=== design 1 ===
Design 1, clock distribution:
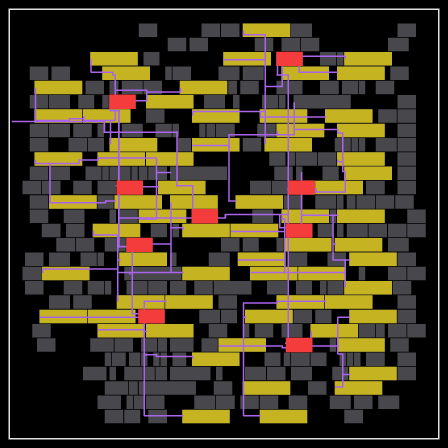

===== src/rtl/pipe_skid_stage.sv =====
// Elastic valid/ready stage with a one-beat skid buffer. in_ready and out_valid are both registered.
// Optional synchronous flush port, enabled by defining PIPE_SKID_FLUSH_EN.
//
// state | meaning
// ------+---------------------------------------------------------
// EMPTY | no beat held; out_valid=0, in_ready=1
// BUSY  | one beat in main register; out_valid=1, in_ready=1
// FULL  | main and skid both hold beats; out_valid=1, in_ready=0
module pipe_skid_stage #(
  parameter int unsigned     WIDTH       = 32,
  parameter logic [WIDTH-1:0] RESET_VALUE = '0
) (
  input  logic             clk,
  input  logic             reset,
  input  logic             in_valid,
  output logic             in_ready,
  input  logic [WIDTH-1:0] in_data,
  output logic             out_valid,
  input  logic             out_ready,
  output logic [WIDTH-1:0] out_data
`ifdef PIPE_SKID_FLUSH_EN
  ,
  input  logic             flush
`endif
);

  typedef enum logic [1:0] {
    ST_EMPTY = 2'b00,
    ST_BUSY  = 2'b01,
    ST_FULL  = 2'b10
  } state_t;

  state_t           state;
  state_t           state_nxt;
  logic [WIDTH-1:0] main_q;
  logic [WIDTH-1:0] skid_q;
  logic             push;
  logic             pop;
  logic             load_main;
  logic             main_from_skid;
  logic             load_skid;
  logic             flush_act;

`ifdef PIPE_SKID_FLUSH_EN
  assign flush_act = flush;
`else
  assign flush_act = 1'b0;
`endif

  // Handshake outputs decode the state register only; the illegal code drives both low.
  assign in_ready  = (state == ST_EMPTY) || (state == ST_BUSY);
  assign out_valid = (state == ST_BUSY)  || (state == ST_FULL);
  assign out_data  = main_q;

  assign push = in_valid && in_ready;
  assign pop  = out_valid && out_ready;

  always_comb begin
    state_nxt      = state;
    load_main      = 1'b0;
    main_from_skid = 1'b0;
    load_skid      = 1'b0;
    unique case (state)
      ST_EMPTY: begin
        if (push) begin
          load_main = 1'b1;
          state_nxt = ST_BUSY;
        end
      end
      ST_BUSY: begin
        if (push && pop) begin
          load_main = 1'b1;
        end else if (push) begin
          load_skid = 1'b1;
          state_nxt = ST_FULL;
        end else if (pop) begin
          state_nxt = ST_EMPTY;
        end
      end
      ST_FULL: begin
        if (pop) begin
          load_main      = 1'b1;
          main_from_skid = 1'b1;
          state_nxt      = ST_BUSY;
        end
      end
      default: state_nxt = ST_EMPTY;
    endcase
    // Flush discards whatever push or pop this cycle would have performed.
    if (flush_act) begin
      state_nxt      = ST_EMPTY;
      load_main      = 1'b0;
      main_from_skid = 1'b0;
      load_skid      = 1'b0;
    end
  end

  always_ff @(posedge clk or negedge reset) begin
    if (!reset) begin
      state <= ST_EMPTY;
    end else begin
      state <= state_nxt;
    end
  end

  always_ff @(posedge clk or negedge reset) begin
    if (!reset) begin
      main_q <= RESET_VALUE;
      skid_q <= RESET_VALUE;
    end else begin
      if (load_main) begin
        main_q <= main_from_skid ? skid_q : in_data;
      end
      if (load_skid) begin
        skid_q <= in_data;
      end
    end
  end

endmodule


===== config.mk =====
export PLATFORM = sky130hd
export DESIGN_NAME = pipe_skid_stage
export DESIGN_NICKNAME = d
export VERILOG_FILES = /design/src/rtl/pipe_skid_stage.sv
export SDC_FILE = /design/constraint.sdc
export NUM_CORES = 1
export LEC_CHECK = 0
export CORE_MARGIN = 2
export CORE_UTILIZATION = 50
export DETAILED_ROUTE_END_ITERATION = 8
export PLACE_DENSITY = 0.85
export SLEW_MARGIN = 10
export SYNTH_ARGS = -nofsm -noshare
export SYNTH_HDL_FRONTEND = slang
export SYNTH_SLANG_ARGS = --single-unit

===== constraint.sdc =====
create_clock -name clk -period 4.4 [get_ports clk]
set_input_delay 1.1 -clock clk [delete_from_list [all_inputs] [get_ports clk]]
set_output_delay 1.1 -clock clk [all_outputs]
set_load 0.005 [all_outputs]

=== design 2 ===
`config.mk`:
```
export PLATFORM = sky130hd
export DESIGN_NAME = store_sequencer
export DESIGN_NICKNAME = d
export VERILOG_FILES = /design/src/rtl/store_sequencer.sv
export SDC_FILE = /design/constraint.sdc
export NUM_CORES = 1
export LEC_CHECK = 0
export CAP_MARGIN = 20
export CORE_MARGIN = 2
export CORE_UTILIZATION = 40
export CTS_BUF_LIST = sky130_fd_sc_hd__clkbuf_16
export CTS_CLUSTER_SIZE = 14
export DETAILED_ROUTE_END_ITERATION = 10
export GPL_TIMING_DRIVEN = 0
export PLACE_DENSITY = 0.81
export SYNTH_ARGS = -nofsm -noshare
export SYNTH_HDL_FRONTEND = slang
export SYNTH_SLANG_ARGS = --single-unit
```
`constraint.sdc`:
```
create_clock -name clk -period 1.91 [get_ports clk]
set_input_delay 0.2865 -clock clk [delete_from_list [all_inputs] [get_ports clk]]
set_output_delay 0.2865 -clock clk [all_outputs]
set_load 0.02 [all_outputs]
```
`src/rtl/store_sequencer.sv`:
```
// store_sequencer: sequences sw/sh/sb stores through the store-size merge datapath and the shared data memory.
//   Word stores write directly; halfword/byte stores do read -> wait -> latch MDR -> merge/write.
//   Optional feature macro: STORE_SEQ_ALIGN_CHECK_EN (rejects misaligned halfword/word stores).
//   Ports:
//     clk, reset (sync, active-low)
//     start, size[1:0], addr[31:0]  - request from main control (accepted only when idle)
//     busy, done, error             - handshake back to main control
//     mem_addr[31:0], mem_rd, mem_wr - shared data memory control
//     mdr_load, SSCtrl[1:0]          - MDR capture and store-size merge select
module store_sequencer #(
    parameter int READ_LAT = 1,
    parameter int CNT_W    = 4
) (
    input  logic        clk,
    input  logic        reset,
    input  logic        start,
    input  logic [1:0]  size,
    input  logic [31:0] addr,
    output logic        busy,
    output logic        done,
    output logic        error,
    output logic [31:0] mem_addr,
    output logic        mem_rd,
    output logic        mem_wr,
    output logic        mdr_load,
    output logic [1:0]  SSCtrl
);
    typedef enum logic [2:0] {S_IDLE, S_READ, S_WAIT, S_LATCH, S_WRITE, S_DONE} state_t;
    state_t state_q, state_d;
    logic [CNT_W-1:0] cnt_q, cnt_d;
    logic [31:0] addr_q, addr_d;
    logic [1:0] size_q, size_d;
    logic err_q, err_d;
    logic reject;
    logic unused_lane_bits;
    // Lane bits travel with the request but are decoded by the datapath, not here.
    assign unused_lane_bits = ^addr_q[1:0];
`ifdef STORE_SEQ_ALIGN_CHECK_EN
    assign reject = (size == 2'b00) || (size == 2'b10 && addr[0]) || (size == 2'b01 && addr[1:0] != 2'b00);
`else
    assign reject = (size == 2'b00);
`endif
    always_comb begin
        state_d = state_q;
        cnt_d   = cnt_q;
        addr_d  = addr_q;
        size_d  = size_q;
        err_d   = err_q;
        case (state_q)
            S_IDLE: if (start) begin
                addr_d  = addr;
                size_d  = size;
                err_d   = reject;
                state_d = reject ? S_DONE : (size == 2'b01 ? S_WRITE : S_READ);
            end
            S_READ: begin
                // WAIT lasts exactly READ_LAT cycles: it exits when the counter reads zero.
                cnt_d   = CNT_W'(READ_LAT > 0 ? READ_LAT - 1 : 0);
                state_d = READ_LAT > 0 ? S_WAIT : S_LATCH;
            end
            S_WAIT: begin
                cnt_d   = cnt_q == '0 ? cnt_q : cnt_q - 1'b1;
                state_d = cnt_q == '0 ? S_LATCH : S_WAIT;
            end
            S_LATCH: state_d = S_WRITE;
            S_WRITE: state_d = S_DONE;
            S_DONE: begin
                state_d = S_IDLE;
                err_d   = 1'b0;
            end
            default: state_d = S_IDLE;
        endcase
    end
    always_ff @(posedge clk) begin
        if (!reset) begin
            state_q <= S_IDLE;
            cnt_q   <= '0;
            addr_q  <= '0;
            size_q  <= 2'b00;
            err_q   <= 1'b0;
        end else begin
            state_q <= state_d;
            cnt_q   <= cnt_d;
            addr_q  <= addr_d;
            size_q  <= size_d;
            err_q   <= err_d;
        end
    end
    assign busy     = state_q != S_IDLE;
    assign done     = state_q == S_DONE;
    assign error    = state_q == S_DONE && err_q;
    assign mem_addr = busy ? {addr_q[31:2], 2'b00} : 32'h0;
    assign mem_rd   = state_q == S_READ;
    assign mem_wr   = state_q == S_WRITE;
    assign mdr_load = state_q == S_LATCH;
    assign SSCtrl   = state_q == S_WRITE ? size_q : 2'b00;
endmodule

```
=== design 3 ===
`config.mk`:
```
export PLATFORM = sky130hd
export DESIGN_NAME = clk_period_meter
export DESIGN_NICKNAME = d
export VERILOG_FILES = /design/src/rtl/clk_period_meter.sv
export SDC_FILE = /design/constraint.sdc
export NUM_CORES = 1
export LEC_CHECK = 0
export CORE_MARGIN = 3
export CORE_UTILIZATION = 51
export DETAILED_ROUTE_END_ITERATION = 8
export PLACE_DENSITY = 0.8
export RECOVER_POWER = 100
export SLEW_MARGIN = 20
export SYNTH_ARGS = -nofsm -noshare
export SYNTH_HDL_FRONTEND = slang
export SYNTH_SLANG_ARGS = --single-unit
```
`constraint.sdc`:
```
create_clock -name clk -period 3.2 [get_ports clk]
set_input_delay 0.32 -clock clk [delete_from_list [all_inputs] [get_ports clk]]
set_output_delay 0.32 -clock clk [all_outputs]
set_load 0.02 [all_outputs]
```
`src/rtl/clk_period_meter.sv`:
```
// ---------------------------------------------------------------------------
// clk_period_meter
//
// Measures a slow, clock-like signal (typically a divided clock) in cycles of
// the fast system clock. sig_in is synchronised, rising edges are detected,
// and the number of clk cycles between consecutive rising edges is delivered
// on a valid/ready output. A sticky timeout flags loss of toggling. A sticky
// overrun flags a result that was replaced before it was consumed.
//
// Optional feature macro: DUTY_MEAS_EN
//   defined   : meas_high reports the clk cycles sig_in was high in the period
//   undefined : high-time logic is not built and meas_high is tied to 0
//
// Parameters
//   CNT_W        width of the period/high counters and outputs
//   SYNC_STAGES  flops in the sig_in synchroniser (>= 2)
//   TIMEOUT      cycles without a rising edge before timeout (2 .. 2^CNT_W-1)
//
// Ports
//   clk          system clock, all logic on posedge
//   rst          synchronous, active-high reset
//   sig_in       asynchronous signal to be measured
//   meas_valid   a measurement is available
//   meas_ready   consumer accepts; transfer on meas_valid && meas_ready
//   meas_period  clk cycles between consecutive sig_in rising edges
//   meas_high    clk cycles sig_in was high within that period
//   timeout      sticky: no rising edge for TIMEOUT cycles
//   overrun      sticky: a result was overwritten before being accepted
// ---------------------------------------------------------------------------
module clk_period_meter #(
    parameter int          CNT_W       = 32,
    parameter int          SYNC_STAGES = 2,
    parameter int unsigned TIMEOUT     = 1000000
) (
    input  logic             clk,
    input  logic             rst,
    input  logic             sig_in,
    output logic             meas_valid,
    input  logic             meas_ready,
    output logic [CNT_W-1:0] meas_period,
    output logic [CNT_W-1:0] meas_high,
    output logic             timeout,
    output logic             overrun
);

    typedef enum logic {IDLE, MEAS} state_t;

    localparam logic [CNT_W-1:0] TIMEOUT_C = CNT_W'(TIMEOUT);
    localparam logic [CNT_W-1:0] ONE_C     = CNT_W'(1);

    state_t                 state;
    logic [SYNC_STAGES-1:0] sync_p0;
    logic                   sync_d_p1;
    logic [CNT_W-1:0]       cnt;
    logic                   res_ovw;

    logic                   sig_s;
    logic                   rise;
    logic                   new_res;
    logic                   accept;
    logic                   to_hit;

    // Increment that sticks at all-ones instead of wrapping.
    function automatic logic [CNT_W-1:0] sat_inc(input logic [CNT_W-1:0] v);
        return (&v) ? v : v + ONE_C;
    endfunction

    // ---- stage p0/p1: synchroniser output and its one-cycle delay ----------
    assign sig_s   = sync_p0[SYNC_STAGES-1];
    assign rise    = sig_s & ~sync_d_p1;
    assign new_res = (state == MEAS) && rise;
    assign accept  = meas_valid && meas_ready;
    // A rise in the same cycle takes priority over the timeout.
    assign to_hit  = (state == MEAS) && !rise && (cnt == TIMEOUT_C);

    always_ff @(posedge clk) begin
        if (rst) begin
            sync_p0     <= '0;
            sync_d_p1   <= 1'b0;
            state       <= IDLE;
            cnt         <= '0;
            meas_valid  <= 1'b0;
            meas_period <= '0;
            timeout     <= 1'b0;
            overrun     <= 1'b0;
            res_ovw     <= 1'b0;
        end else begin
            sync_p0   <= {sync_p0[SYNC_STAGES-2:0], sig_in};
            sync_d_p1 <= sig_s;

            // The first edge after reset or timeout only arms the counter:
            // the period before it is partial.
            case (state)
                IDLE: begin
                    if (rise) begin
                        state   <= MEAS;
                        cnt     <= ONE_C;
                        timeout <= 1'b0;
                    end
                end
                MEAS: begin
                    if (rise) begin
                        cnt <= ONE_C;
                    end else if (to_hit) begin
                        state   <= IDLE;
                        cnt     <= '0;
                        timeout <= 1'b1;
                    end else begin
                        cnt <= sat_inc(cnt);
                    end
                end
                default: state <= IDLE;
            endcase

            // res_ovw remembers whether the result on display replaced an
            // unconsumed one; only accepting a clean result clears overrun.
            if (new_res) begin
                meas_valid  <= 1'b1;
                meas_period <= cnt;
                if (meas_valid && !meas_ready) begin
                    overrun <= 1'b1;
                    res_ovw <= 1'b1;
                end else begin
                    res_ovw <= 1'b0;
                end
            end else if (accept) begin
                meas_valid <= 1'b0;
                if (!res_ovw) begin
                    overrun <= 1'b0;
                end
            end
        end
    end

`ifdef DUTY_MEAS_EN
    logic [CNT_W-1:0] high_cnt;

    // ---- stage p1: high-time accumulation alongside cnt --------------------
    // The rise cycle is itself a high cycle of the new period, so the count
    // restarts at 1 rather than 0; a 50% duty period of N reports N/2.
    always_ff @(posedge clk) begin
        if (rst) begin
            high_cnt  <= '0;
            meas_high <= '0;
        end else begin
            if (rise) begin
                high_cnt <= ONE_C;
            end else if ((state == MEAS) && !to_hit) begin
                if (sig_s) begin
                    high_cnt <= sat_inc(high_cnt);
                end
            end else begin
                high_cnt <= '0;
            end
            if (new_res) begin
                meas_high <= high_cnt;
            end
        end
    end
`else
    assign meas_high = '0;
`endif

endmodule
```
=== design 4 ===
### src/rtl/instr_fetch_unit_if.sv
// Fetch-stage bus bundle: instruction-memory req/ack port plus the
// instruction hand-off to the decoder/core.
interface instr_fetch_unit_if;
    logic        imem_req_o;
    logic [31:0] imem_addr_o;
    logic        imem_ack_i;
    logic [31:0] imem_rdata_i;
    logic        instr_valid_o;
    logic        instr_ready_i;
    logic        branch_taken_i;
    logic [31:0] instr_o;
    logic [5:0]  instr_op_o;
    logic [31:0] pc_o;
    logic [31:0] pc_plus4_o;
    logic        fetch_err_o;

    modport master (
        output imem_req_o,
        output imem_addr_o,
        input  imem_ack_i,
        input  imem_rdata_i,
        output instr_valid_o,
        input  instr_ready_i,
        input  branch_taken_i,
        output instr_o,
        output instr_op_o,
        output pc_o,
        output pc_plus4_o,
        output fetch_err_o
    );

    modport slave (
        input  imem_req_o,
        input  imem_addr_o,
        output imem_ack_i,
        output imem_rdata_i,
        input  instr_valid_o,
        output instr_ready_i,
        output branch_taken_i,
        input  instr_o,
        input  instr_op_o,
        input  pc_o,
        input  pc_plus4_o,
        input  fetch_err_o
    );
endinterface

### src/rtl/instr_fetch_unit.sv
// MIPS fetch stage: owns the PC, fetches one word per instruction over a
// req/ack handshake, holds it for the core and redirects on taken beq.
module instr_fetch_unit #(
    parameter logic [31:0] RESET_PC = 32'h0000_0000,
    parameter int unsigned MAX_WAIT = 15
) (
    input  logic                       clk_i,
    input  logic                       rst_i,
    instr_fetch_unit_if.master         bus
);

    localparam int unsigned CNT_W = 8;
    localparam logic [CNT_W-1:0] LAST_WAIT = CNT_W'(MAX_WAIT - 1);

    typedef enum logic [1:0] {
        S_IDLE  = 2'd0,
        S_REQ   = 2'd1,
        S_VALID = 2'd2
    } state_t;

    state_t           r_state;
    logic [31:0]      r_pc;
    logic [31:0]      r_instr;
    logic [CNT_W-1:0] r_cnt;
    logic             r_req;
    logic             r_valid;
    logic             r_err;

    logic [31:0]      w_pc_plus4;
    logic [31:0]      w_br_off;
    logic [31:0]      w_br_target;

    // beq target: word offset sign-extended and scaled, relative to pc+4
    assign w_pc_plus4  = r_pc + 32'd4;
    assign w_br_off    = {{14{r_instr[15]}}, r_instr[15:0], 2'b00};
    assign w_br_target = w_pc_plus4 + w_br_off;

    always_ff @(posedge clk_i or negedge rst_i) begin
        if (!rst_i) begin
            r_state <= S_IDLE;
            r_pc    <= RESET_PC;
            r_instr <= 32'd0;
            r_cnt   <= '0;
            r_req   <= 1'b0;
            r_valid <= 1'b0;
            r_err   <= 1'b0;
        end else begin
            r_err <= 1'b0;
            case (r_state)
                S_IDLE: begin
                    r_state <= S_REQ;
                    r_req   <= 1'b1;
                    r_cnt   <= '0;
                end
                S_REQ: begin
                    // ack beats a coincident timeout
                    if (bus.imem_ack_i) begin
                        r_instr <= bus.imem_rdata_i;
                        r_cnt   <= '0;
                        r_state <= S_VALID;
                        r_req   <= 1'b0;
                        r_valid <= 1'b1;
                    end else if (r_cnt == LAST_WAIT) begin
                        r_err <= 1'b1;
                        r_cnt <= '0;
                    end else begin
                        r_cnt <= r_cnt + CNT_W'(1);
                    end
                end
                S_VALID: begin
                    if (bus.instr_ready_i) begin
                        r_pc    <= bus.branch_taken_i ? w_br_target : w_pc_plus4;
                        r_state <= S_REQ;
                        r_valid <= 1'b0;
                        r_req   <= 1'b1;
                    end
                end
                default: begin
                    r_state <= S_IDLE;
                    r_req   <= 1'b0;
                    r_valid <= 1'b0;
                    r_cnt   <= '0;
                end
            endcase
        end
    end

    assign bus.imem_req_o    = r_req;
    assign bus.imem_addr_o   = r_pc;
    assign bus.instr_valid_o = r_valid;
    assign bus.instr_o       = r_instr;
    assign bus.instr_op_o    = r_instr[31:26];
    assign bus.pc_o          = r_pc;
    assign bus.pc_plus4_o    = w_pc_plus4;
    assign bus.fetch_err_o   = r_err;

    // Request and valid phases never overlap
    a_req_valid_excl: assert property (@(posedge clk_i) disable iff (!rst_i)
        !(r_req && r_valid));

    // Error pulse only ever follows a request cycle
    a_err_in_req: assert property (@(posedge clk_i) disable iff (!rst_i)
        r_err |-> r_req);

    generate
        if (RESET_PC[1:0] == 2'b00) begin : g_align_chk
            a_addr_aligned: assert property (@(posedge clk_i) disable iff (!rst_i)
                r_pc[1:0] == 2'b00);
        end
    endgenerate

endmodule

### src/flat_wrapper.sv
// flat-port wrapper written by rule: the top's interface ports become plain ports
module instr_fetch_unit_flat 
#(
    parameter logic [31:0] RESET_PC = 32'h0000_0000,
    parameter int unsigned MAX_WAIT = 15
)
  (clk_i, rst_i, bus_imem_req_o, bus_imem_addr_o, bus_imem_ack_i, bus_imem_rdata_i, bus_instr_valid_o, bus_instr_ready_i, bus_branch_taken_i, bus_instr_o, bus_instr_op_o, bus_pc_o, bus_pc_plus4_o, bus_fetch_err_o);
  instr_fetch_unit_if bus_i ();
  input  logic clk_i;
  input  logic rst_i;
  output wire logic [$bits(bus_i.imem_req_o)-1:0] bus_imem_req_o;
  output wire logic [$bits(bus_i.imem_addr_o)-1:0] bus_imem_addr_o;
  input wire logic [$bits(bus_i.imem_ack_i)-1:0] bus_imem_ack_i;
  input wire logic [$bits(bus_i.imem_rdata_i)-1:0] bus_imem_rdata_i;
  output wire logic [$bits(bus_i.instr_valid_o)-1:0] bus_instr_valid_o;
  input wire logic [$bits(bus_i.instr_ready_i)-1:0] bus_instr_ready_i;
  input wire logic [$bits(bus_i.branch_taken_i)-1:0] bus_branch_taken_i;
  output wire logic [$bits(bus_i.instr_o)-1:0] bus_instr_o;
  output wire logic [$bits(bus_i.instr_op_o)-1:0] bus_instr_op_o;
  output wire logic [$bits(bus_i.pc_o)-1:0] bus_pc_o;
  output wire logic [$bits(bus_i.pc_plus4_o)-1:0] bus_pc_plus4_o;
  output wire logic [$bits(bus_i.fetch_err_o)-1:0] bus_fetch_err_o;
  assign bus_imem_req_o = bus_i.imem_req_o;
  assign bus_imem_addr_o = bus_i.imem_addr_o;
  assign bus_i.imem_ack_i = bus_imem_ack_i;
  assign bus_i.imem_rdata_i = bus_imem_rdata_i;
  assign bus_instr_valid_o = bus_i.instr_valid_o;
  assign bus_i.instr_ready_i = bus_instr_ready_i;
  assign bus_i.branch_taken_i = bus_branch_taken_i;
  assign bus_instr_o = bus_i.instr_o;
  assign bus_instr_op_o = bus_i.instr_op_o;
  assign bus_pc_o = bus_i.pc_o;
  assign bus_pc_plus4_o = bus_i.pc_plus4_o;
  assign bus_fetch_err_o = bus_i.fetch_err_o;
  instr_fetch_unit #(.RESET_PC(RESET_PC), .MAX_WAIT(MAX_WAIT)) u_core (.clk_i(clk_i), .rst_i(rst_i), .bus(bus_i));
endmodule
### config.mk
export PLATFORM = sky130hd
export DESIGN_NAME = instr_fetch_unit_flat
export DESIGN_NICKNAME = d
export VERILOG_FILES = /design/src/rtl/instr_fetch_unit_if.sv /design/src/rtl/instr_fetch_unit.sv /design/src/flat_wrapper.sv
export SDC_FILE = /design/constraint.sdc
export NUM_CORES = 1
export LEC_CHECK = 0
export ABC_AREA = 1
export CAP_MARGIN = 20
export CORE_ASPECT_RATIO = 1.1
export CORE_MARGIN = 2
export CORE_UTILIZATION = 30
export CTS_CLUSTER_SIZE = 40
export DETAILED_ROUTE_END_ITERATION = 8
export GPL_TIMING_DRIVEN = 0
export HOLD_SLACK_MARGIN = 0.08
export PLACE_DENSITY = 0.64
export SLEW_MARGIN = 20
export SYNTH_ARGS = -nofsm -noshare
export SYNTH_HDL_FRONTEND = slang
export SYNTH_SLANG_ARGS = --single-unit
### constraint.sdc
create_clock -name clk_i -period 7.88 [get_ports clk_i]
set_input_delay 1.97 -clock clk_i [delete_from_list [all_inputs] [get_ports clk_i]]
set_output_delay 1.97 -clock clk_i [all_outputs]
set_load 0.02 [all_outputs]
=== design 5 ===
### src/rtl/prach_tdm_mux.sv
// rtl/prach_tdm_mux.sv - round-robin TDM multiplexer of per-channel I/Q streams
module prach_tdm_mux #(
  parameter int NUM_CH     = 8,
  parameter int FIFO_DEPTH = 4,
  parameter int DW         = 16
) (
  input  logic                 clk,
  input  logic                 rst,
  input  logic [NUM_CH*DW-1:0] din_dr,
  input  logic [NUM_CH*DW-1:0] din_di,
  input  logic [NUM_CH-1:0]    din_dv,
  input  logic                 sync_in,
  input  logic [NUM_CH-1:0]    ctrl_ch_en,
  input  logic                 ovf_clr,
  output logic [DW-1:0]        dout_dr,
  output logic [DW-1:0]        dout_di,
  output logic                 dout_dv,
  output logic [7:0]           dout_chn,
  output logic                 sync_out,
  output logic [NUM_CH-1:0]    err_ovf
);

  localparam int AW = (FIFO_DEPTH > 1) ? $clog2(FIFO_DEPTH) : 1;
  localparam int CW = AW + 1;
  localparam int WW = 2 * DW;

  // slot counter and FIFO state
  logic [7:0]        s_q, s_d;
  logic [WW-1:0]     mem_q    [NUM_CH][FIFO_DEPTH];
  logic [AW-1:0]     wr_ptr_q [NUM_CH];
  logic [AW-1:0]     wr_ptr_d [NUM_CH];
  logic [AW-1:0]     rd_ptr_q [NUM_CH];
  logic [AW-1:0]     rd_ptr_d [NUM_CH];
  logic [CW-1:0]     cnt_q    [NUM_CH];
  logic [CW-1:0]     cnt_d    [NUM_CH];

  // per-cycle decisions
  logic [NUM_CH-1:0] pop;
  logic [NUM_CH-1:0] push;
  logic [NUM_CH-1:0] ovf_set;
  logic [WW-1:0]     head;

  // registered outputs
  logic [DW-1:0]     dout_dr_q;
  logic [DW-1:0]     dout_di_q;
  logic              dout_dv_q;
  logic [7:0]        dout_chn_q;
  logic              sync_d1_q;
  logic              sync_out_q;
  logic [NUM_CH-1:0] err_ovf_q;

  // next slot: wrap at the frame end, or restart at 0 after a sync pulse
  always_comb begin
    s_d = s_q + 8'd1;
    if (sync_in || s_q == 8'(NUM_CH - 1)) begin
      s_d = 8'd0;
    end
  end

  // pop the current slot's FIFO; a full FIFO still accepts a push when it is popped this cycle
  always_comb begin
    pop     = '0;
    push    = '0;
    ovf_set = '0;
    head    = '0;
    for (int k = 0; k < NUM_CH; k++) begin
      if (s_q == 8'(k) && ctrl_ch_en[k] && cnt_q[k] != '0) begin
        pop[k] = 1'b1;
        head   = mem_q[k][rd_ptr_q[k]];
      end
      if (din_dv[k] && ctrl_ch_en[k]) begin
        if (cnt_q[k] != CW'(FIFO_DEPTH) || pop[k]) begin
          push[k] = 1'b1;
        end else begin
          ovf_set[k] = 1'b1;
        end
      end
    end
  end

  // pointer and occupancy update; a disabled channel is flushed to empty
  always_comb begin
    for (int k = 0; k < NUM_CH; k++) begin
      wr_ptr_d[k] = wr_ptr_q[k];
      rd_ptr_d[k] = rd_ptr_q[k];
      cnt_d[k]    = cnt_q[k];
      if (!ctrl_ch_en[k]) begin
        wr_ptr_d[k] = '0;
        rd_ptr_d[k] = '0;
        cnt_d[k]    = '0;
      end else begin
        if (push[k]) begin
          wr_ptr_d[k] = wr_ptr_q[k] + AW'(1);
        end
        if (pop[k]) begin
          rd_ptr_d[k] = rd_ptr_q[k] + AW'(1);
        end
        case ({push[k], pop[k]})
          2'b10:   cnt_d[k] = cnt_q[k] + CW'(1);
          2'b01:   cnt_d[k] = cnt_q[k] - CW'(1);
          default: cnt_d[k] = cnt_q[k];
        endcase
      end
    end
  end

  // control state registers
  always_ff @(posedge clk) begin
    if (rst) begin
      s_q <= 8'd0;
      for (int k = 0; k < NUM_CH; k++) begin
        wr_ptr_q[k] <= '0;
        rd_ptr_q[k] <= '0;
        cnt_q[k]    <= '0;
      end
    end else begin
      s_q <= s_d;
      for (int k = 0; k < NUM_CH; k++) begin
        wr_ptr_q[k] <= wr_ptr_d[k];
        rd_ptr_q[k] <= rd_ptr_d[k];
        cnt_q[k]    <= cnt_d[k];
      end
    end
  end

  // sample storage; contents are don't-care while the pointers say empty
  always_ff @(posedge clk) begin
    for (int k = 0; k < NUM_CH; k++) begin
      if (push[k]) begin
        mem_q[k][wr_ptr_q[k]] <= {din_dr[k*DW +: DW], din_di[k*DW +: DW]};
      end
    end
  end

  // output beat, two-stage sync delay and sticky overflow flags (set beats clear)
  always_ff @(posedge clk) begin
    if (rst) begin
      dout_dr_q  <= '0;
      dout_di_q  <= '0;
      dout_dv_q  <= 1'b0;
      dout_chn_q <= 8'd0;
      sync_d1_q  <= 1'b0;
      sync_out_q <= 1'b0;
      err_ovf_q  <= '0;
    end else begin
      dout_dr_q  <= head[WW-1:DW];
      dout_di_q  <= head[DW-1:0];
      dout_dv_q  <= |pop;
      dout_chn_q <= s_q;
      sync_d1_q  <= sync_in;
      sync_out_q <= sync_d1_q;
      err_ovf_q  <= (ovf_clr ? '0 : err_ovf_q) | ovf_set;
    end
  end

  assign dout_dr  = dout_dr_q;
  assign dout_di  = dout_di_q;
  assign dout_dv  = dout_dv_q;
  assign dout_chn = dout_chn_q;
  assign sync_out = sync_out_q;
  assign err_ovf  = err_ovf_q;

endmodule

### config.mk
export PLATFORM = sky130hd
export DESIGN_NAME = prach_tdm_mux
export DESIGN_NICKNAME = d
export VERILOG_FILES = /design/src/rtl/prach_tdm_mux.sv
export SDC_FILE = /design/constraint.sdc
export NUM_CORES = 1
export LEC_CHECK = 0
export ABC_AREA = 0
export CORE_ASPECT_RATIO = 0.75
export CORE_MARGIN = 2
export CORE_UTILIZATION = 30
export DETAILED_ROUTE_END_ITERATION = 12
export GPL_ROUTABILITY_DRIVEN = 0
export GPL_TIMING_DRIVEN = 0
export PLACE_DENSITY = 0.52
export SYNTH_ARGS = -nofsm -noshare
export SYNTH_HDL_FRONTEND = slang
export SYNTH_SLANG_ARGS = --single-unit
### constraint.sdc
create_clock -name clk -period 3.7 [get_ports clk]
set_input_delay 0.555 -clock clk [delete_from_list [all_inputs] [get_ports clk]]
set_output_delay 0.555 -clock clk [all_outputs]
set_load 0.02 [all_outputs]

==> screenshots <==
Clock distribution.
picture 1
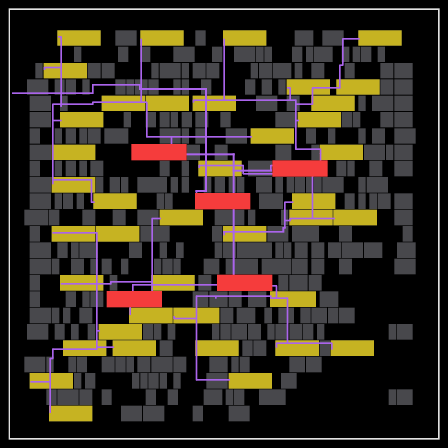
picture 2
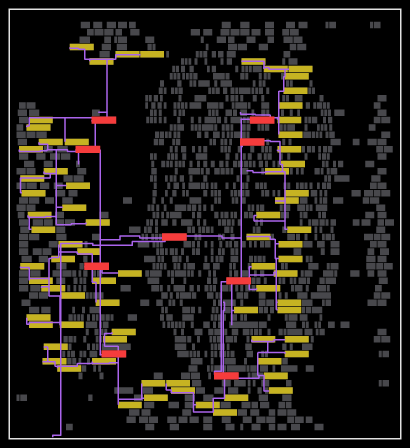
picture 3
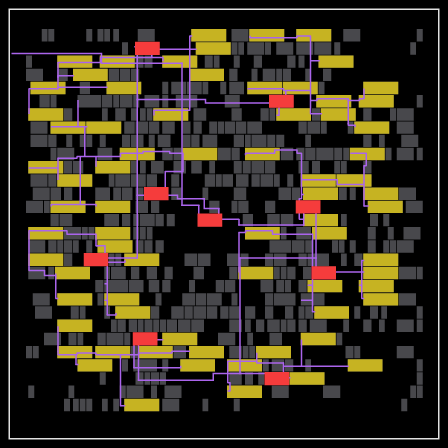
picture 4
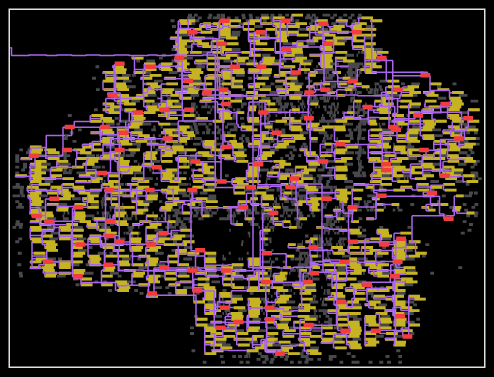
design 4: picture 2
design 3: picture 3
design 2: picture 1
design 5: picture 4

Key to picture 3:
[yellow] flip-flops | count: 72
[red] cells driving clock nets | count: 9
[purple] clock wires | length: 859 µm
routed clock nets	10

Design 3, wiring by layer:
Scale bar: 20 µm.
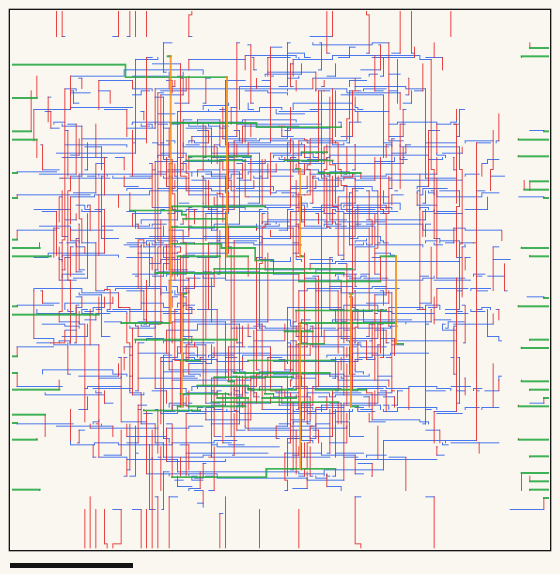
color	layer	wire length
blue	met1	3550 µm
green	met3	615 µm
orange	met4	162 µm
red	met2	3440 µm

==> results.json, design 3 <==
{
  "slowest_delay_ps": 710,
  "hold_viol_final": 0,
  "gr-usage-all-layers": 0.2167,
  "yosysMostFrequentCell": "nand2_1",
  "logic_family": "simple AND/OR/NAND/NOR gates",
  "setup_violations": 0,
  "layout_top_cells": "86 x nand2_1, 72 x dfxtp_1, 45 x a21oi_1",
  "tapCellCount": 77,
  "avgSynthCellArea_um2": 7.895,
  "regArea_um2": 1441,
  "rows": 29,
  "fin_crit_ps": 2775,
  "yosys.area_share.simple": 0.2646,
  "dr.pass1.iters": 4,
  "worst_slew_pin_slew_ps": 1836,
  "common_cells": "87 x nand2_1, 72 x dfxtp_1, 45 x a21oi_1, 33 x buf_4, 20 x nor2_1",
  "wl_met3_um": 615,
  "drv_slew": 44,
  "violations": "max-capacitance violations, max-slew violations",
  "startpoint": "rst",
  "ys_top_cells_by_area": "dfxtp_1 42%, nand2_1 9.5%, buf_4 7.2%, a21oi_1 6.5%, nor3_1 2.6%",
  "final_common_cell": "nand2_1",
  "initCoreUtil": 0.5329,
  "hold_class": "flop to flop",
  "wirelength_mm": 7.763,
  "max_freq_mhz": 360.4,
  "critPathLaunchType": "primary input",
  "clk_pin_slew_ps": 70,
  "dieArea_um2": 7771,
  "fin_area_um2": 3871,
  "drv_cap": 1,
  "status": "finished, violations left"
}
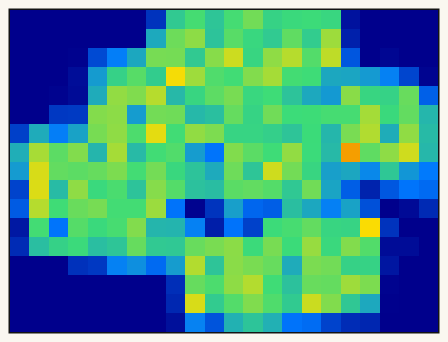
Design 5: local utilization
The die is cut into 22 by 17 equal tiles; dark blue is low, red is high, 0 to 100% covered.
mean over tiles	34%
densest ninth of the die	top center
fullest tile	82%
nearly empty tiles	22%
tiles over 75% full	0.30%
Core Util at FP: 0.3023
Core ar.: 147600 µm²
final core utilization: 0.3713

==> results.json, design 5 <==
{
  "status": "finished, final reports clean",
  "min_to": "mem_q[1][101]",
  "diodes": 8,
  "n_clock_buffer": 154,
  "ys.flop_type": "edfxtp_1",
  "regArea_um2": 33050,
  "grt_pass1_vias": 23660,
  "hold_viol_final": 0,
  "yosysWarnings": 0,
  "grt_pass1_wl_mm": 183.6,
  "switching_power_uw": 5667,
  "rows": 122,
  "fin_ws_ps": 193.3,
  "fin_area_um2": 54810,
  "startpoint": "s_q[7]",
  "crit_slowest_cell": "nand4_1",
  "cts_resized": 8,
  "detailedPlacementHpwl_mm": 99.15,
  "largest_cell_class": "sequential cells",
  "worst_slew_pin_slew_ps": 1266,
  "vdd_drop_max_mv": 0.3948,
  "grt_max_degree": 33,
  "clock-sinks": 1139,
  "skew_ps": 47.17,
  "fillers": 13650,
  "p_per_area_nw_per_um2": 494.2,
  "bufAreaShareNonClock": 0.07851,
  "cts_buffers": 114,
  "ys_ff": 1139
}
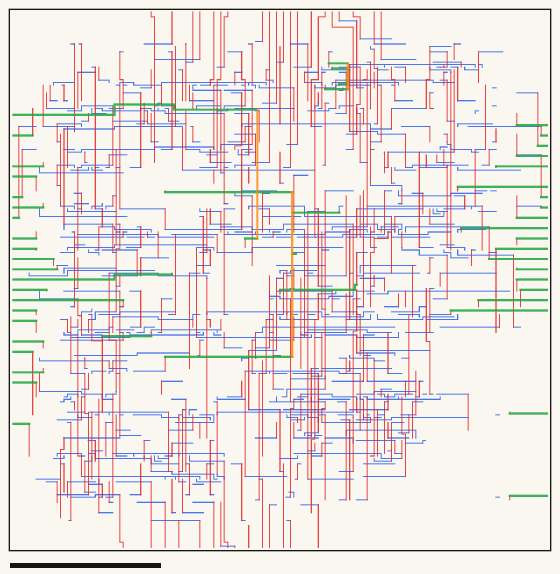
Design 2: wiring by layer
Scale bar: 20 µm.
color	layer	wire length
orange	met4	42.2 µm
red	met2	2210 µm
blue	met1	1960 µm
green	met3	305 µm

==> results.json, design 2 <==
{
  "startpoint": "state_q[1]",
  "layout_top_cells": "66 x nand2_1, 38 x dfxtp_1, 36 x a21oi_1",
  "drt_first_iter_violations": 98,
  "dp_slack_ps": -433.4,
  "dr.pass1.iters": 4,
  "h-tree-depth": 2,
  "synth_area_um2": 1812,
  "via_count": 1803,
  "wl_met3_um": 304,
  "worstSetupEndpoint": "mem_addr[12]",
  "edf_count": 0,
  "ys_async_sr_fraction": 0,
  "inverters": 7,
  "die_w_um": 71.30,
  "area_growth_pct": 49.65,
  "cpMostUsedCell": "clkbuf_8",
  "wl_per_cell_um": 12.06,
  "crit_family": "buffers and inverters",
  "cts_buffer_depth": 2,
  "slowest_delay_ps": 360,
  "timing.final.crit_share": 0.9643,
  "p_seq_uw": 984,
  "root_buffer": "clkbuf_16",
  "yosys-stat-cells": 239,
  "fin_crit_ps": 1842,
  "p_int_uw": 1768,
  "r2r_cells": 4,
  "worst_slew_pin_slew_ps": 499.7,
  "crit_type": "flop to output port",
  "setup_violations": 0,
  "cp_data_arrival_time_ps": 1560,
  "core_area_um2": 4354,
  "cts_setup_buffers": 1,
  "warnings": 28,
  "ys.flop_type": "dfxtp_1",
  "place_congestion": 0.7417,
  "largest_cell_class": "multi-input combinational cells",
  "logic_family": "simple AND/OR/NAND/NOR gates",
  "clock_power_uw": 807,
  "status": "finished, final reports clean"
}
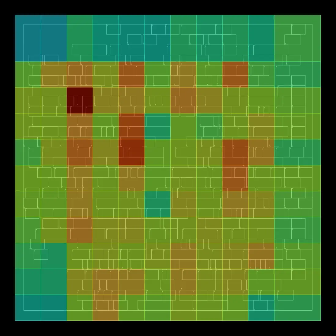
Design 1: routing congestion map
GRT Util Overall: 0.1890
GRT met1 Usage: 0.2621
routed len/inst: 15.13 µm
layer with the highest usage: met2
routing usage on met3: 0.04111

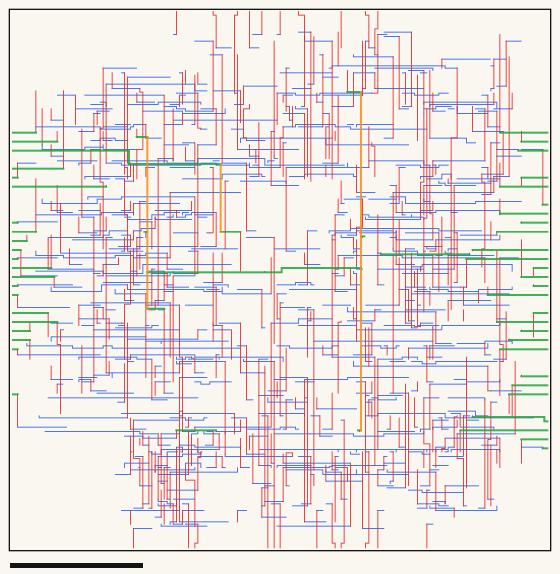
Design 1: wiring by layer
Scale bar: 20 µm.
color	layer	wire length
blue	met1	2710 µm
green	met3	325 µm
red	met2	2630 µm
orange	met4	87.0 µm

Notes on 'clock distribution' of design 1 above:
[purple] clock wires | length: 794 µm
[yellow] flip-flops | count: 66
[red] cells driving clock nets | count: 9
routed clock nets	10
clk ins delay skew pair: 330 ps
power share of the clock group: 0.221
final clock skew: 6.160 ps

==> results.json, design 1 <==
{
  "seq_cell_count": 66,
  "vdd_drop_max_mv": 0.3679,
  "ys.flop_type": "dfrtp_1",
  "clk_pin_slew_ps": 70,
  "mux_area_frac": 0.2308,
  "root_buffer": "clkbuf_8",
  "status": "finished, final reports clean",
  "p_int_uw": 2090,
  "synth_cell_type_count": 21,
  "logic_gates": 147,
  "syn_nets": 270,
  "overflow": 0,
  "crit_buf_inv": 2,
  "timing.rr.end": "skid_q[16]",
  "cts_tree": "yes",
  "p_seq_frac": 0.360,
  "diodes": 0,
  "wirelength_mm": 5.751,
  "reg2reg_from": "state[0]",
  "yosys_area_um2": 2993,
  "ys_ff": 66,
  "logic_family": "multiplexers",
  "top_layer": "met4",
  "clock_power_uw": 672,
  "io_buffers": 69,
  "nNonClkBuffers": 72,
  "cts_buffers": 9,
  "n_clock_buffer": 11,
  "cts_resized": 0,
  "avgSynthCellArea_um2": 13.07,
  "min_to": "skid_q[6]",
  "edf_count": 0,
  "antenna_found_initial": 0,
  "clock-sinks": 66,
  "grt_max_degree": 50
}
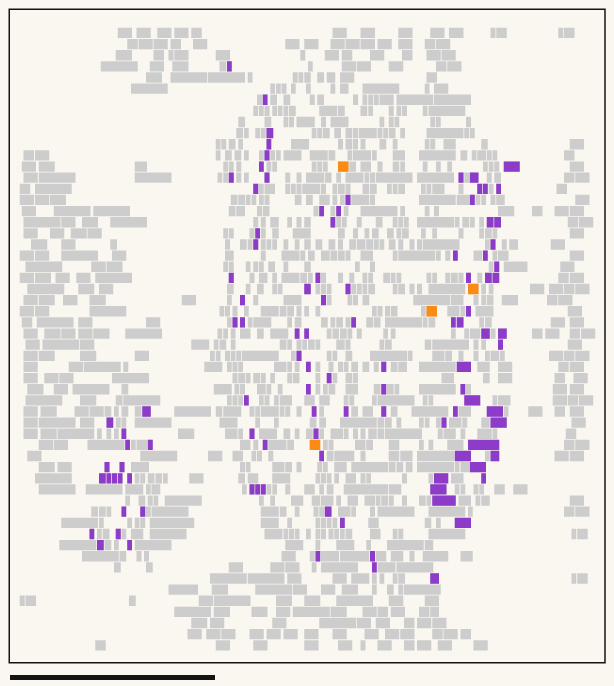
Design 4: selected gate families
Scale bar: 50 µm.
color	family	cells
purple	NOR gates	105
orange	AND-OR and OR-AND gates	4

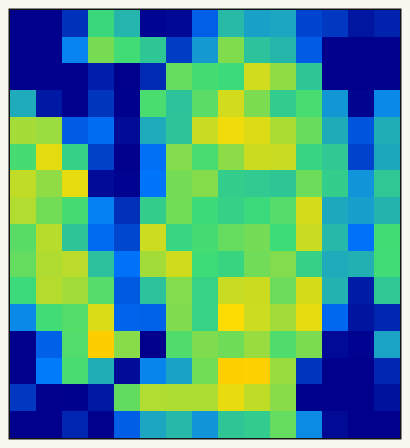
Design 4: local utilization
The die is cut into 15 by 16 equal tiles; dark blue is low, red is high, 0 to 100% covered.
mean over tiles	37%
emptiest ninth of the die	upper left
tiles over 75% full	1.3%
fullest tile	77%

==> results.json, design 4 <==
{
  "r2r_slack_ps": 4470,
  "skew_ps": 9.527,
  "use_met2": 0.3032,
  "timing.final.crit_share": 0.5976,
  "critPathLaunchType": "flop",
  "viasPerCell": 4.535,
  "synth_seq_share": 0.2816,
  "diodes": 0,
  "status": "finished, final reports clean",
  "worst-path-stages": 9,
  "syn_inst": 953,
  "bufAreaShareNonClock": 0.2300,
  "cts_buffers": 9,
  "crit_family": "buffers and inverters",
  "min_to": "u_core.r_cnt[6]"
}

=== design 6 ===
Design 6, local utilization:
The die is cut into 10 by 10 equal tiles; dark blue is low, red is high, 0 to 100% covered.
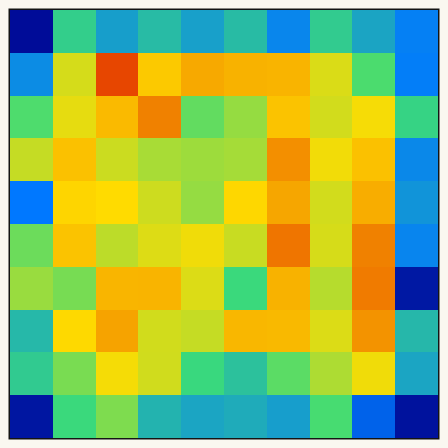

File: config.mk
export PLATFORM = sky130hd
export DESIGN_NAME = transaction_draw_sequencer
export DESIGN_NICKNAME = d
export VERILOG_FILES = /design/src/rtl/transaction_draw_sequencer.sv
export SDC_FILE = /design/constraint.sdc
export NUM_CORES = 1
export LEC_CHECK = 0
export ABC_CLOCK_PERIOD_IN_PS = 1990
export CAP_MARGIN = 20
export CORE_MARGIN = 2
export CORE_UTILIZATION = 58
export CTS_CLUSTER_DIAMETER = 150
export DETAILED_ROUTE_END_ITERATION = 6
export DONT_BUFFER_PORTS = 1
export MAX_ROUTING_LAYER = met4
export PLACE_DENSITY_LB_ADDON = 0.05
export SKIP_LAST_GASP = 1
export SYNTH_ARGS = -nofsm -noshare
export SYNTH_HDL_FRONTEND = slang
export SYNTH_SLANG_ARGS = --single-unit
File: constraint.sdc
create_clock -name clk -period 1.99 [get_ports clk]
set_input_delay 0.2985 -clock clk [delete_from_list [all_inputs] [get_ports clk]]
set_output_delay 0.2985 -clock clk [all_outputs]
set_load 0.02 [all_outputs]
File: src/rtl/transaction_draw_sequencer.sv
// transaction_draw_sequencer
//   Sequences one transaction animation frame: erases a rectangular region
//   behind the drawer's origin, pulses the drawer's reset so it captures its
//   start point, and forwards the drawer's pixel stream to the VGA plot port
//   until the drawer finishes or times out. It then holds for one frame
//   period and pulses done.
//
// Ports
//   clk, resetn           clock, synchronous active-low reset
//   go                    start request (accepted only while idle)
//   base_x, base_y        region / drawer origin
//   fg_colour             colour for drawer pixels (latched with go)
//   drw_resetn            drawer reset, low for one cycle before drawing
//   drw_enable            drawer step enable
//   drw_start_x/_y        latched origin presented to the drawer
//   drw_x, drw_y          drawer coordinate stream
//   drw_done              drawer finished flag
//   vga_x, vga_y          registered plot coordinates
//   vga_colour, vga_plot  registered plot colour and strobe
//   busy                  high whenever a sequence is in progress
//   done                  one-cycle end-of-sequence pulse
//   err                   sticky drawer timeout, cleared by the next go

module transaction_draw_sequencer #(
   parameter int unsigned REGION_W    = 128,
   parameter int unsigned REGION_H    = 32,
   parameter int unsigned Y_OFFSET    = 8,
   parameter int unsigned FRAME_TICKS = 833333,
   parameter int unsigned DRAW_MAX    = 16384,
   parameter logic [2:0]  BG_COLOUR   = 3'b000
) (
   input  logic       clk,
   input  logic       resetn,
   input  logic       go,
   input  logic [8:0] base_x,
   input  logic [7:0] base_y,
   input  logic [2:0] fg_colour,
   output logic       drw_resetn,
   output logic       drw_enable,
   output logic [8:0] drw_start_x,
   output logic [7:0] drw_start_y,
   input  logic [8:0] drw_x,
   input  logic [7:0] drw_y,
   input  logic       drw_done,
   output logic [8:0] vga_x,
   output logic [7:0] vga_y,
   output logic [2:0] vga_colour,
   output logic       vga_plot,
   output logic       busy,
   output logic       done,
   output logic       err
);

   localparam int unsigned CXW = (REGION_W > 1) ? $clog2(REGION_W) : 1;
   localparam int unsigned CYW = (REGION_H > 1) ? $clog2(REGION_H) : 1;
   localparam int unsigned DCW = $clog2(DRAW_MAX + 1);
   localparam int unsigned HCW = $clog2(FRAME_TICKS + 1);

   localparam logic [CXW-1:0] CX_LAST = CXW'(REGION_W - 1);
   localparam logic [CYW-1:0] CY_LAST = CYW'(REGION_H - 1);
   localparam logic [DCW-1:0] DC_LAST = DCW'(DRAW_MAX - 1);
   localparam logic [HCW-1:0] HC_LAST = HCW'(FRAME_TICKS - 1);

   typedef enum logic [2:0] {
      IDLE,
      CLEAR,
      DRW_RST,
      DRAW,
      HOLD,
      FIN
   } state_t;

   state_t state, state_nxt;

   logic [8:0]     bx;
   logic [7:0]     by;
   logic [2:0]     fg;
   logic [CXW-1:0] cx;
   logic [CYW-1:0] cy;
   logic [DCW-1:0] dcnt;
   logic [HCW-1:0] hcnt;

   logic clear_last;
   logic draw_last;
   logic hold_last;

   assign clear_last = (cx == CX_LAST) && (cy == CY_LAST);
   assign draw_last  = (dcnt == DC_LAST);
   assign hold_last  = (hcnt == HC_LAST);

   // ---------------------------------------------------------------------
   // State register
   // ---------------------------------------------------------------------
   always_ff @(posedge clk) begin
      if (!resetn) state <= IDLE;
      else         state <= state_nxt;
   end

   // ---------------------------------------------------------------------
   // Next state and state-decoded outputs
   // ---------------------------------------------------------------------
   always_comb begin
      state_nxt  = state;
      busy       = 1'b1;
      done       = 1'b0;
      drw_enable = 1'b0;
      case (state)
         IDLE: begin
            busy = 1'b0;
            if (go) state_nxt = CLEAR;
         end
         CLEAR: begin
            if (clear_last) state_nxt = DRW_RST;
         end
         DRW_RST: begin
            state_nxt = DRAW;
         end
         DRAW: begin
            drw_enable = 1'b1;
            // done has priority; the timeout still lets its own pixel through
            if (drw_done || draw_last) state_nxt = HOLD;
         end
         HOLD: begin
            if (hold_last) state_nxt = FIN;
         end
         FIN: begin
            done      = 1'b1;
            state_nxt = IDLE;
         end
         default: begin
            state_nxt = IDLE;
         end
      endcase
   end

   // The drawer is held in reset with the system and for the single
   // DRW_RST cycle, where it captures drw_start_x/drw_start_y.
   assign drw_resetn  = resetn & (state != DRW_RST);
   assign drw_start_x = bx;
   assign drw_start_y = by;

   // ---------------------------------------------------------------------
   // Datapath: latched request, counters and the registered plot port
   // ---------------------------------------------------------------------
   always_ff @(posedge clk) begin
      if (!resetn) begin
         bx         <= '0;
         by         <= '0;
         fg         <= '0;
         cx         <= '0;
         cy         <= '0;
         dcnt       <= '0;
         hcnt       <= '0;
         err        <= 1'b0;
         vga_x      <= '0;
         vga_y      <= '0;
         vga_colour <= '0;
         vga_plot   <= 1'b0;
      end else begin
         vga_plot <= 1'b0;
         case (state)
            IDLE: begin
               if (go) begin
                  bx  <= base_x;
                  by  <= base_y;
                  fg  <= fg_colour;
                  cx  <= '0;
                  cy  <= '0;
                  err <= 1'b0;
               end
            end
            CLEAR: begin
               // Region sits Y_OFFSET rows above base_y; x and y wrap
               // naturally at their port widths.
               vga_x      <= bx + 9'(cx);
               vga_y      <= by - 8'(Y_OFFSET) + 8'(cy);
               vga_colour <= BG_COLOUR;
               vga_plot   <= 1'b1;
               if (cx == CX_LAST) begin
                  cx <= '0;
                  cy <= cy + 1'b1;
               end else begin
                  cx <= cx + 1'b1;
               end
            end
            DRW_RST: begin
               dcnt <= '0;
               hcnt <= '0;
            end
            DRAW: begin
               dcnt <= dcnt + 1'b1;
               if (!drw_done) begin
                  vga_x      <= drw_x;
                  vga_y      <= drw_y;
                  vga_colour <= fg;
                  vga_plot   <= 1'b1;
                  if (draw_last) err <= 1'b1;
               end
            end
            HOLD: begin
               hcnt <= hcnt + 1'b1;
            end
            default: begin
            end
         endcase
      end
   end

endmodule

=== design 7 ===
File: config.mk
export PLATFORM = sky130hd
export DESIGN_NAME = keypad_scanner
export DESIGN_NICKNAME = d
export VERILOG_FILES = /design/src/rtl/keypad_pkg.sv /design/src/rtl/keypad_scanner_sync2.sv /design/src/rtl/keypad_scanner.sv
export SDC_FILE = /design/constraint.sdc
export NUM_CORES = 1
export LEC_CHECK = 0
export ABC_AREA = 1
export CAP_MARGIN = 20
export CORE_UTILIZATION = 45
export CTS_CLUSTER_SIZE = 40
export DETAILED_ROUTE_END_ITERATION = 16
export PLACE_DENSITY_LB_ADDON = 0.05
export SYNTH_ARGS = -nofsm -noshare
export SYNTH_HDL_FRONTEND = slang
export SYNTH_SLANG_ARGS = --single-unit
File: constraint.sdc
create_clock -name clk -period 4.3 [get_ports clk]
set_input_delay 1.29 -clock clk [delete_from_list [all_inputs] [get_ports clk]]
set_output_delay 1.29 -clock clk [all_outputs]
set_load 0.03 [all_outputs]
File: src/rtl/keypad_pkg.sv
// Shared types and constants for the 4x4 keypad scanner.
package keypad_pkg;

    typedef enum logic [1:0] {
        SCAN,
        DB_PRESS,
        HELD,
        DB_RELEASE
    } state_t;

    localparam logic [3:0] ROW0   = 4'b1110;
    localparam logic [3:0] ROW1   = 4'b1101;
    localparam logic [3:0] ROW2   = 4'b1011;
    localparam logic [3:0] ROW3   = 4'b0111;
    localparam logic [3:0] NO_KEY = 4'b1111;

    function automatic logic one_low(input logic [3:0] v);
        return (v == ROW0) || (v == ROW1) || (v == ROW2) || (v == ROW3);
    endfunction

    function automatic logic [3:0] next_row(input logic [3:0] r);
        return {r[2:0], r[3]};
    endfunction

endpackage

File: src/rtl/keypad_scanner_sync2.sv
// Two-flop synchronizer for the raw column inputs; resets to idle.
module sync2
    import keypad_pkg::*;
(
    input  logic       clk,
    input  logic       reset,
    input  logic [3:0] d,
    output logic [3:0] q
);

    logic [3:0] meta;

    always_ff @(posedge clk or posedge reset) begin
        if (reset) begin
            meta <= NO_KEY;
            q    <= NO_KEY;
        end else begin
            meta <= d;
            q    <= meta;
        end
    end

endmodule

File: src/rtl/keypad_scanner.sv
// Row-scanning keypad controller with press/release debounce.
// Define KEYPAD_REPEAT_EN to enable auto-repeat pulses while a key is held.
module keypad_scanner
    import keypad_pkg::*;
#(
    parameter int SCAN_DIV        = 16,
    parameter int DEBOUNCE_CYCLES = 1024,
    parameter int REPEAT_CYCLES   = 65536
) (
    input  logic       clk,
    input  logic       reset,
    input  logic [3:0] col,
    output logic [3:0] row,
    output logic [3:0] key_row,
    output logic [3:0] key_col,
    output logic       key_valid,
    output logic       key_pulse
);

    localparam int DW = $clog2(SCAN_DIV);
    localparam int BW = $clog2(DEBOUNCE_CYCLES);
    localparam logic [DW-1:0] DIV_LAST = DW'(SCAN_DIV - 1);
    localparam logic [BW-1:0] DB_LAST  = BW'(DEBOUNCE_CYCLES - 1);

    state_t        state, state_n;
    logic [3:0]    scol;
    logic [3:0]    row_n, key_row_n, key_col_n;
    logic [DW-1:0] div_cnt, div_n;
    logic [BW-1:0] db_cnt, db_n;
    logic          pulse_n;
    logic          rep_hit;

    sync2 u_sync (
        .clk   (clk),
        .reset (reset),
        .d     (col),
        .q     (scol)
    );

    assign key_valid = (state == HELD) || (state == DB_RELEASE);

    always_ff @(posedge clk or posedge reset) begin
        if (reset) begin
            state     <= SCAN;
            row       <= ROW0;
            key_row   <= NO_KEY;
            key_col   <= NO_KEY;
            div_cnt   <= '0;
            db_cnt    <= '0;
            key_pulse <= 1'b0;
        end else begin
            state     <= state_n;
            row       <= row_n;
            key_row   <= key_row_n;
            key_col   <= key_col_n;
            div_cnt   <= div_n;
            db_cnt    <= db_n;
            key_pulse <= pulse_n;
        end
    end

    always_comb begin
        state_n   = state;
        row_n     = row;
        key_row_n = key_row;
        key_col_n = key_col;
        div_n     = div_cnt;
        db_n      = db_cnt;
        pulse_n   = 1'b0;
        unique case (state)
            SCAN: begin
                if (div_cnt != DIV_LAST) begin
                    div_n = div_cnt + 1'b1;
                end else begin
                    div_n = '0;
                    if (one_low(scol)) begin
                        state_n   = DB_PRESS;
                        key_row_n = row;
                        key_col_n = scol;
                        db_n      = '0;
                    end else begin
                        row_n = next_row(row);
                    end
                end
            end
            DB_PRESS: begin
                if (scol != key_col) begin
                    state_n   = SCAN;
                    row_n     = next_row(row);
                    key_row_n = NO_KEY;
                    key_col_n = NO_KEY;
                    div_n     = '0;
                end else if (db_cnt == DB_LAST) begin
                    state_n = HELD;
                    pulse_n = 1'b1;
                end else begin
                    db_n = db_cnt + 1'b1;
                end
            end
            HELD: begin
                // a second key on another row cannot disturb the frozen row
                if (scol == NO_KEY) begin
                    state_n = DB_RELEASE;
                    db_n    = '0;
                end else begin
                    pulse_n = rep_hit;
                end
            end
            DB_RELEASE: begin
                if (scol != NO_KEY) begin
                    state_n = HELD;
                end else if (db_cnt == DB_LAST) begin
                    state_n   = SCAN;
                    row_n     = ROW0;
                    key_row_n = NO_KEY;
                    key_col_n = NO_KEY;
                    div_n     = '0;
                end else begin
                    db_n = db_cnt + 1'b1;
                end
            end
            default: state_n = SCAN;
        endcase
    end

`ifdef KEYPAD_REPEAT_EN
    localparam int RW = $clog2(REPEAT_CYCLES);
    localparam logic [RW-1:0] REP_LAST = RW'(REPEAT_CYCLES - 1);

    logic [RW-1:0] rep_cnt, rep_n;

    assign rep_hit = (rep_cnt == REP_LAST);

    always_ff @(posedge clk or posedge reset) begin
        if (reset) begin
            rep_cnt <= '0;
        end else begin
            rep_cnt <= rep_n;
        end
    end

    // holds its value through DB_RELEASE so a bounce does not restart it
    always_comb begin
        rep_n = rep_cnt;
        if (state == DB_PRESS && state_n == HELD) begin
            rep_n = '0;
        end else if (state == HELD && state_n == HELD) begin
            rep_n = rep_hit ? '0 : rep_cnt + 1'b1;
        end
    end
`else
    // auto-repeat compiled out
    assign rep_hit = (REPEAT_CYCLES < 0);
`endif

endmodule

=== design 8 ===
--- config.mk ---
export PLATFORM = sky130hd
export DESIGN_NAME = cdc_handshake_tx
export DESIGN_NICKNAME = d
export VERILOG_FILES = /design/src/rtl/cdc_handshake_tx.sv
export SDC_FILE = /design/constraint.sdc
export NUM_CORES = 1
export LEC_CHECK = 0
export CAP_MARGIN = 20
export CORE_ASPECT_RATIO = 0.6
export CORE_UTILIZATION = 49
export CTS_CLUSTER_SIZE = 28
export DETAILED_ROUTE_END_ITERATION = 10
export GPL_ROUTABILITY_DRIVEN = 0
export HOLD_SLACK_MARGIN = 0.12
export PLACE_DENSITY = 0.77
export SLEW_MARGIN = 20
export SYNTH_ARGS = -nofsm -noshare
export SYNTH_HDL_FRONTEND = slang
export SYNTH_SLANG_ARGS = --single-unit
--- constraint.sdc ---
create_clock -name clk -period 2.24 [get_ports clk]
set_input_delay 0.672 -clock clk [delete_from_list [all_inputs] [get_ports clk]]
set_output_delay 0.672 -clock clk [all_outputs]
set_load 0.05 [all_outputs]
--- src/rtl/cdc_handshake_tx.sv ---
// Source-domain side of a 4-phase req/ack clock-domain crossing.
// Accepts one word over valid/ready and holds it on xfer_data.
// Drives xfer_req through the full req/ack handshake against a synchronized ack.
// A sticky timeout flag reports a destination that stops responding.
module cdc_handshake_tx #(
    parameter int unsigned BUS_WIDTH      = 8,
    parameter int unsigned TIMEOUT_CYCLES = 64,
    parameter int unsigned CNT_WIDTH      = 8
) (
    input  logic                 clk,
    input  logic                 rst_n,
    input  logic                 in_valid,
    input  logic [BUS_WIDTH-1:0] in_data,
    output logic                 in_ready,
    output logic                 xfer_req,
    output logic [BUS_WIDTH-1:0] xfer_data,
    input  logic                 xfer_ack_async,
    output logic                 done,
    output logic                 timeout_err,
    input  logic                 err_clr
);

    typedef enum logic [1:0] {
        S_IDLE    = 2'd0,
        S_REQ     = 2'd1,
        S_RELEASE = 2'd2
    } state_t;

    localparam logic [CNT_WIDTH-1:0] TIMEOUT_VAL = CNT_WIDTH'(TIMEOUT_CYCLES);
    localparam logic                 TIMEOUT_EN  = (TIMEOUT_CYCLES != 0);

    state_t               state;
    logic                 ack_meta;
    logic                 ack_s;
    logic [CNT_WIDTH-1:0] wait_cnt;
    logic [CNT_WIDTH-1:0] wait_cnt_inc;
    logic                 accept;
    logic                 leave_req;
    logic                 leave_rel;
    logic                 state_change;
    logic                 waiting;
    logic                 timeout_hit;

    // Two-flop synchronizer bringing the destination ack into clk
    always_ff @(posedge clk or negedge rst_n) begin
        if (!rst_n) begin
            ack_meta <= 1'b0;
            ack_s    <= 1'b0;
        end else begin
            ack_meta <= xfer_ack_async;
            ack_s    <= ack_meta;
        end
    end

    // Handshake decode: ready only in IDLE with no stale ack, plus state-change events
    always_comb begin
        in_ready     = rst_n && (state == S_IDLE) && !ack_s;
        accept       = in_valid && in_ready;
        leave_req    = (state == S_REQ) && ack_s;
        leave_rel    = (state == S_RELEASE) && !ack_s;
        state_change = accept || leave_req || leave_rel;
        waiting      = (state == S_REQ) || (state == S_RELEASE);
        wait_cnt_inc = wait_cnt + CNT_WIDTH'(1);
        // Flag on the edge where the counter would step onto TIMEOUT_CYCLES.
        timeout_hit  = TIMEOUT_EN && waiting && !state_change &&
                       (wait_cnt != '1) && (wait_cnt_inc == TIMEOUT_VAL);
    end

    // 4-phase FSM with registered req, data and done
    always_ff @(posedge clk or negedge rst_n) begin
        if (!rst_n) begin
            state     <= S_IDLE;
            xfer_req  <= 1'b0;
            xfer_data <= '0;
            done      <= 1'b0;
        end else begin
            done <= 1'b0;
            case (state)
                S_IDLE: begin
                    if (accept) begin
                        state     <= S_REQ;
                        xfer_req  <= 1'b1;
                        xfer_data <= in_data;
                    end
                end
                S_REQ: begin
                    if (ack_s) begin
                        state    <= S_RELEASE;
                        xfer_req <= 1'b0;
                    end
                end
                S_RELEASE: begin
                    if (!ack_s) begin
                        state <= S_IDLE;
                        done  <= 1'b1;
                    end
                end
                default: begin
                    state    <= S_IDLE;
                    xfer_req <= 1'b0;
                end
            endcase
        end
    end

    // Per-state wait counter: cleared on each transition, saturating while waiting
    always_ff @(posedge clk or negedge rst_n) begin
        if (!rst_n) begin
            wait_cnt <= '0;
        end else if (state_change) begin
            wait_cnt <= '0;
        end else if (waiting && (wait_cnt != '1)) begin
            wait_cnt <= wait_cnt_inc;
        end
    end

    // Sticky timeout flag; a simultaneous set beats err_clr
    always_ff @(posedge clk or negedge rst_n) begin
        if (!rst_n) begin
            timeout_err <= 1'b0;
        end else if (timeout_hit) begin
            timeout_err <= 1'b1;
        end else if (err_clr) begin
            timeout_err <= 1'b0;
        end
    end

endmodule

=== design 9 ===
<file path="src/rtl/spi_cmd_pkg.sv">
// Shared opcodes, FSM state encoding and STATUS byte layout for the SPI command decoder.
package spi_cmd_pkg;

    localparam logic [7:0] OP_VEC_SIZE = 8'h01;
    localparam logic [7:0] OP_MAT_SIZE = 8'h02;
    localparam logic [7:0] OP_RUN      = 8'h03;
    localparam logic [7:0] OP_MEM_WR   = 8'h10;
    localparam logic [7:0] OP_MEM_RD   = 8'h20;
    localparam logic [7:0] OP_STATUS   = 8'h30;

    localparam int STATUS_BUSY_BIT = 0;
    localparam int STATUS_ERR_BIT  = 1;

    // DROP swallows the rest of a frame whose opcode was not recognised.
    typedef enum logic [3:0] {
        IDLE     = 4'd0,
        CSR_DATA = 4'd1,
        ADDR_HI  = 4'd2,
        ADDR_LO  = 4'd3,
        LEN      = 4'd4,
        WR_DATA  = 4'd5,
        RD_ISSUE = 4'd6,
        RD_WAIT  = 4'd7,
        RD_PUSH  = 4'd8,
        ST_PUSH  = 4'd9,
        DROP     = 4'd10
    } state_t;

    function automatic logic [7:0] status_byte(input logic err, input logic csr_ready);
        logic [7:0] b;
        b = 8'h00;
        b[STATUS_ERR_BIT]  = err;
        b[STATUS_BUSY_BIT] = ~csr_ready;
        return b;
    endfunction

endpackage

</file>
<file path="src/rtl/spi_tx_hold.sv">
// Single-entry holding register between the command decoder and the SPI shifter.
module spi_tx_hold (
    input  logic       clk,
    input  logic       reset,
    input  logic       flush,
    input  logic       push,
    input  logic [7:0] push_data,
    input  logic       tx_ready,
    output logic       tx_valid,
    output logic [7:0] tx_data
);

    // Handshake: tx_valid stays high and tx_data stable until the cycle where
    // tx_valid && tx_ready, which is the transfer; the producer only pushes
    // into an empty entry, and flush (frame end) drops the entry unconditionally.
    always_ff @(posedge clk or posedge reset) begin
        if (reset) begin
            tx_valid <= 1'b0;
            tx_data  <= 8'h00;
        end else if (flush) begin
            tx_valid <= 1'b0;
        end else if (push) begin
            tx_valid <= 1'b1;
            tx_data  <= push_data;
        end else if (tx_valid && tx_ready) begin
            tx_valid <= 1'b0;
        end
    end

endmodule

</file>
<file path="src/rtl/spi_cmd_decoder.sv">
// Decodes SPI command frames into CSR strobes and sequential RAM accesses.
// Optional inter-byte timeout is compiled in with `define CMD_TIMEOUT_EN.
module spi_cmd_decoder
    import spi_cmd_pkg::*;
#(
    parameter int ADDR_SIZE      = 10,
    parameter int TIMEOUT_CYCLES = 4096
) (
    input  logic                 clk,
    input  logic                 reset,
    input  logic                 rx_valid,
    input  logic [7:0]           rx_data,
    input  logic                 frame_end,
    output logic                 tx_valid,
    output logic [7:0]           tx_data,
    input  logic                 tx_ready,
    input  logic                 csr_ready,
    output logic                 vec_size_valid,
    output logic [7:0]           vec_size_data,
    output logic                 mat_size_valid,
    output logic [7:0]           mat_size_data,
    output logic                 run_valid,
    output logic                 run_data,
    output logic [ADDR_SIZE-1:0] mem_addr,
    output logic                 mem_w_en,
    output logic [7:0]           mem_w_data,
    output logic                 mem_r_en,
    input  logic [7:0]           mem_r_data,
    output logic                 err,
    output logic [3:0]           dbg_state
);

    localparam logic [ADDR_SIZE-1:0] ADDR_ONE = ADDR_SIZE'(1);

    state_t                state;
    logic [7:0]            op_q;
    logic                  is_rd;
    logic [7:0]            addr_hi;
    logic [ADDR_SIZE-1:0]  addr_q;
    logic [8:0]            rem;
    logic [8:0]            len_byte;
    logic                  timeout;
    logic                  tx_push;
    logic [7:0]            tx_push_data;

    assign dbg_state = state;
    assign len_byte  = (rx_data == 8'h00) ? 9'd256 : {1'b0, rx_data};

    // STATUS answers immediately from the opcode cycle; read data is pushed from RD_WAIT.
    always_comb begin
        tx_push      = 1'b0;
        tx_push_data = mem_r_data;
        if (!frame_end) begin
            if (state == RD_WAIT) begin
                tx_push = 1'b1;
            end else if (state == IDLE && rx_valid && rx_data == OP_STATUS) begin
                tx_push      = 1'b1;
                tx_push_data = status_byte(err, csr_ready);
            end
        end
    end

    spi_tx_hold u_tx_hold (
        .clk       (clk),
        .reset     (reset),
        .flush     (frame_end),
        .push      (tx_push),
        .push_data (tx_push_data),
        .tx_ready  (tx_ready),
        .tx_valid  (tx_valid),
        .tx_data   (tx_data)
    );

`ifdef CMD_TIMEOUT_EN
    localparam int TO_W = (TIMEOUT_CYCLES > 1) ? $clog2(TIMEOUT_CYCLES) : 1;

    logic [TO_W-1:0] to_cnt;
    logic            to_active;

    // Read and STATUS phases wait on the host's TX clocking, so they never time out.
    assign to_active = !(state inside {IDLE, RD_ISSUE, RD_WAIT, RD_PUSH, ST_PUSH});
    assign timeout   = to_active && !rx_valid && (to_cnt == TO_W'(TIMEOUT_CYCLES - 1));

    always_ff @(posedge clk or posedge reset) begin
        if (reset) begin
            to_cnt <= '0;
        end else if (rx_valid || !to_active || frame_end || timeout) begin
            to_cnt <= '0;
        end else begin
            to_cnt <= to_cnt + TO_W'(1);
        end
    end
`else
    // Without the timeout a stalled frame simply waits; TIMEOUT_CYCLES has no effect.
    assign timeout = (TIMEOUT_CYCLES < 0);
`endif

    always_ff @(posedge clk or posedge reset) begin
        if (reset) begin
            state          <= IDLE;
            op_q           <= 8'h00;
            is_rd          <= 1'b0;
            addr_hi        <= 8'h00;
            addr_q         <= '0;
            rem            <= 9'd0;
            err            <= 1'b0;
            vec_size_valid <= 1'b0;
            vec_size_data  <= 8'h00;
            mat_size_valid <= 1'b0;
            mat_size_data  <= 8'h00;
            run_valid      <= 1'b0;
            run_data       <= 1'b0;
            mem_addr       <= '0;
            mem_w_en       <= 1'b0;
            mem_w_data     <= 8'h00;
            mem_r_en       <= 1'b0;
        end else begin
            vec_size_valid <= 1'b0;
            mat_size_valid <= 1'b0;
            run_valid      <= 1'b0;
            mem_w_en       <= 1'b0;
            mem_r_en       <= 1'b0;

            if (frame_end) begin
                state <= IDLE;
            end else if (timeout) begin
                state <= IDLE;
                err   <= 1'b1;
            end else begin
                case (state)
                    IDLE: begin
                        if (rx_valid) begin
                            case (rx_data)
                                OP_VEC_SIZE, OP_MAT_SIZE, OP_RUN: begin
                                    op_q  <= rx_data;
                                    state <= CSR_DATA;
                                end
                                OP_MEM_WR: begin
                                    is_rd <= 1'b0;
                                    state <= ADDR_HI;
                                end
                                OP_MEM_RD: begin
                                    is_rd <= 1'b1;
                                    state <= ADDR_HI;
                                end
                                OP_STATUS: state <= ST_PUSH;
                                default: begin
                                    err   <= 1'b1;
                                    state <= DROP;
                                end
                            endcase
                        end
                    end
                    CSR_DATA: begin
                        if (rx_valid) begin
                            state <= IDLE;
                            if (!csr_ready) begin
                                err <= 1'b1;
                            end else if (op_q == OP_VEC_SIZE) begin
                                vec_size_valid <= 1'b1;
                                vec_size_data  <= rx_data;
                            end else if (op_q == OP_MAT_SIZE) begin
                                mat_size_valid <= 1'b1;
                                mat_size_data  <= rx_data;
                            end else begin
                                run_valid <= 1'b1;
                                run_data  <= rx_data[0];
                            end
                        end
                    end
                    ADDR_HI: begin
                        if (rx_valid) begin
                            addr_hi <= rx_data;
                            state   <= ADDR_LO;
                        end
                    end
                    ADDR_LO: begin
                        if (rx_valid) begin
                            addr_q <= ADDR_SIZE'({addr_hi, rx_data});
                            state  <= LEN;
                        end
                    end
                    LEN: begin
                        if (rx_valid) begin
                            rem <= len_byte;
                            if (is_rd) begin
                                // mem_r_en is visible during RD_ISSUE, so data is ready in RD_WAIT.
                                mem_r_en <= 1'b1;
                                mem_addr <= addr_q;
                                addr_q   <= addr_q + ADDR_ONE;
                                state    <= RD_ISSUE;
                            end else begin
                                state <= WR_DATA;
                            end
                        end
                    end
                    WR_DATA: begin
                        if (rx_valid) begin
                            mem_w_en   <= 1'b1;
                            mem_w_data <= rx_data;
                            mem_addr   <= addr_q;
                            addr_q     <= addr_q + ADDR_ONE;
                            rem        <= rem - 9'd1;
                            if (rem == 9'd1) state <= IDLE;
                        end
                    end
                    RD_ISSUE: state <= RD_WAIT;
                    RD_WAIT:  state <= RD_PUSH;
                    RD_PUSH: begin
                        if (tx_valid && tx_ready) begin
                            rem <= rem - 9'd1;
                            if (rem == 9'd1) begin
                                state <= IDLE;
                            end else begin
                                mem_r_en <= 1'b1;
                                mem_addr <= addr_q;
                                addr_q   <= addr_q + ADDR_ONE;
                                state    <= RD_ISSUE;
                            end
                        end
                    end
                    ST_PUSH: begin
                        if (tx_valid && tx_ready) begin
                            err   <= 1'b0;
                            state <= IDLE;
                        end
                    end
                    DROP:    state <= DROP;
                    default: state <= IDLE;
                endcase
            end
        end
    end

endmodule

</file>
<file path="config.mk">
export PLATFORM = sky130hd
export DESIGN_NAME = spi_cmd_decoder
export DESIGN_NICKNAME = d
export VERILOG_FILES = /design/src/rtl/spi_cmd_pkg.sv /design/src/rtl/spi_tx_hold.sv /design/src/rtl/spi_cmd_decoder.sv
export SDC_FILE = /design/constraint.sdc
export NUM_CORES = 1
export LEC_CHECK = 0
export CELL_PAD_IN_SITES_DETAIL_PLACEMENT = 2
export CELL_PAD_IN_SITES_GLOBAL_PLACEMENT = 2
export CORE_MARGIN = 2
export CORE_UTILIZATION = 35
export CTS_BUF_LIST = sky130_fd_sc_hd__clkbuf_8
export DETAILED_ROUTE_END_ITERATION = 12
export PLACE_DENSITY = 0.81
export SYNTH_ARGS = -nofsm -noshare
export SYNTH_HDL_FRONTEND = slang
export SYNTH_SLANG_ARGS = --single-unit
</file>
<file path="constraint.sdc">
create_clock -name clk -period 3.3 [get_ports clk]
set_input_delay 0.825 -clock clk [delete_from_list [all_inputs] [get_ports clk]]
set_output_delay 0.825 -clock clk [all_outputs]
set_load 0.02 [all_outputs]
</file>
Design 6, wiring by layer:
Scale bar: 20 µm.
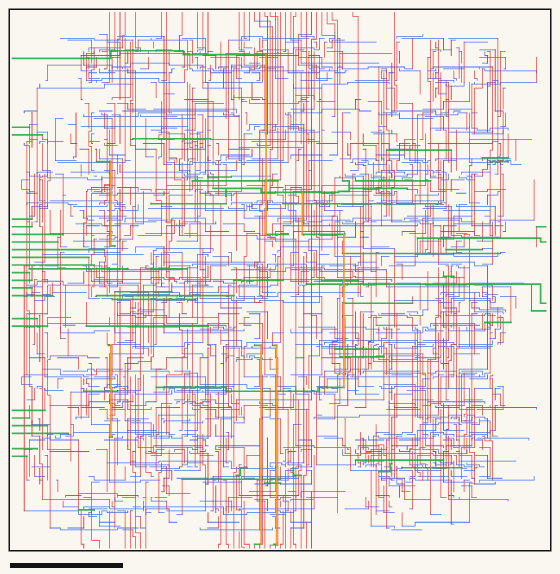
color	layer	wire length
green	met3	699 µm
orange	met4	169 µm
red	met2	6090 µm
blue	met1	5190 µm

Notes on 'local utilization' of design 6 above:
tiles over 75% full	28%
mean over tiles	59%
fullest tile	92%
final core utilization: 0.6761
Core Util at FP: 0.5972

==> results.json, design 6 <==
{
  "status": "finished, violations left",
  "violations": "negative setup slack",
  "wl_per_cell_um": 16.30,
  "largest_register_ffs": 20,
  "vdd_drop_max_mv": 0.5655,
  "warnings": 28,
  "ant_nets": 0,
  "fin_ws_ps": -19.36,
  "comb_share": 0.5167,
  "timing.final.crit_share": 1.010,
  "core_area_um2": 8217,
  "logic_gates": 459,
  "hold_buffers": 0,
  "path_cells": "ha_4 > ha_2 > fa_2 > a211oi_2 > o21bai_1 > a21oi_1 > xnor2_1 > o211ai_1",
  "p_seq_frac": 0.439,
  "largest_cell_class": "multi-input combinational cells",
  "synth_seq_share": 0.3753,
  "grt_pass1_vias": 4164,
  "comb-power_uw": 1580,
  "fin_crit_ps": 2009,
  "regMostFlops": "hcnt",
  "worst-path-max-fanout": 2,
  "hold_class": "primary input to flop",
  "p_per_area_nw_per_um2": 985.3,
  "worstSkewPairLatency_ps": 360,
  "final-comb-area_um2": 2870,
  "yosysMostFrequentCell": "nand2_1",
  "skew_ps": 8.759,
  "avgSynthCellArea_um2": 8.071,
  "setup_violations": 1,
  "use_met2": 0.4647,
  "crit_slowest_cell": "dfxtp_4",
  "timing.rr.end": "vga_y[7]",
  "edf_count": 0,
  "synth_top_area_share": 0.3753,
  "drt_first_iter_violations": 198,
  "synth_area_um2": 4907,
  "wirelength_mm": 12.14,
  "yosys.area_share.aoi": 0.2068,
  "viasPerCell": 5.952,
  "inverters": 22,
  "ys_async_sr_fraction": 0,
  "detailedPlacementHpwl_mm": 9.018
}
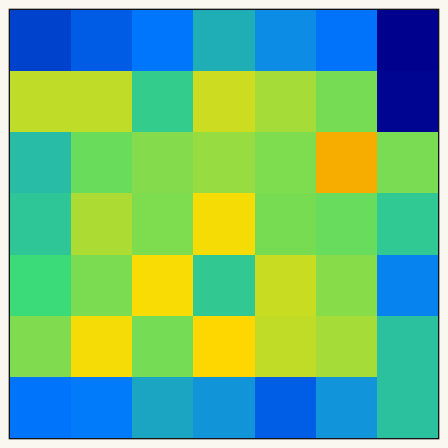
Design 7: local utilization
The die is cut into 7 by 7 equal tiles; dark blue is low, red is high, 0 to 100% covered.
tiles over 75% full	4.1%
fullest tile	80%
nearly empty tiles	4.1%
densest ninth of the die	center

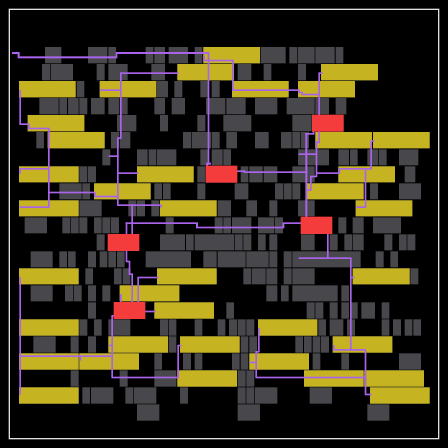
Design 7: clock distribution
[yellow] flip-flops | count: 37
[red] cells driving clock nets | count: 5
[purple] clock wires | length: 453 µm
flops lie	spread over the die
routed clock nets	6
clk ins delay skew pair: 290 ps
Clk. pwr: 307 µW
power share of the clock group: 0.294
final clock skew: 7.700 ps

==> results.json, design 7 <==
{
  "status": "finished, final reports clean",
  "tapCellCount": 50,
  "largest_cell_class": "sequential cells",
  "reg2reg_from": "state[0]",
  "synth_top_area_share": 0.2514,
  "area_growth_pct": 17.14,
  "clock-sinks": 37,
  "fin_area_um2": 2326,
  "max-slew-margin-rel": 0.6924,
  "comb_share": 0.3846,
  "seq_cell_count": 37,
  "regArea_um2": 949.7,
  "worst_slew_pin_slew_ps": 461.5,
  "overflow": 0,
  "largest_register_ffs": 10,
  "wl_per_cell_um": 11.51,
  "nNonClkBuffers": 20,
  "startpoint": "key_col[2]",
  "setup_violations": 0,
  "gr-usage-all-layers": 0.1780,
  "dp_slack_ps": 1810,
  "grt_pass1_vias": 1397,
  "crit_type": "flop to output port",
  "min_path_cells": 0,
  "cts_buffer_depth": 2,
  "diodes": 0,
  "hold_buffers": 0,
  "place_congestion": 0.7734
}
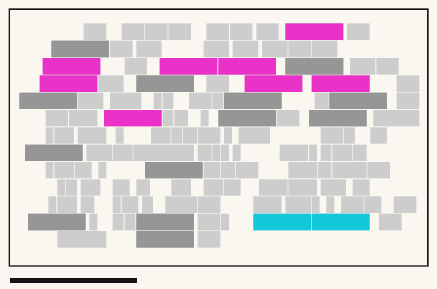
Design 8: sequential cells colored by netlist name
Scale bar: 20 µm. Other sequential cells in the stronger gray, the rest of the logic in the fainter gray.
color	netlist name	placed flops
cyan	state	2
magenta	xfer_data	8
Sequential Area: 575.6 µm²
final core utilization: 0.6917
Seq/total area: 0.3734

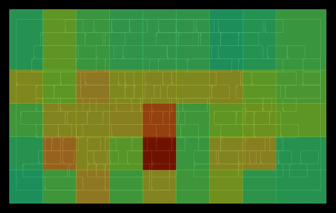
Design 8: routing congestion map
layer with the highest usage: met2
routing usage on met3: 0.05114
routed len/inst: 13.54 µm
GRT met1 Usage: 0.2238
GRT Util Overall: 0.1837

==> results.json, design 8 <==
{
  "status": "finished, final reports clean",
  "ys.flop_type": "dfrtp_1",
  "top_layer": "met4",
  "startpoint": "rst_n",
  "cts_setup_buffers": 0,
  "reg2reg_from": "state[1]",
  "fin_nets": 151,
  "hold_viol_final": 0,
  "use_met2": 0.3170,
  "ys_ff": 23,
  "fin_tns_setup_ps": 0,
  "worst_slew_pin_slew_ps": 502.5,
  "r2r_slack_ps": 370,
  "tapCellCount": 30,
  "min-delay-start": "ack_meta",
  "logic_gates": 70,
  "inverters": 5,
  "worstSkewPairLatency_ps": 260,
  "comb_share": 0.3791,
  "setup_violations": 0,
  "largest_cell_class": "multi-input combinational cells",
  "yosys.area_share.aoi": 0.1307,
  "mux_area_frac": 0.1033,
  "ant_nets": 0,
  "logic_family": "simple AND/OR/NAND/NOR gates",
  "edf_count": 0,
  "cts_buffer_depth": 2,
  "fin_ws_ps": 42.69,
  "clk_pin_slew_ps": 80,
  "clock_power_uw": 249,
  "dieArea_um2": 2631,
  "clock_power_share": 0.138,
  "drv_cap": 0,
  "h-tree-depth": 1,
  "synth_top_area_share": 0.4847,
  "leakagePower_uw": 0.0006642,
  "p_per_area_nw_per_um2": 1169,
  "finalPower_uw": 1802,
  "comb-power_uw": 941,
  "ys_async_sr_fraction": 1.000,
  "fin_crit_ps": 2197
}
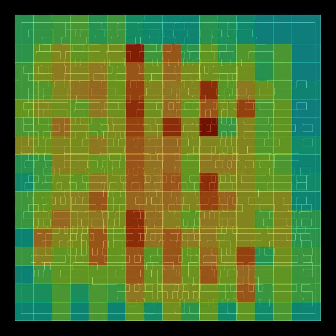
Design 9: routing congestion map
layer with the highest usage: met2
GRT met1 Usage: 0.2649
final core utilization: 0.4507
GRT Util Overall: 0.2053
M2 GR Usage: 0.3492

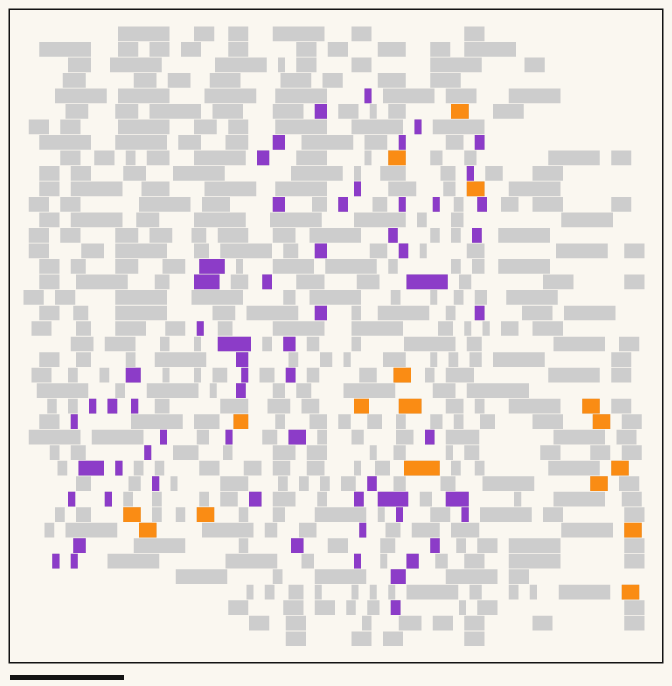
Design 9: selected gate families
Scale bar: 20 µm.
color	family	cells	most used
orange	AND-OR and OR-AND gates	17	a22o_1
purple	NOR gates	63	nor2_1
Cell Count, Final, Fillers Out: 613
most frequent logic cell in the layout: dfrtp_1
share of cell area taken by multi-input logic gates: 0.3669

==> results.json, design 9 <==
{
  "status": "finished, final reports clean",
  "p_seq_uw": 1650,
  "dieHeight_um": 114.3,
  "fin_area_um2": 5391,
  "drv_cap": 0,
  "clock-sinks": 84,
  "setup_violations": 0,
  "fin_crit_ps": 2757,
  "logic_gates": 265,
  "synth_top_area_share": 0.4934,
  "largestRegisters": "addr_q x10, mem_addr x10, rem x9",
  "viasPerCell": 5.496,
  "cts_buffers": 9,
  "timing.final.crit_share": 0.8353,
  "hold_class": "flop to flop",
  "dpl_cell_area_um2": 5194,
  "place_inst": 598,
  "wl_met3_um": 377,
  "ant_nets": 0,
  "drive_above_1_share": 0.1760,
  "via_count": 3369,
  "xor_area_frac": 0.002056
}

=== design 10 ===
File: config.mk
export PLATFORM = sky130hd
export DESIGN_NAME = clk_div_prog_flat
export DESIGN_NICKNAME = d
export VERILOG_FILES = /design/src/rtl/clk_div_prog_if.sv /design/src/rtl/clk_div_prog.sv /design/src/flat_wrapper.sv
export SDC_FILE = /design/constraint.sdc
export NUM_CORES = 1
export LEC_CHECK = 0
export CAP_MARGIN = 20
export CORE_MARGIN = 1
export CORE_UTILIZATION = 44
export DETAILED_ROUTE_END_ITERATION = 7
export PLACE_DENSITY = 0.62
export SLEW_MARGIN = 30
export SYNTH_ARGS = -nofsm -noshare
export SYNTH_HDL_FRONTEND = slang
export SYNTH_SLANG_ARGS = --single-unit
export TNS_END_PERCENT = 1
File: constraint.sdc
create_clock -name CLKIN -period 13.8 [get_ports CLKIN]
set_input_delay 4.14 -clock CLKIN [delete_from_list [all_inputs] [get_ports CLKIN]]
set_output_delay 4.14 -clock CLKIN [all_outputs]
set_load 0.02 [all_outputs]
File: src/rtl/clk_div_prog_if.sv
// clk_div_prog_if
//   Groups the control and status signals of the programmable clock divider.
//   The clock (CLKIN) and reset (ACLR_L) are not part of the interface.
//
//   Signals:
//     EN          count enable
//     DIV_LOAD    one-cycle request to load DIV_IN as the pending divisor
//     DIV_IN      requested divisor N
//     CLKOUT      divided clock, period N CLKIN cycles
//     TICK        one-cycle strobe per CLKOUT period
//     DIV_ACTIVE  divisor currently in effect
//     PENDING     a loaded divisor is waiting for the next period boundary
//     DIV_ERR     sticky flag: last load was 0 or 1
//
//   Modports:
//     master  drives the controls and observes the status (user side)
//     slave   the divider itself
interface clk_div_prog_if #(
    parameter int CNT_W = 16
);
    logic             EN;
    logic             DIV_LOAD;
    logic [CNT_W-1:0] DIV_IN;
    logic             CLKOUT;
    logic             TICK;
    logic [CNT_W-1:0] DIV_ACTIVE;
    logic             PENDING;
    logic             DIV_ERR;

    modport master (
        output EN, DIV_LOAD, DIV_IN,
        input  CLKOUT, TICK, DIV_ACTIVE, PENDING, DIV_ERR
    );

    modport slave (
        input  EN, DIV_LOAD, DIV_IN,
        output CLKOUT, TICK, DIV_ACTIVE, PENDING, DIV_ERR
    );
endinterface

File: src/rtl/clk_div_prog.sv
// clk_div_prog
//   Runtime-programmable integer clock divider. Produces a divided square
//   wave (low for ceil(N/2) cycles, then high for floor(N/2) cycles) and a
//   one-cycle TICK strobe during the last cycle of each period. A newly
//   loaded divisor is held pending and only takes effect at a period
//   boundary, so CLKOUT never shows a runt pulse.
//
//   Parameters:
//     CNT_W    width of the period counter and of the divisor
//     DEF_DIV  divisor in effect after reset (2 .. 2^CNT_W-1)
//
//   Ports:
//     CLKIN    system clock, rising-edge
//     ACLR_L   asynchronous active-low reset
//     bus      clk_div_prog_if.slave (EN, DIV_LOAD, DIV_IN in;
//              CLKOUT, TICK, DIV_ACTIVE, PENDING, DIV_ERR out)
module clk_div_prog #(
    parameter int CNT_W   = 16,
    parameter int DEF_DIV = 100
) (
    input  logic                 CLKIN,
    input  logic                 ACLR_L,
    clk_div_prog_if.slave        bus
);

    localparam logic [CNT_W-1:0] DEF_DIV_V = CNT_W'(DEF_DIV);

    generate
        if (DEF_DIV < 2 || longint'(DEF_DIV) > ((longint'(1) << CNT_W) - 1)) begin : g_bad_def_div
            $error("clk_div_prog: DEF_DIV out of range 2 .. 2^CNT_W-1");
        end
    endgenerate

    logic [CNT_W-1:0] cnt_reg, cnt_next;
    logic             clkout_reg, clkout_next;
    logic             tick_reg, tick_next;
    logic [CNT_W-1:0] div_active_reg, div_active_next;
    logic [CNT_W-1:0] div_pend_reg, div_pend_next;
    logic             pending_reg, pending_next;
    logic             div_err_reg, div_err_next;

    // Low-phase length ceil(N/2) for the divisor in force after this edge.
    // One extra bit so N = 2^CNT_W-1 does not overflow on the +1.
    logic [CNT_W:0]   half_next;
    logic             wrap;

    assign wrap = (cnt_reg == div_active_reg - CNT_W'(1));

    always_comb begin
        cnt_next        = cnt_reg;
        clkout_next     = clkout_reg;
        tick_next       = 1'b0;
        div_active_next = div_active_reg;
        div_pend_next   = div_pend_reg;
        pending_next    = pending_reg;
        div_err_next    = div_err_reg;
        half_next       = '0;

        if (bus.EN) begin
            if (wrap) begin
                cnt_next = '0;
                // Apply only the value that was pending before this edge;
                // a load on this same edge is handled below and stays pending.
                if (pending_reg) begin
                    div_active_next = div_pend_reg;
                    pending_next    = 1'b0;
                end
            end else begin
                cnt_next = cnt_reg + CNT_W'(1);
            end
            // Outputs are derived from the next-state count so they line up
            // with cnt without an extra cycle of latency.
            half_next   = ({1'b0, div_active_next} + (CNT_W+1)'(1)) >> 1;
            clkout_next = ({1'b0, cnt_next} >= half_next);
            tick_next   = (cnt_next == div_active_next - CNT_W'(1));
        end

        // Loads are accepted even while counting is disabled; last one wins.
        if (bus.DIV_LOAD) begin
            pending_next = 1'b1;
            if (bus.DIV_IN < CNT_W'(2)) begin
                div_pend_next = CNT_W'(2);
                div_err_next  = 1'b1;
            end else begin
                div_pend_next = bus.DIV_IN;
                div_err_next  = 1'b0;
            end
        end
    end

    always_ff @(posedge CLKIN or negedge ACLR_L) begin
        if (!ACLR_L) begin
            cnt_reg        <= '0;
            clkout_reg     <= 1'b0;
            tick_reg       <= 1'b0;
            div_active_reg <= DEF_DIV_V;
            div_pend_reg   <= DEF_DIV_V;
            pending_reg    <= 1'b0;
            div_err_reg    <= 1'b0;
        end else begin
            cnt_reg        <= cnt_next;
            clkout_reg     <= clkout_next;
            tick_reg       <= tick_next;
            div_active_reg <= div_active_next;
            div_pend_reg   <= div_pend_next;
            pending_reg    <= pending_next;
            div_err_reg    <= div_err_next;
        end
    end

    assign bus.CLKOUT     = clkout_reg;
    assign bus.TICK       = tick_reg;
    assign bus.DIV_ACTIVE = div_active_reg;
    assign bus.PENDING    = pending_reg;
    assign bus.DIV_ERR    = div_err_reg;

endmodule

File: src/flat_wrapper.sv
// flat-port wrapper written by rule: the top's interface ports become plain ports
module clk_div_prog_flat 
#(
    parameter int CNT_W   = 16,
    parameter int DEF_DIV = 100
)
  (CLKIN, ACLR_L, bus_EN, bus_DIV_LOAD, bus_DIV_IN, bus_CLKOUT, bus_TICK, bus_DIV_ACTIVE, bus_PENDING, bus_DIV_ERR);
  clk_div_prog_if #(.CNT_W(CNT_W)) bus_i ();
  input  logic CLKIN;
  input  logic ACLR_L;
  input wire logic [$bits(bus_i.EN)-1:0] bus_EN;
  input wire logic [$bits(bus_i.DIV_LOAD)-1:0] bus_DIV_LOAD;
  input wire logic [$bits(bus_i.DIV_IN)-1:0] bus_DIV_IN;
  output wire logic [$bits(bus_i.CLKOUT)-1:0] bus_CLKOUT;
  output wire logic [$bits(bus_i.TICK)-1:0] bus_TICK;
  output wire logic [$bits(bus_i.DIV_ACTIVE)-1:0] bus_DIV_ACTIVE;
  output wire logic [$bits(bus_i.PENDING)-1:0] bus_PENDING;
  output wire logic [$bits(bus_i.DIV_ERR)-1:0] bus_DIV_ERR;
  assign bus_i.EN = bus_EN;
  assign bus_i.DIV_LOAD = bus_DIV_LOAD;
  assign bus_i.DIV_IN = bus_DIV_IN;
  assign bus_CLKOUT = bus_i.CLKOUT;
  assign bus_TICK = bus_i.TICK;
  assign bus_DIV_ACTIVE = bus_i.DIV_ACTIVE;
  assign bus_PENDING = bus_i.PENDING;
  assign bus_DIV_ERR = bus_i.DIV_ERR;
  clk_div_prog #(.CNT_W(CNT_W), .DEF_DIV(DEF_DIV)) u_core (.CLKIN(CLKIN), .ACLR_L(ACLR_L), .bus(bus_i));
endmodule
=== design 11 ===
`src/rtl/seq_cpu_core.sv`:
```
// Multi-cycle accumulator CPU core with an AR/PC/IR/DR/AC/E register model.
// It has a variable-latency memory handshake, indirect addressing, an interrupt cycle and HLT.
module seq_cpu_core #(
    parameter int DW = 16,
    parameter int AW = 12
) (
    input  logic          clk,
    input  logic          reset,
    input  logic          en,
    output logic          mem_req,
    output logic          mem_we,
    output logic [AW-1:0] mem_addr,
    output logic [DW-1:0] mem_wdata,
    input  logic          mem_ack,
    input  logic [DW-1:0] mem_rdata,
    input  logic          irq,
    output logic [DW-1:0] ac_data,
    output logic [AW-1:0] pc_data,
    output logic [7:0]    out_data,
    output logic          out_valid,
    output logic          halted
);
    typedef enum logic [2:0] {FETCH, DECODE, INDIR, OPRD, OPWR, REGIO, INTR, HALT} state_t;

    localparam logic [2:0] OP_AND = 3'd0;
    localparam logic [2:0] OP_ADD = 3'd1;
    localparam logic [2:0] OP_LDA = 3'd2;
    localparam logic [2:0] OP_STA = 3'd3;
    localparam logic [2:0] OP_BUN = 3'd4;
    localparam logic [2:0] OP_BSA = 3'd5;
    localparam logic [2:0] OP_ISZ = 3'd6;
    localparam logic [2:0] OP_REG = 3'd7;

    state_t        state, state_next;
    logic [AW-1:0] ar, pc;
    logic [DW-1:0] ir, dr, ac;
    logic          e, ien;

    logic [2:0]    opcode;
    logic          ind;
    logic          mem_done;
    logic [DW:0]   sum;
    logic [DW-1:0] pc_ext;

    logic          acc, acc_we;
    logic [AW-1:0] acc_addr;
    logic [DW-1:0] acc_wdata;

    logic [DW-1:0] r_ac;
    logic          r_e, r_skip;
    logic [DW:0]   rot;

    assign opcode   = ir[AW+2:AW];
    assign ind      = ir[AW+3];
    assign mem_done = mem_req & mem_ack;
    assign sum      = {1'b0, ac} + {1'b0, mem_rdata};
    assign pc_ext   = {{(DW-AW){1'b0}}, pc};

    assign ac_data  = ac;
    assign pc_data  = pc;
    assign halted   = (state == HALT);

    // Execute phase reached once the effective address is known.
    function automatic state_t exec_state(input logic [2:0] op);
        case (op)
            OP_BUN:          return FETCH;
            OP_STA, OP_BSA:  return OPWR;
            default:         return OPRD;
        endcase
    endfunction

    // Register-reference bits applied in priority order, each on the previous result.
    always_comb begin
        r_ac   = ac;
        r_e    = e;
        rot    = '0;
        r_skip = 1'b0;
        if (ir[11]) r_ac = '0;
        if (ir[10]) r_e = 1'b0;
        if (ir[9])  r_ac = ~r_ac;
        if (ir[8])  r_e = ~r_e;
        if (ir[7]) begin
            rot        = {r_e, r_ac};
            {r_e, r_ac} = {rot[0], rot[DW:1]};
        end
        if (ir[6]) begin
            rot        = {r_e, r_ac};
            {r_e, r_ac} = {rot[DW-1:0], rot[DW]};
        end
        if (ir[5])  r_ac = r_ac + DW'(1);
        r_skip = (ir[4] & ~r_ac[DW-1]) | (ir[3] & r_ac[DW-1]) |
                 (ir[2] & (r_ac == '0)) | (ir[1] & ~r_e);
    end

    // NOTE: every output of a combinational block gets a default first, so no path can infer a latch.
    always_comb begin
        state_next = state;
        acc        = 1'b0;
        acc_we     = 1'b0;
        acc_addr   = ar;
        acc_wdata  = ac;
        case (state)
            FETCH: begin
                acc_addr = pc;
                if (mem_req) begin
                    if (mem_ack) state_next = DECODE;
                end else if (en) begin
                    if (ien && irq) state_next = INTR;
                    else            acc = 1'b1;
                end
            end
            DECODE: begin
                if (opcode == OP_REG) state_next = REGIO;
                else if (ind)         state_next = INDIR;
                else                  state_next = exec_state(opcode);
            end
            INDIR: begin
                acc = 1'b1;
                if (mem_done) state_next = exec_state(opcode);
            end
            OPRD: begin
                acc = 1'b1;
                if (mem_done) state_next = (opcode == OP_ISZ) ? OPWR : FETCH;
            end
            OPWR: begin
                acc    = 1'b1;
                acc_we = 1'b1;
                case (opcode)
                    OP_STA:  acc_wdata = ac;
                    OP_BSA:  acc_wdata = pc_ext;
                    default: acc_wdata = dr;
                endcase
                if (mem_done) state_next = FETCH;
            end
            REGIO: state_next = (!ind && ir[0]) ? HALT : FETCH;
            INTR: begin
                acc       = 1'b1;
                acc_we    = 1'b1;
                acc_addr  = '0;
                acc_wdata = pc_ext;
                if (mem_done) state_next = FETCH;
            end
            default: state_next = HALT;
        endcase
    end

    // NOTE: sequential state uses non-blocking assignments so every register samples pre-edge values.
    always_ff @(posedge clk) begin
        if (reset) state <= FETCH;
        else       state <= state_next;
    end

    always_ff @(posedge clk) begin
        if (reset) begin
            ar        <= '0;
            pc        <= '0;
            ir        <= '0;
            dr        <= '0;
            ac        <= '0;
            e         <= 1'b0;
            ien       <= 1'b0;
            mem_req   <= 1'b0;
            mem_we    <= 1'b0;
            mem_addr  <= '0;
            mem_wdata <= '0;
            out_data  <= '0;
            out_valid <= 1'b0;
        end else begin
            out_valid <= 1'b0;
            // Request attributes are captured once and held until the ack edge.
            if (mem_done) begin
                mem_req <= 1'b0;
            end else if (acc && !mem_req) begin
                mem_req   <= 1'b1;
                mem_we    <= acc_we;
                mem_addr  <= acc_addr;
                mem_wdata <= acc_wdata;
            end

            case (state)
                FETCH: if (mem_done) begin
                    ir <= mem_rdata;
                    pc <= pc + AW'(1);
                end
                DECODE: if (opcode != OP_REG) begin
                    ar <= ir[AW-1:0];
                    if (!ind && opcode == OP_BUN) pc <= ir[AW-1:0];
                end
                INDIR: if (mem_done) begin
                    ar <= mem_rdata[AW-1:0];
                    if (opcode == OP_BUN) pc <= mem_rdata[AW-1:0];
                end
                OPRD: if (mem_done) begin
                    dr <= mem_rdata;
                    case (opcode)
                        OP_AND:  ac <= ac & mem_rdata;
                        OP_ADD:  {e, ac} <= sum;
                        OP_LDA:  ac <= mem_rdata;
                        OP_ISZ:  dr <= mem_rdata + DW'(1);
                        default: ;
                    endcase
                end
                OPWR: if (mem_done) begin
                    if (opcode == OP_BSA) pc <= ar + AW'(1);
                    if (opcode == OP_ISZ && dr == '0) pc <= pc + AW'(1);
                end
                REGIO: begin
                    if (!ind) begin
                        ac <= r_ac;
                        e  <= r_e;
                        if (r_skip) pc <= pc + AW'(1);
                    end else begin
                        if (ir[10]) begin
                            out_data  <= ac[7:0];
                            out_valid <= 1'b1;
                        end
                        if (ir[6])      ien <= 1'b0;
                        else if (ir[7]) ien <= 1'b1;
                    end
                end
                INTR: if (mem_done) begin
                    pc  <= AW'(1);
                    ien <= 1'b0;
                end
                default: ;
            endcase
        end
    end
endmodule

```
`config.mk`:
```
export PLATFORM = sky130hd
export DESIGN_NAME = seq_cpu_core
export DESIGN_NICKNAME = d
export VERILOG_FILES = /design/src/rtl/seq_cpu_core.sv
export SDC_FILE = /design/constraint.sdc
export NUM_CORES = 1
export LEC_CHECK = 0
export CORE_MARGIN = 2
export CORE_UTILIZATION = 59
export CTS_CLUSTER_SIZE = 8
export DETAILED_ROUTE_END_ITERATION = 10
export HOLD_SLACK_MARGIN = 0.15
export PLACE_DENSITY = 0.79
export SKIP_CTS_REPAIR_TIMING = 1
export SYNTH_ARGS = -nofsm -noshare
export SYNTH_HDL_FRONTEND = slang
export SYNTH_SLANG_ARGS = --single-unit
```
`constraint.sdc`:
```
create_clock -name clk -period 4.3 [get_ports clk]
set_clock_uncertainty 0.2 [all_clocks]
set_input_delay 1.075 -clock clk [delete_from_list [all_inputs] [get_ports clk]]
set_output_delay 1.075 -clock clk [all_outputs]
set_load 0.1 [all_outputs]
```
Design 11, routing congestion map:
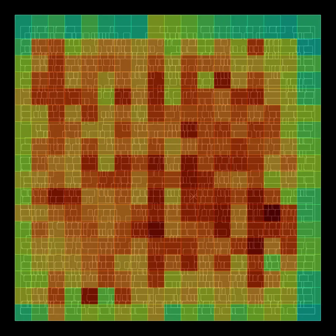
layer with the highest usage: met2
final core utilization: 0.7503

==> results.json, design 11 <==
{
  "status": "finished, violations left",
  "violations": "design-rule violations",
  "synth_cell_type_count": 78,
  "final_common_cell": "nor2_1",
  "route.met2.wl_mm": 14.31,
  "leakagePower_uw": 0.003935,
  "clock_power_share": 0.348,
  "yosys_area_um2": 8940,
  "largest_area_cell": "dfxtp_1",
  "warnings": 26,
  "dieHeight_um": 127.1,
  "min_to": "out_data[3]",
  "drcViolationCount": 1,
  "final-comb-area_um2": 6127,
  "antenna_found_initial": 0,
  "dieArea_um2": 16150,
  "p_seq_uw": 1280,
  "seq_area_frac": 0.2121,
  "yosys.area_share.aoi": 0.3152,
  "top_layer": "met4",
  "ys_top_cells_by_area": "dfxtp_1 26%, a211oi_1 6.5%, nor2_1 6.3%, a21oi_1 5.6%, nand2_1 5.1%",
  "detailedPlacementHpwl_mm": 24.09,
  "met1Wirelength_mm": 12.98,
  "ys.flop_type": "dfxtp_1",
  "reg2reg_from": "ir[6]",
  "ant_nets": 0,
  "comb-power_uw": 1380,
  "timing.rr.end": "pc_data[7]",
  "hold_viol_final": 0,
  "yosysMostFrequentCell": "nor2_1",
  "fin_ws_ps": 280.5,
  "overflow": 0,
  "seq_cell_count": 116,
  "clk_pin_slew_ps": 60,
  "grt_pass1_wl_mm": 51.18
}
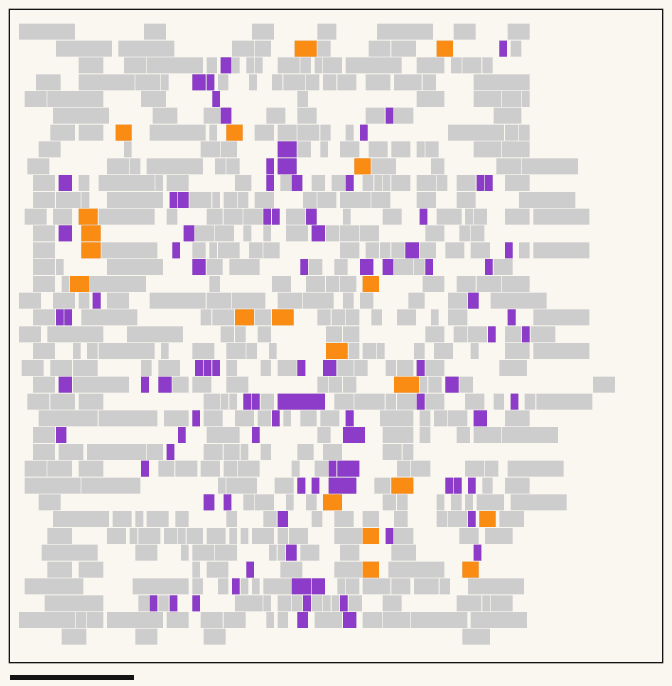
Design 10: selected gate families
Scale bar: 20 µm.
color	family	cells	most used
purple	NOR gates	93	nor2_1
orange	AND-OR and OR-AND gates	20	a21o_1

==> results.json, design 10 <==
{
  "place_congestion": 0.9161,
  "status": "finished, final reports clean",
  "dp_slack_ps": 7814,
  "crit_buf_inv": 3,
  "seq_area_frac": 0.2484,
  "cpMostUsedCell": "a21o_1",
  "comb_share": 0.6063,
  "logic_gates": 446,
  "ys.flop_type": "dfrtp_1",
  "avgSynthCellArea_um2": 8.543,
  "timing.rr.end": "u_core.bus.CLKOUT",
  "yosys.area_share.aoi": 0.1528,
  "dpl_cell_area_um2": 5179,
  "inverters": 20,
  "min_path_cells": 2,
  "ys_async_sr_fraction": 1.000,
  "synth_seq_share": 0.2775,
  "largest_cell_class": "multi-input combinational cells",
  "fin_tns_setup_ps": 0,
  "drv_cap": 0,
  "setup_violations": 0,
  "h-tree-depth": 2
}

## Gallery

Clock distribution.
image #1
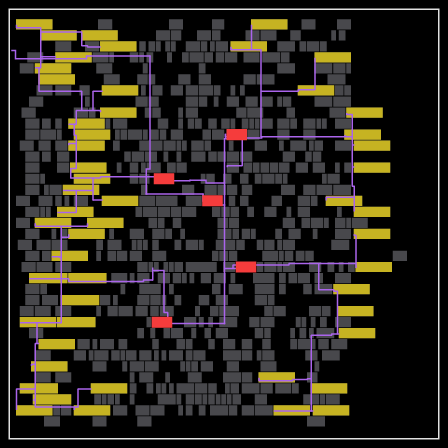
image #2
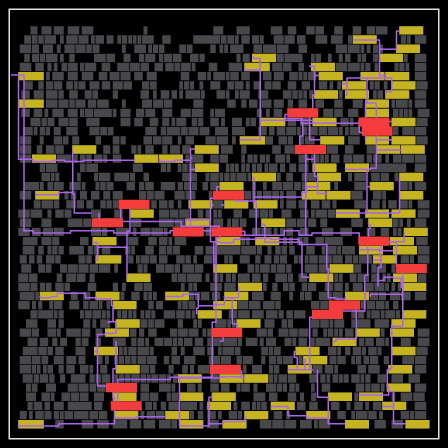
Of these, most sequential cells: image #2
For design 10, see image #1.
For design 11, see image #2.

Key to image #2:
[yellow] flip-flops | count: 116
[red] cells driving clock nets | count: 17
[purple] clock wires | length: 1590 µm
flops lie	spread over the die
routed clock nets	18


=== design 12 ===
## config.mk

```make
export PLATFORM = sky130hd
export DESIGN_NAME = ysyx_22040237_lsu_flat
export DESIGN_NICKNAME = d
export VERILOG_FILES = /design/src/rtl/ysyx_22040237_lsu_pkg.sv /design/src/rtl/ysyx_22040237_lsu_if.sv /design/src/rtl/ysyx_22040237_lsu_align.sv /design/src/rtl/ysyx_22040237_lsu.sv /design/src/flat_wrapper.sv
export SDC_FILE = /design/constraint.sdc
export NUM_CORES = 1
export LEC_CHECK = 0
export CAP_MARGIN = 20
export CORE_AREA = 4 4 234 236
export CTS_BUF_LIST = sky130_fd_sc_hd__clkbuf_16
export CTS_CLUSTER_DIAMETER = 120
export DETAILED_ROUTE_END_ITERATION = 10
export DIE_AREA = 0 0 238 240
export GPL_TIMING_DRIVEN = 0
export HOLD_SLACK_MARGIN = 0.03
export PLACE_DENSITY_LB_ADDON = 0.25
export SLEW_MARGIN = 0
export SYNTH_ARGS = -nofsm -noshare
export SYNTH_HDL_FRONTEND = slang
export SYNTH_HIERARCHICAL = 1
export SYNTH_SLANG_ARGS = --single-unit
```

## constraint.sdc

```tcl
create_clock -name clk -period 3.66 [get_ports clk]
set_input_delay 1.098 -clock clk [delete_from_list [all_inputs] [get_ports clk]]
set_output_delay 1.098 -clock clk [all_outputs]
set_load 0.1 [all_outputs]
```

## src/rtl/ysyx_22040237_lsu_pkg.sv

```systemverilog
// Shared types for the load/store unit: memory operation encoding, FSM
// states, access sizes, byte-enable constants and small decode helpers
// used by both the LSU top and its lane-alignment logic.
package ysyx_22040237_pkg;

  typedef enum logic [3:0] {
    NONE = 4'd0,
    LB, LH, LW, LD,
    LBU, LHU, LWU,
    SB, SH, SW, SD
  } lsu_op_t;

  typedef enum logic [1:0] {
    IDLE,
    REQ,
    WAIT,
    DONE
  } lsu_state_t;

  typedef enum logic [1:0] {
    SZ_B,
    SZ_H,
    SZ_W,
    SZ_D
  } lsu_size_t;

  // Byte enables for an access of each size at lane 0.
  localparam logic [7:0] MASK_B = 8'h01;
  localparam logic [7:0] MASK_H = 8'h03;
  localparam logic [7:0] MASK_W = 8'h0F;
  localparam logic [7:0] MASK_D = 8'hFF;

  function automatic lsu_size_t op_size(input lsu_op_t op);
    case (op)
      LH, LHU, SH: return SZ_H;
      LW, LWU, SW: return SZ_W;
      LD, SD:      return SZ_D;
      default:     return SZ_B;
    endcase
  endfunction

  function automatic logic op_is_load(input lsu_op_t op);
    return (op inside {LB, LH, LW, LD, LBU, LHU, LWU});
  endfunction

  function automatic logic op_is_store(input lsu_op_t op);
    return (op inside {SB, SH, SW, SD});
  endfunction

  function automatic logic op_is_signed(input lsu_op_t op);
    return (op inside {LB, LH, LW, LD});
  endfunction

  function automatic logic [7:0] size_mask(input lsu_size_t sz);
    case (sz)
      SZ_H:    return MASK_H;
      SZ_W:    return MASK_W;
      SZ_D:    return MASK_D;
      default: return MASK_B;
    endcase
  endfunction

endpackage

```

## src/rtl/ysyx_22040237_lsu_if.sv

```systemverilog
// Memory-side bus of the LSU: one request channel (valid/ready, doubleword
// aligned address, write enable, lane-shifted data, byte mask) and one
// response channel (valid, aligned read doubleword; no ready, the LSU
// always sinks a response while waiting for it).
//   master : the LSU (drives requests, receives responses)
//   slave  : the memory (receives requests, drives responses)
interface ysyx_22040237_lsu_if;

  logic        mem_req_valid;
  logic        mem_req_ready;
  logic [63:0] mem_req_addr;
  logic        mem_req_wen;
  logic [63:0] mem_req_wdata;
  logic [7:0]  mem_req_wmask;
  logic        mem_resp_valid;
  logic [63:0] mem_resp_rdata;

  modport master (
    output mem_req_valid, mem_req_addr, mem_req_wen, mem_req_wdata, mem_req_wmask,
    input  mem_req_ready, mem_resp_valid, mem_resp_rdata
  );

  modport slave (
    input  mem_req_valid, mem_req_addr, mem_req_wen, mem_req_wdata, mem_req_wmask,
    output mem_req_ready, mem_resp_valid, mem_resp_rdata
  );

endinterface

```

## src/rtl/ysyx_22040237_lsu_align.sv

```systemverilog
// Purely combinational byte-lane logic of the LSU.
//   chk_op/chk_off -> chk_misalign : misalignment test for an incoming op
//   op/off/st_src  -> st_wen/st_wdata/st_wmask : store lane shift and mask
//   op/off/ld_raw  -> ld_data : load extract, truncate and sign/zero extend
// off is the byte offset inside the aligned doubleword (addr[2:0]).
module ysyx_22040237_lsu_align
  import ysyx_22040237_pkg::*;
(
  input  lsu_op_t     chk_op,
  input  logic [2:0]  chk_off,
  output logic        chk_misalign,
  input  lsu_op_t     op,
  input  logic [2:0]  off,
  input  logic [63:0] st_src,
  input  logic [63:0] ld_raw,
  output logic        st_wen,
  output logic [63:0] st_wdata,
  output logic [7:0]  st_wmask,
  output logic [63:0] ld_data
);

  logic [5:0]  bit_shift;
  logic [63:0] ld_shifted;
  logic        ld_sign;

  assign bit_shift = {off, 3'b000};

  // Only memory ops can be misaligned; bytes never are.
  always_comb begin
    // NOTE: every always_comb output gets a default first so no path leaves it unassigned (no latch).
    chk_misalign = 1'b0;
    if (op_is_load(chk_op) || op_is_store(chk_op)) begin
      case (op_size(chk_op))
        SZ_H:    chk_misalign = chk_off[0] != 1'b0;
        SZ_W:    chk_misalign = chk_off[1:0] != 2'b00;
        SZ_D:    chk_misalign = chk_off != 3'b000;
        default: chk_misalign = 1'b0;
      endcase
    end
  end

  // Loads and non-memory ops present an idle write channel.
  always_comb begin
    st_wen   = op_is_store(op);
    st_wdata = '0;
    st_wmask = '0;
    if (st_wen) begin
      st_wdata = st_src << bit_shift;
      st_wmask = size_mask(op_size(op)) << off;
    end
  end

  assign ld_shifted = ld_raw >> bit_shift;

  always_comb begin
    ld_sign = 1'b0;
    ld_data = ld_shifted;
    case (op_size(op))
      SZ_B: begin
        ld_sign = op_is_signed(op) & ld_shifted[7];
        ld_data = {{56{ld_sign}}, ld_shifted[7:0]};
      end
      SZ_H: begin
        ld_sign = op_is_signed(op) & ld_shifted[15];
        ld_data = {{48{ld_sign}}, ld_shifted[15:0]};
      end
      SZ_W: begin
        ld_sign = op_is_signed(op) & ld_shifted[31];
        ld_data = {{32{ld_sign}}, ld_shifted[31:0]};
      end
      default: ld_data = ld_shifted;
    endcase
  end

endmodule

```

## src/rtl/ysyx_22040237_lsu.sv

```systemverilog
// Load/store unit between execute and writeback.
//   clk, rst (async, active-low)
//   in_*   : execute-side result with valid/ready handshake
//   out_*  : writeback-side result with valid/ready handshake, plus a
//            misaligned-access flag
//   mem    : memory bus (ysyx_22040237_lsu_if.master)
// One transaction at a time: IDLE accepts, REQ issues the memory request,
// WAIT takes the first response, DONE holds the result until accepted.
// Non-memory ops and misaligned accesses go straight from IDLE to DONE.
module ysyx_22040237_lsu
  import ysyx_22040237_pkg::*;
#(
  parameter int XLEN = 64
) (
  input  logic             clk,
  input  logic             rst,

  input  logic             in_valid,
  output logic             in_ready,
  input  logic [XLEN-1:0]  in_pc,
  input  lsu_op_t          in_op,
  input  logic [XLEN-1:0]  in_addr,
  input  logic [XLEN-1:0]  in_wdata,
  input  logic [XLEN-1:0]  in_rd_data,
  input  logic [4:0]       in_rd_idx,

  output logic             out_valid,
  input  logic             out_ready,
  output logic [XLEN-1:0]  out_pc,
  output logic [XLEN-1:0]  out_rd_data,
  output logic [4:0]       out_rd_idx,
  output logic             out_misalign,

  ysyx_22040237_lsu_if.master mem
);

  lsu_state_t      state_q, state_d;

  logic [XLEN-1:0] pc_q;
  lsu_op_t         op_q;
  logic [XLEN-1:0] addr_q;
  logic [XLEN-1:0] wdata_q;
  logic [4:0]      rd_idx_q;
  logic [XLEN-1:0] result_q;
  logic            misalign_q;

  logic            accept;
  logic            in_is_mem;
  logic            in_misalign;
  logic [63:0]     ld_data;

  ysyx_22040237_lsu_align u_align (
    .chk_op       (in_op),
    .chk_off      (in_addr[2:0]),
    .chk_misalign (in_misalign),
    .op           (op_q),
    .off          (addr_q[2:0]),
    .st_src       (wdata_q),
    .ld_raw       (mem.mem_resp_rdata),
    .st_wen       (mem.mem_req_wen),
    .st_wdata     (mem.mem_req_wdata),
    .st_wmask     (mem.mem_req_wmask),
    .ld_data      (ld_data)
  );

  assign in_is_mem = op_is_load(in_op) || op_is_store(in_op);
  assign accept    = (state_q == IDLE) && in_valid;

  // State register.
  always_ff @(posedge clk or negedge rst) begin
    if (!rst) begin
      state_q <= IDLE;
    end else begin
      // NOTE: sequential state uses non-blocking assignments so every flop samples pre-edge values.
      state_q <= state_d;
    end
  end

  // Next-state logic. Responses are only looked at in WAIT, which is
  // entered the cycle after request acceptance, so early or stale
  // responses fall on the floor.
  always_comb begin
    state_d = state_q;
    case (state_q)
      IDLE: if (in_valid)          state_d = (!in_is_mem || in_misalign) ? DONE : REQ;
      REQ:  if (mem.mem_req_ready) state_d = WAIT;
      WAIT: if (mem.mem_resp_valid) state_d = DONE;
      DONE: if (out_ready)         state_d = IDLE;
      default:                     state_d = IDLE;
    endcase
  end

  // FSM outputs.
  always_comb begin
    in_ready          = 1'b0;
    out_valid         = 1'b0;
    mem.mem_req_valid = 1'b0;
    case (state_q)
      IDLE:    in_ready          = 1'b1;
      REQ:     mem.mem_req_valid = 1'b1;
      DONE:    out_valid         = 1'b1;
      default: ;
    endcase
  end

  // Transaction registers. The result is fixed on entry to DONE so every
  // out_* field stays stable however long writeback stalls.
  always_ff @(posedge clk or negedge rst) begin
    if (!rst) begin
      // NOTE: the datapath registers are reset too, because every out_*/mem_req_* field must read 0 in reset.
      pc_q       <= '0;
      op_q       <= NONE;
      addr_q     <= '0;
      wdata_q    <= '0;
      rd_idx_q   <= '0;
      result_q   <= '0;
      misalign_q <= 1'b0;
    end else if (accept) begin
      pc_q       <= in_pc;
      op_q       <= in_op;
      addr_q     <= in_addr;
      wdata_q    <= in_wdata;
      rd_idx_q   <= in_rd_idx;
      misalign_q <= in_is_mem && in_misalign;
      // Non-memory ops pass the ALU result through; memory ops start at 0
      // and a misaligned one keeps it.
      result_q   <= in_is_mem ? '0 : in_rd_data;
    end else if ((state_q == WAIT) && mem.mem_resp_valid) begin
      result_q   <= op_is_load(op_q) ? ld_data : '0;
    end
  end

  assign mem.mem_req_addr = {addr_q[XLEN-1:3], 3'b000};

  assign out_pc       = pc_q;
  assign out_rd_data  = result_q;
  assign out_rd_idx   = rd_idx_q;
  assign out_misalign = misalign_q;

endmodule

```

## src/flat_wrapper.sv

```systemverilog
// flat-port wrapper written by rule: the top's interface ports become plain ports
module ysyx_22040237_lsu_flat import ysyx_22040237_pkg::*;
#(
  parameter int XLEN = 64
)
  (clk, rst, in_valid, in_ready, in_pc, in_op, in_addr, in_wdata, in_rd_data, in_rd_idx, out_valid, out_ready, out_pc, out_rd_data, out_rd_idx, out_misalign, mem_mem_req_valid, mem_mem_req_addr, mem_mem_req_wen, mem_mem_req_wdata, mem_mem_req_wmask, mem_mem_req_ready, mem_mem_resp_valid, mem_mem_resp_rdata);
  ysyx_22040237_lsu_if mem_i ();
  input  logic clk;
  input  logic rst;
  input  logic in_valid;
  output logic in_ready;
  input  logic [XLEN-1:0] in_pc;
  input  lsu_op_t in_op;
  input  logic [XLEN-1:0] in_addr;
  input  logic [XLEN-1:0] in_wdata;
  input  logic [XLEN-1:0] in_rd_data;
  input  logic [4:0] in_rd_idx;
  output logic out_valid;
  input  logic out_ready;
  output logic [XLEN-1:0] out_pc;
  output logic [XLEN-1:0] out_rd_data;
  output logic [4:0] out_rd_idx;
  output logic out_misalign;
  output wire logic [$bits(mem_i.mem_req_valid)-1:0] mem_mem_req_valid;
  output wire logic [$bits(mem_i.mem_req_addr)-1:0] mem_mem_req_addr;
  output wire logic [$bits(mem_i.mem_req_wen)-1:0] mem_mem_req_wen;
  output wire logic [$bits(mem_i.mem_req_wdata)-1:0] mem_mem_req_wdata;
  output wire logic [$bits(mem_i.mem_req_wmask)-1:0] mem_mem_req_wmask;
  input wire logic [$bits(mem_i.mem_req_ready)-1:0] mem_mem_req_ready;
  input wire logic [$bits(mem_i.mem_resp_valid)-1:0] mem_mem_resp_valid;
  input wire logic [$bits(mem_i.mem_resp_rdata)-1:0] mem_mem_resp_rdata;
  assign mem_mem_req_valid = mem_i.mem_req_valid;
  assign mem_mem_req_addr = mem_i.mem_req_addr;
  assign mem_mem_req_wen = mem_i.mem_req_wen;
  assign mem_mem_req_wdata = mem_i.mem_req_wdata;
  assign mem_mem_req_wmask = mem_i.mem_req_wmask;
  assign mem_i.mem_req_ready = mem_mem_req_ready;
  assign mem_i.mem_resp_valid = mem_mem_resp_valid;
  assign mem_i.mem_resp_rdata = mem_mem_resp_rdata;
  ysyx_22040237_lsu #(.XLEN(XLEN)) u_core (.clk(clk), .rst(rst), .in_valid(in_valid), .in_ready(in_ready), .in_pc(in_pc), .in_op(in_op), .in_addr(in_addr), .in_wdata(in_wdata), .in_rd_data(in_rd_data), .in_rd_idx(in_rd_idx), .out_valid(out_valid), .out_ready(out_ready), .out_pc(out_pc), .out_rd_data(out_rd_data), .out_rd_idx(out_rd_idx), .out_misalign(out_misalign), .mem(mem_i));
endmodule
```

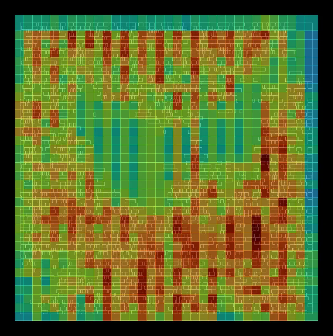
Design 12: routing congestion map
GRT Util Overall: 0.2476
M2 GR Usage: 0.4106
final core utilization: 0.4906
routing usage on met3: 0.04864
routed len/inst: 23.36 µm

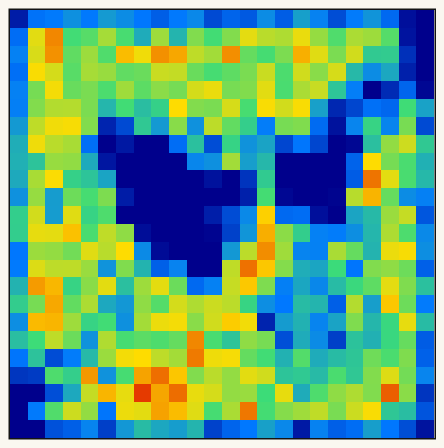
Design 12: local utilization
The die is cut into 24 by 24 equal tiles; dark blue is low, red is high, 0 to 100% covered.
fullest tile	94%
tiles over 75% full	6.4%
nearly empty tiles	10%
mean over tiles	44%
densest ninth of the die	bottom center
emptiest ninth of the die	center

==> results.json <==
{
  "crit_path_end_kind": "output port",
  "overflow": 0,
  "yosysMostFrequentCell": "nand2_1",
  "seq_cell_count": 268,
  "cts_buffers": 31,
  "min_path_cells": 2,
  "ys_async_sr_fraction": 1.000,
  "rsz0062_at_grt": "yes",
  "cts_buffer_depth": 3,
  "min_to": "u_core/out_pc[62]",
  "status": "finished, violations left",
  "drt_first_iter_violations": 1372,
  "top_level_ports": 609,
  "setup_violations": 72,
  "fin_ws_ps": -143.9,
  "yosys.area_share.simple": 0.2532,
  "avgSynthCellArea_um2": 8.596,
  "violations": "negative setup slack"
}


==> layout pictures side by side <==
Local utilization.
panel A
The die is cut into 7 by 7 equal tiles; dark blue is low, red is high, 0 to 100% covered.
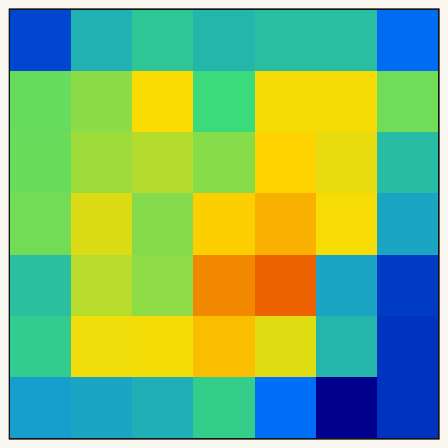
panel B
The die is cut into 11 by 11 equal tiles; dark blue is low, red is high, 0 to 100% covered.
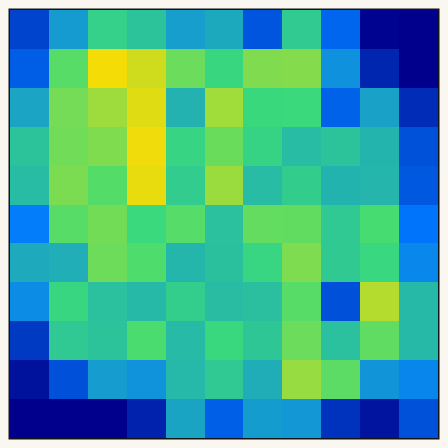
panel C
The die is cut into 11 by 11 equal tiles; dark blue is low, red is high, 0 to 100% covered.
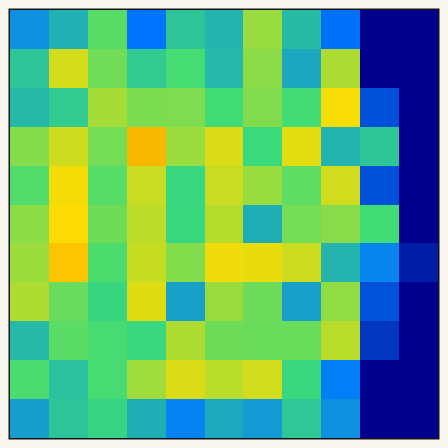
panel D
The die is cut into 9 by 9 equal tiles; dark blue is low, red is high, 0 to 100% covered.
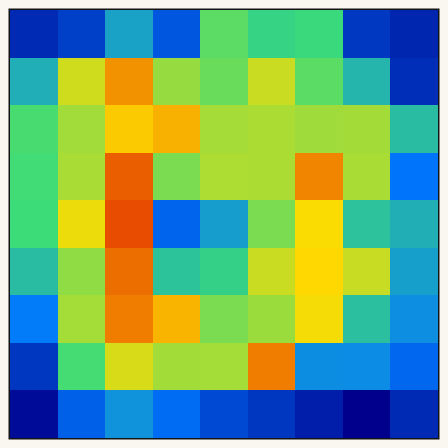
panel E
The die is cut into 13 by 13 equal tiles; dark blue is low, red is high, 0 to 100% covered.
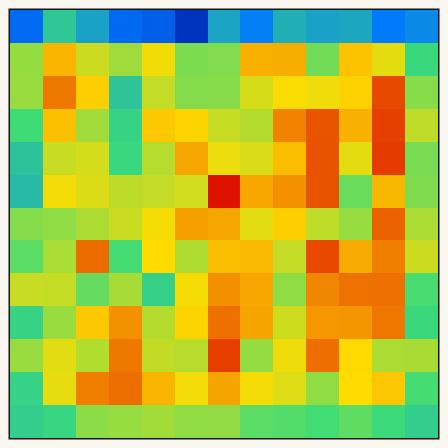
panel F
The die is cut into 8 by 8 equal tiles; dark blue is low, red is high, 0 to 100% covered.
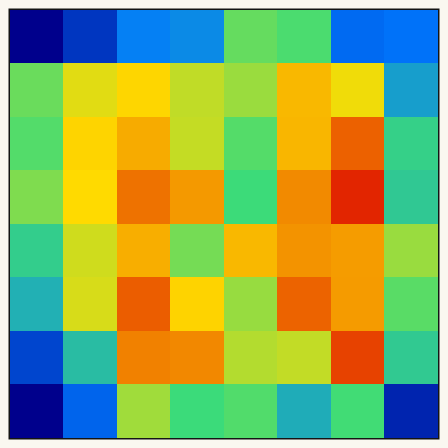
| from | picture |
|---|---|
| design 2 | panel A |
| design 1 | panel F |
| design 9 | panel B |
| design 3 | panel D |
| design 11 | panel E |
| design 10 | panel C |


==> layout pictures side by side <==
Clock distribution.
shot_01.png
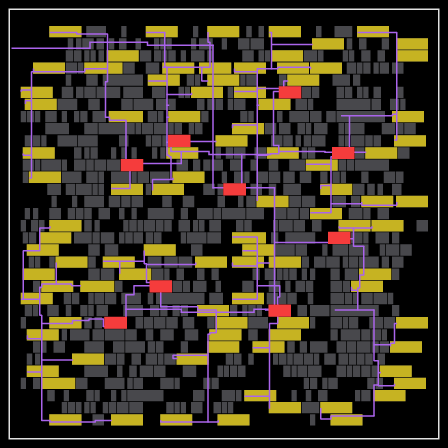
shot_02.png
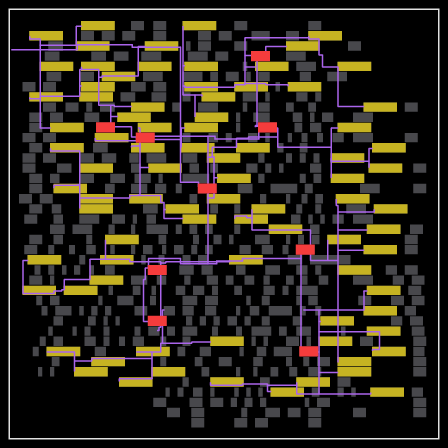
shot_03.png
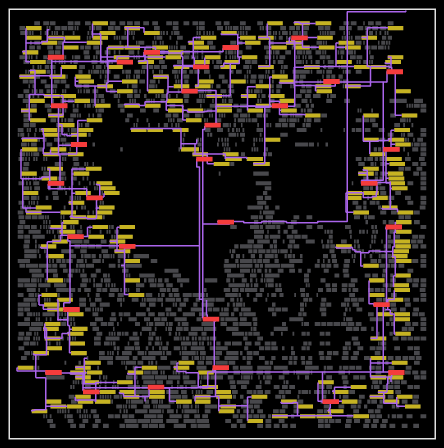
shot_04.png
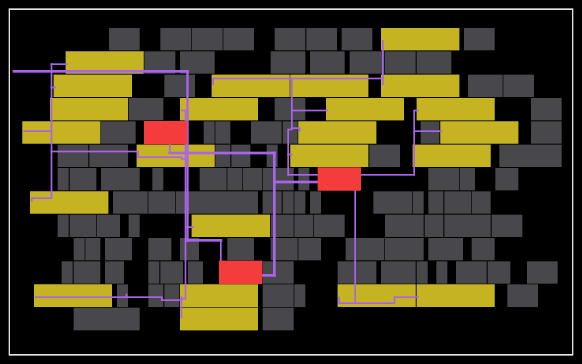
- most sequential cells: shot_03.png
- fewest sequential cells: shot_04.png
- design 8 = shot_04.png
- design 12 = shot_03.png
- design 9 = shot_02.png
- design 6 = shot_01.png

Key to shot_03.png:
[red] cells driving clock nets | count: 31
[purple] clock wires | length: 4070 µm
[yellow] flip-flops | count: 268
routed clock nets	32
flops lie	spread over the die

Power and IR drop assume default switching activity.
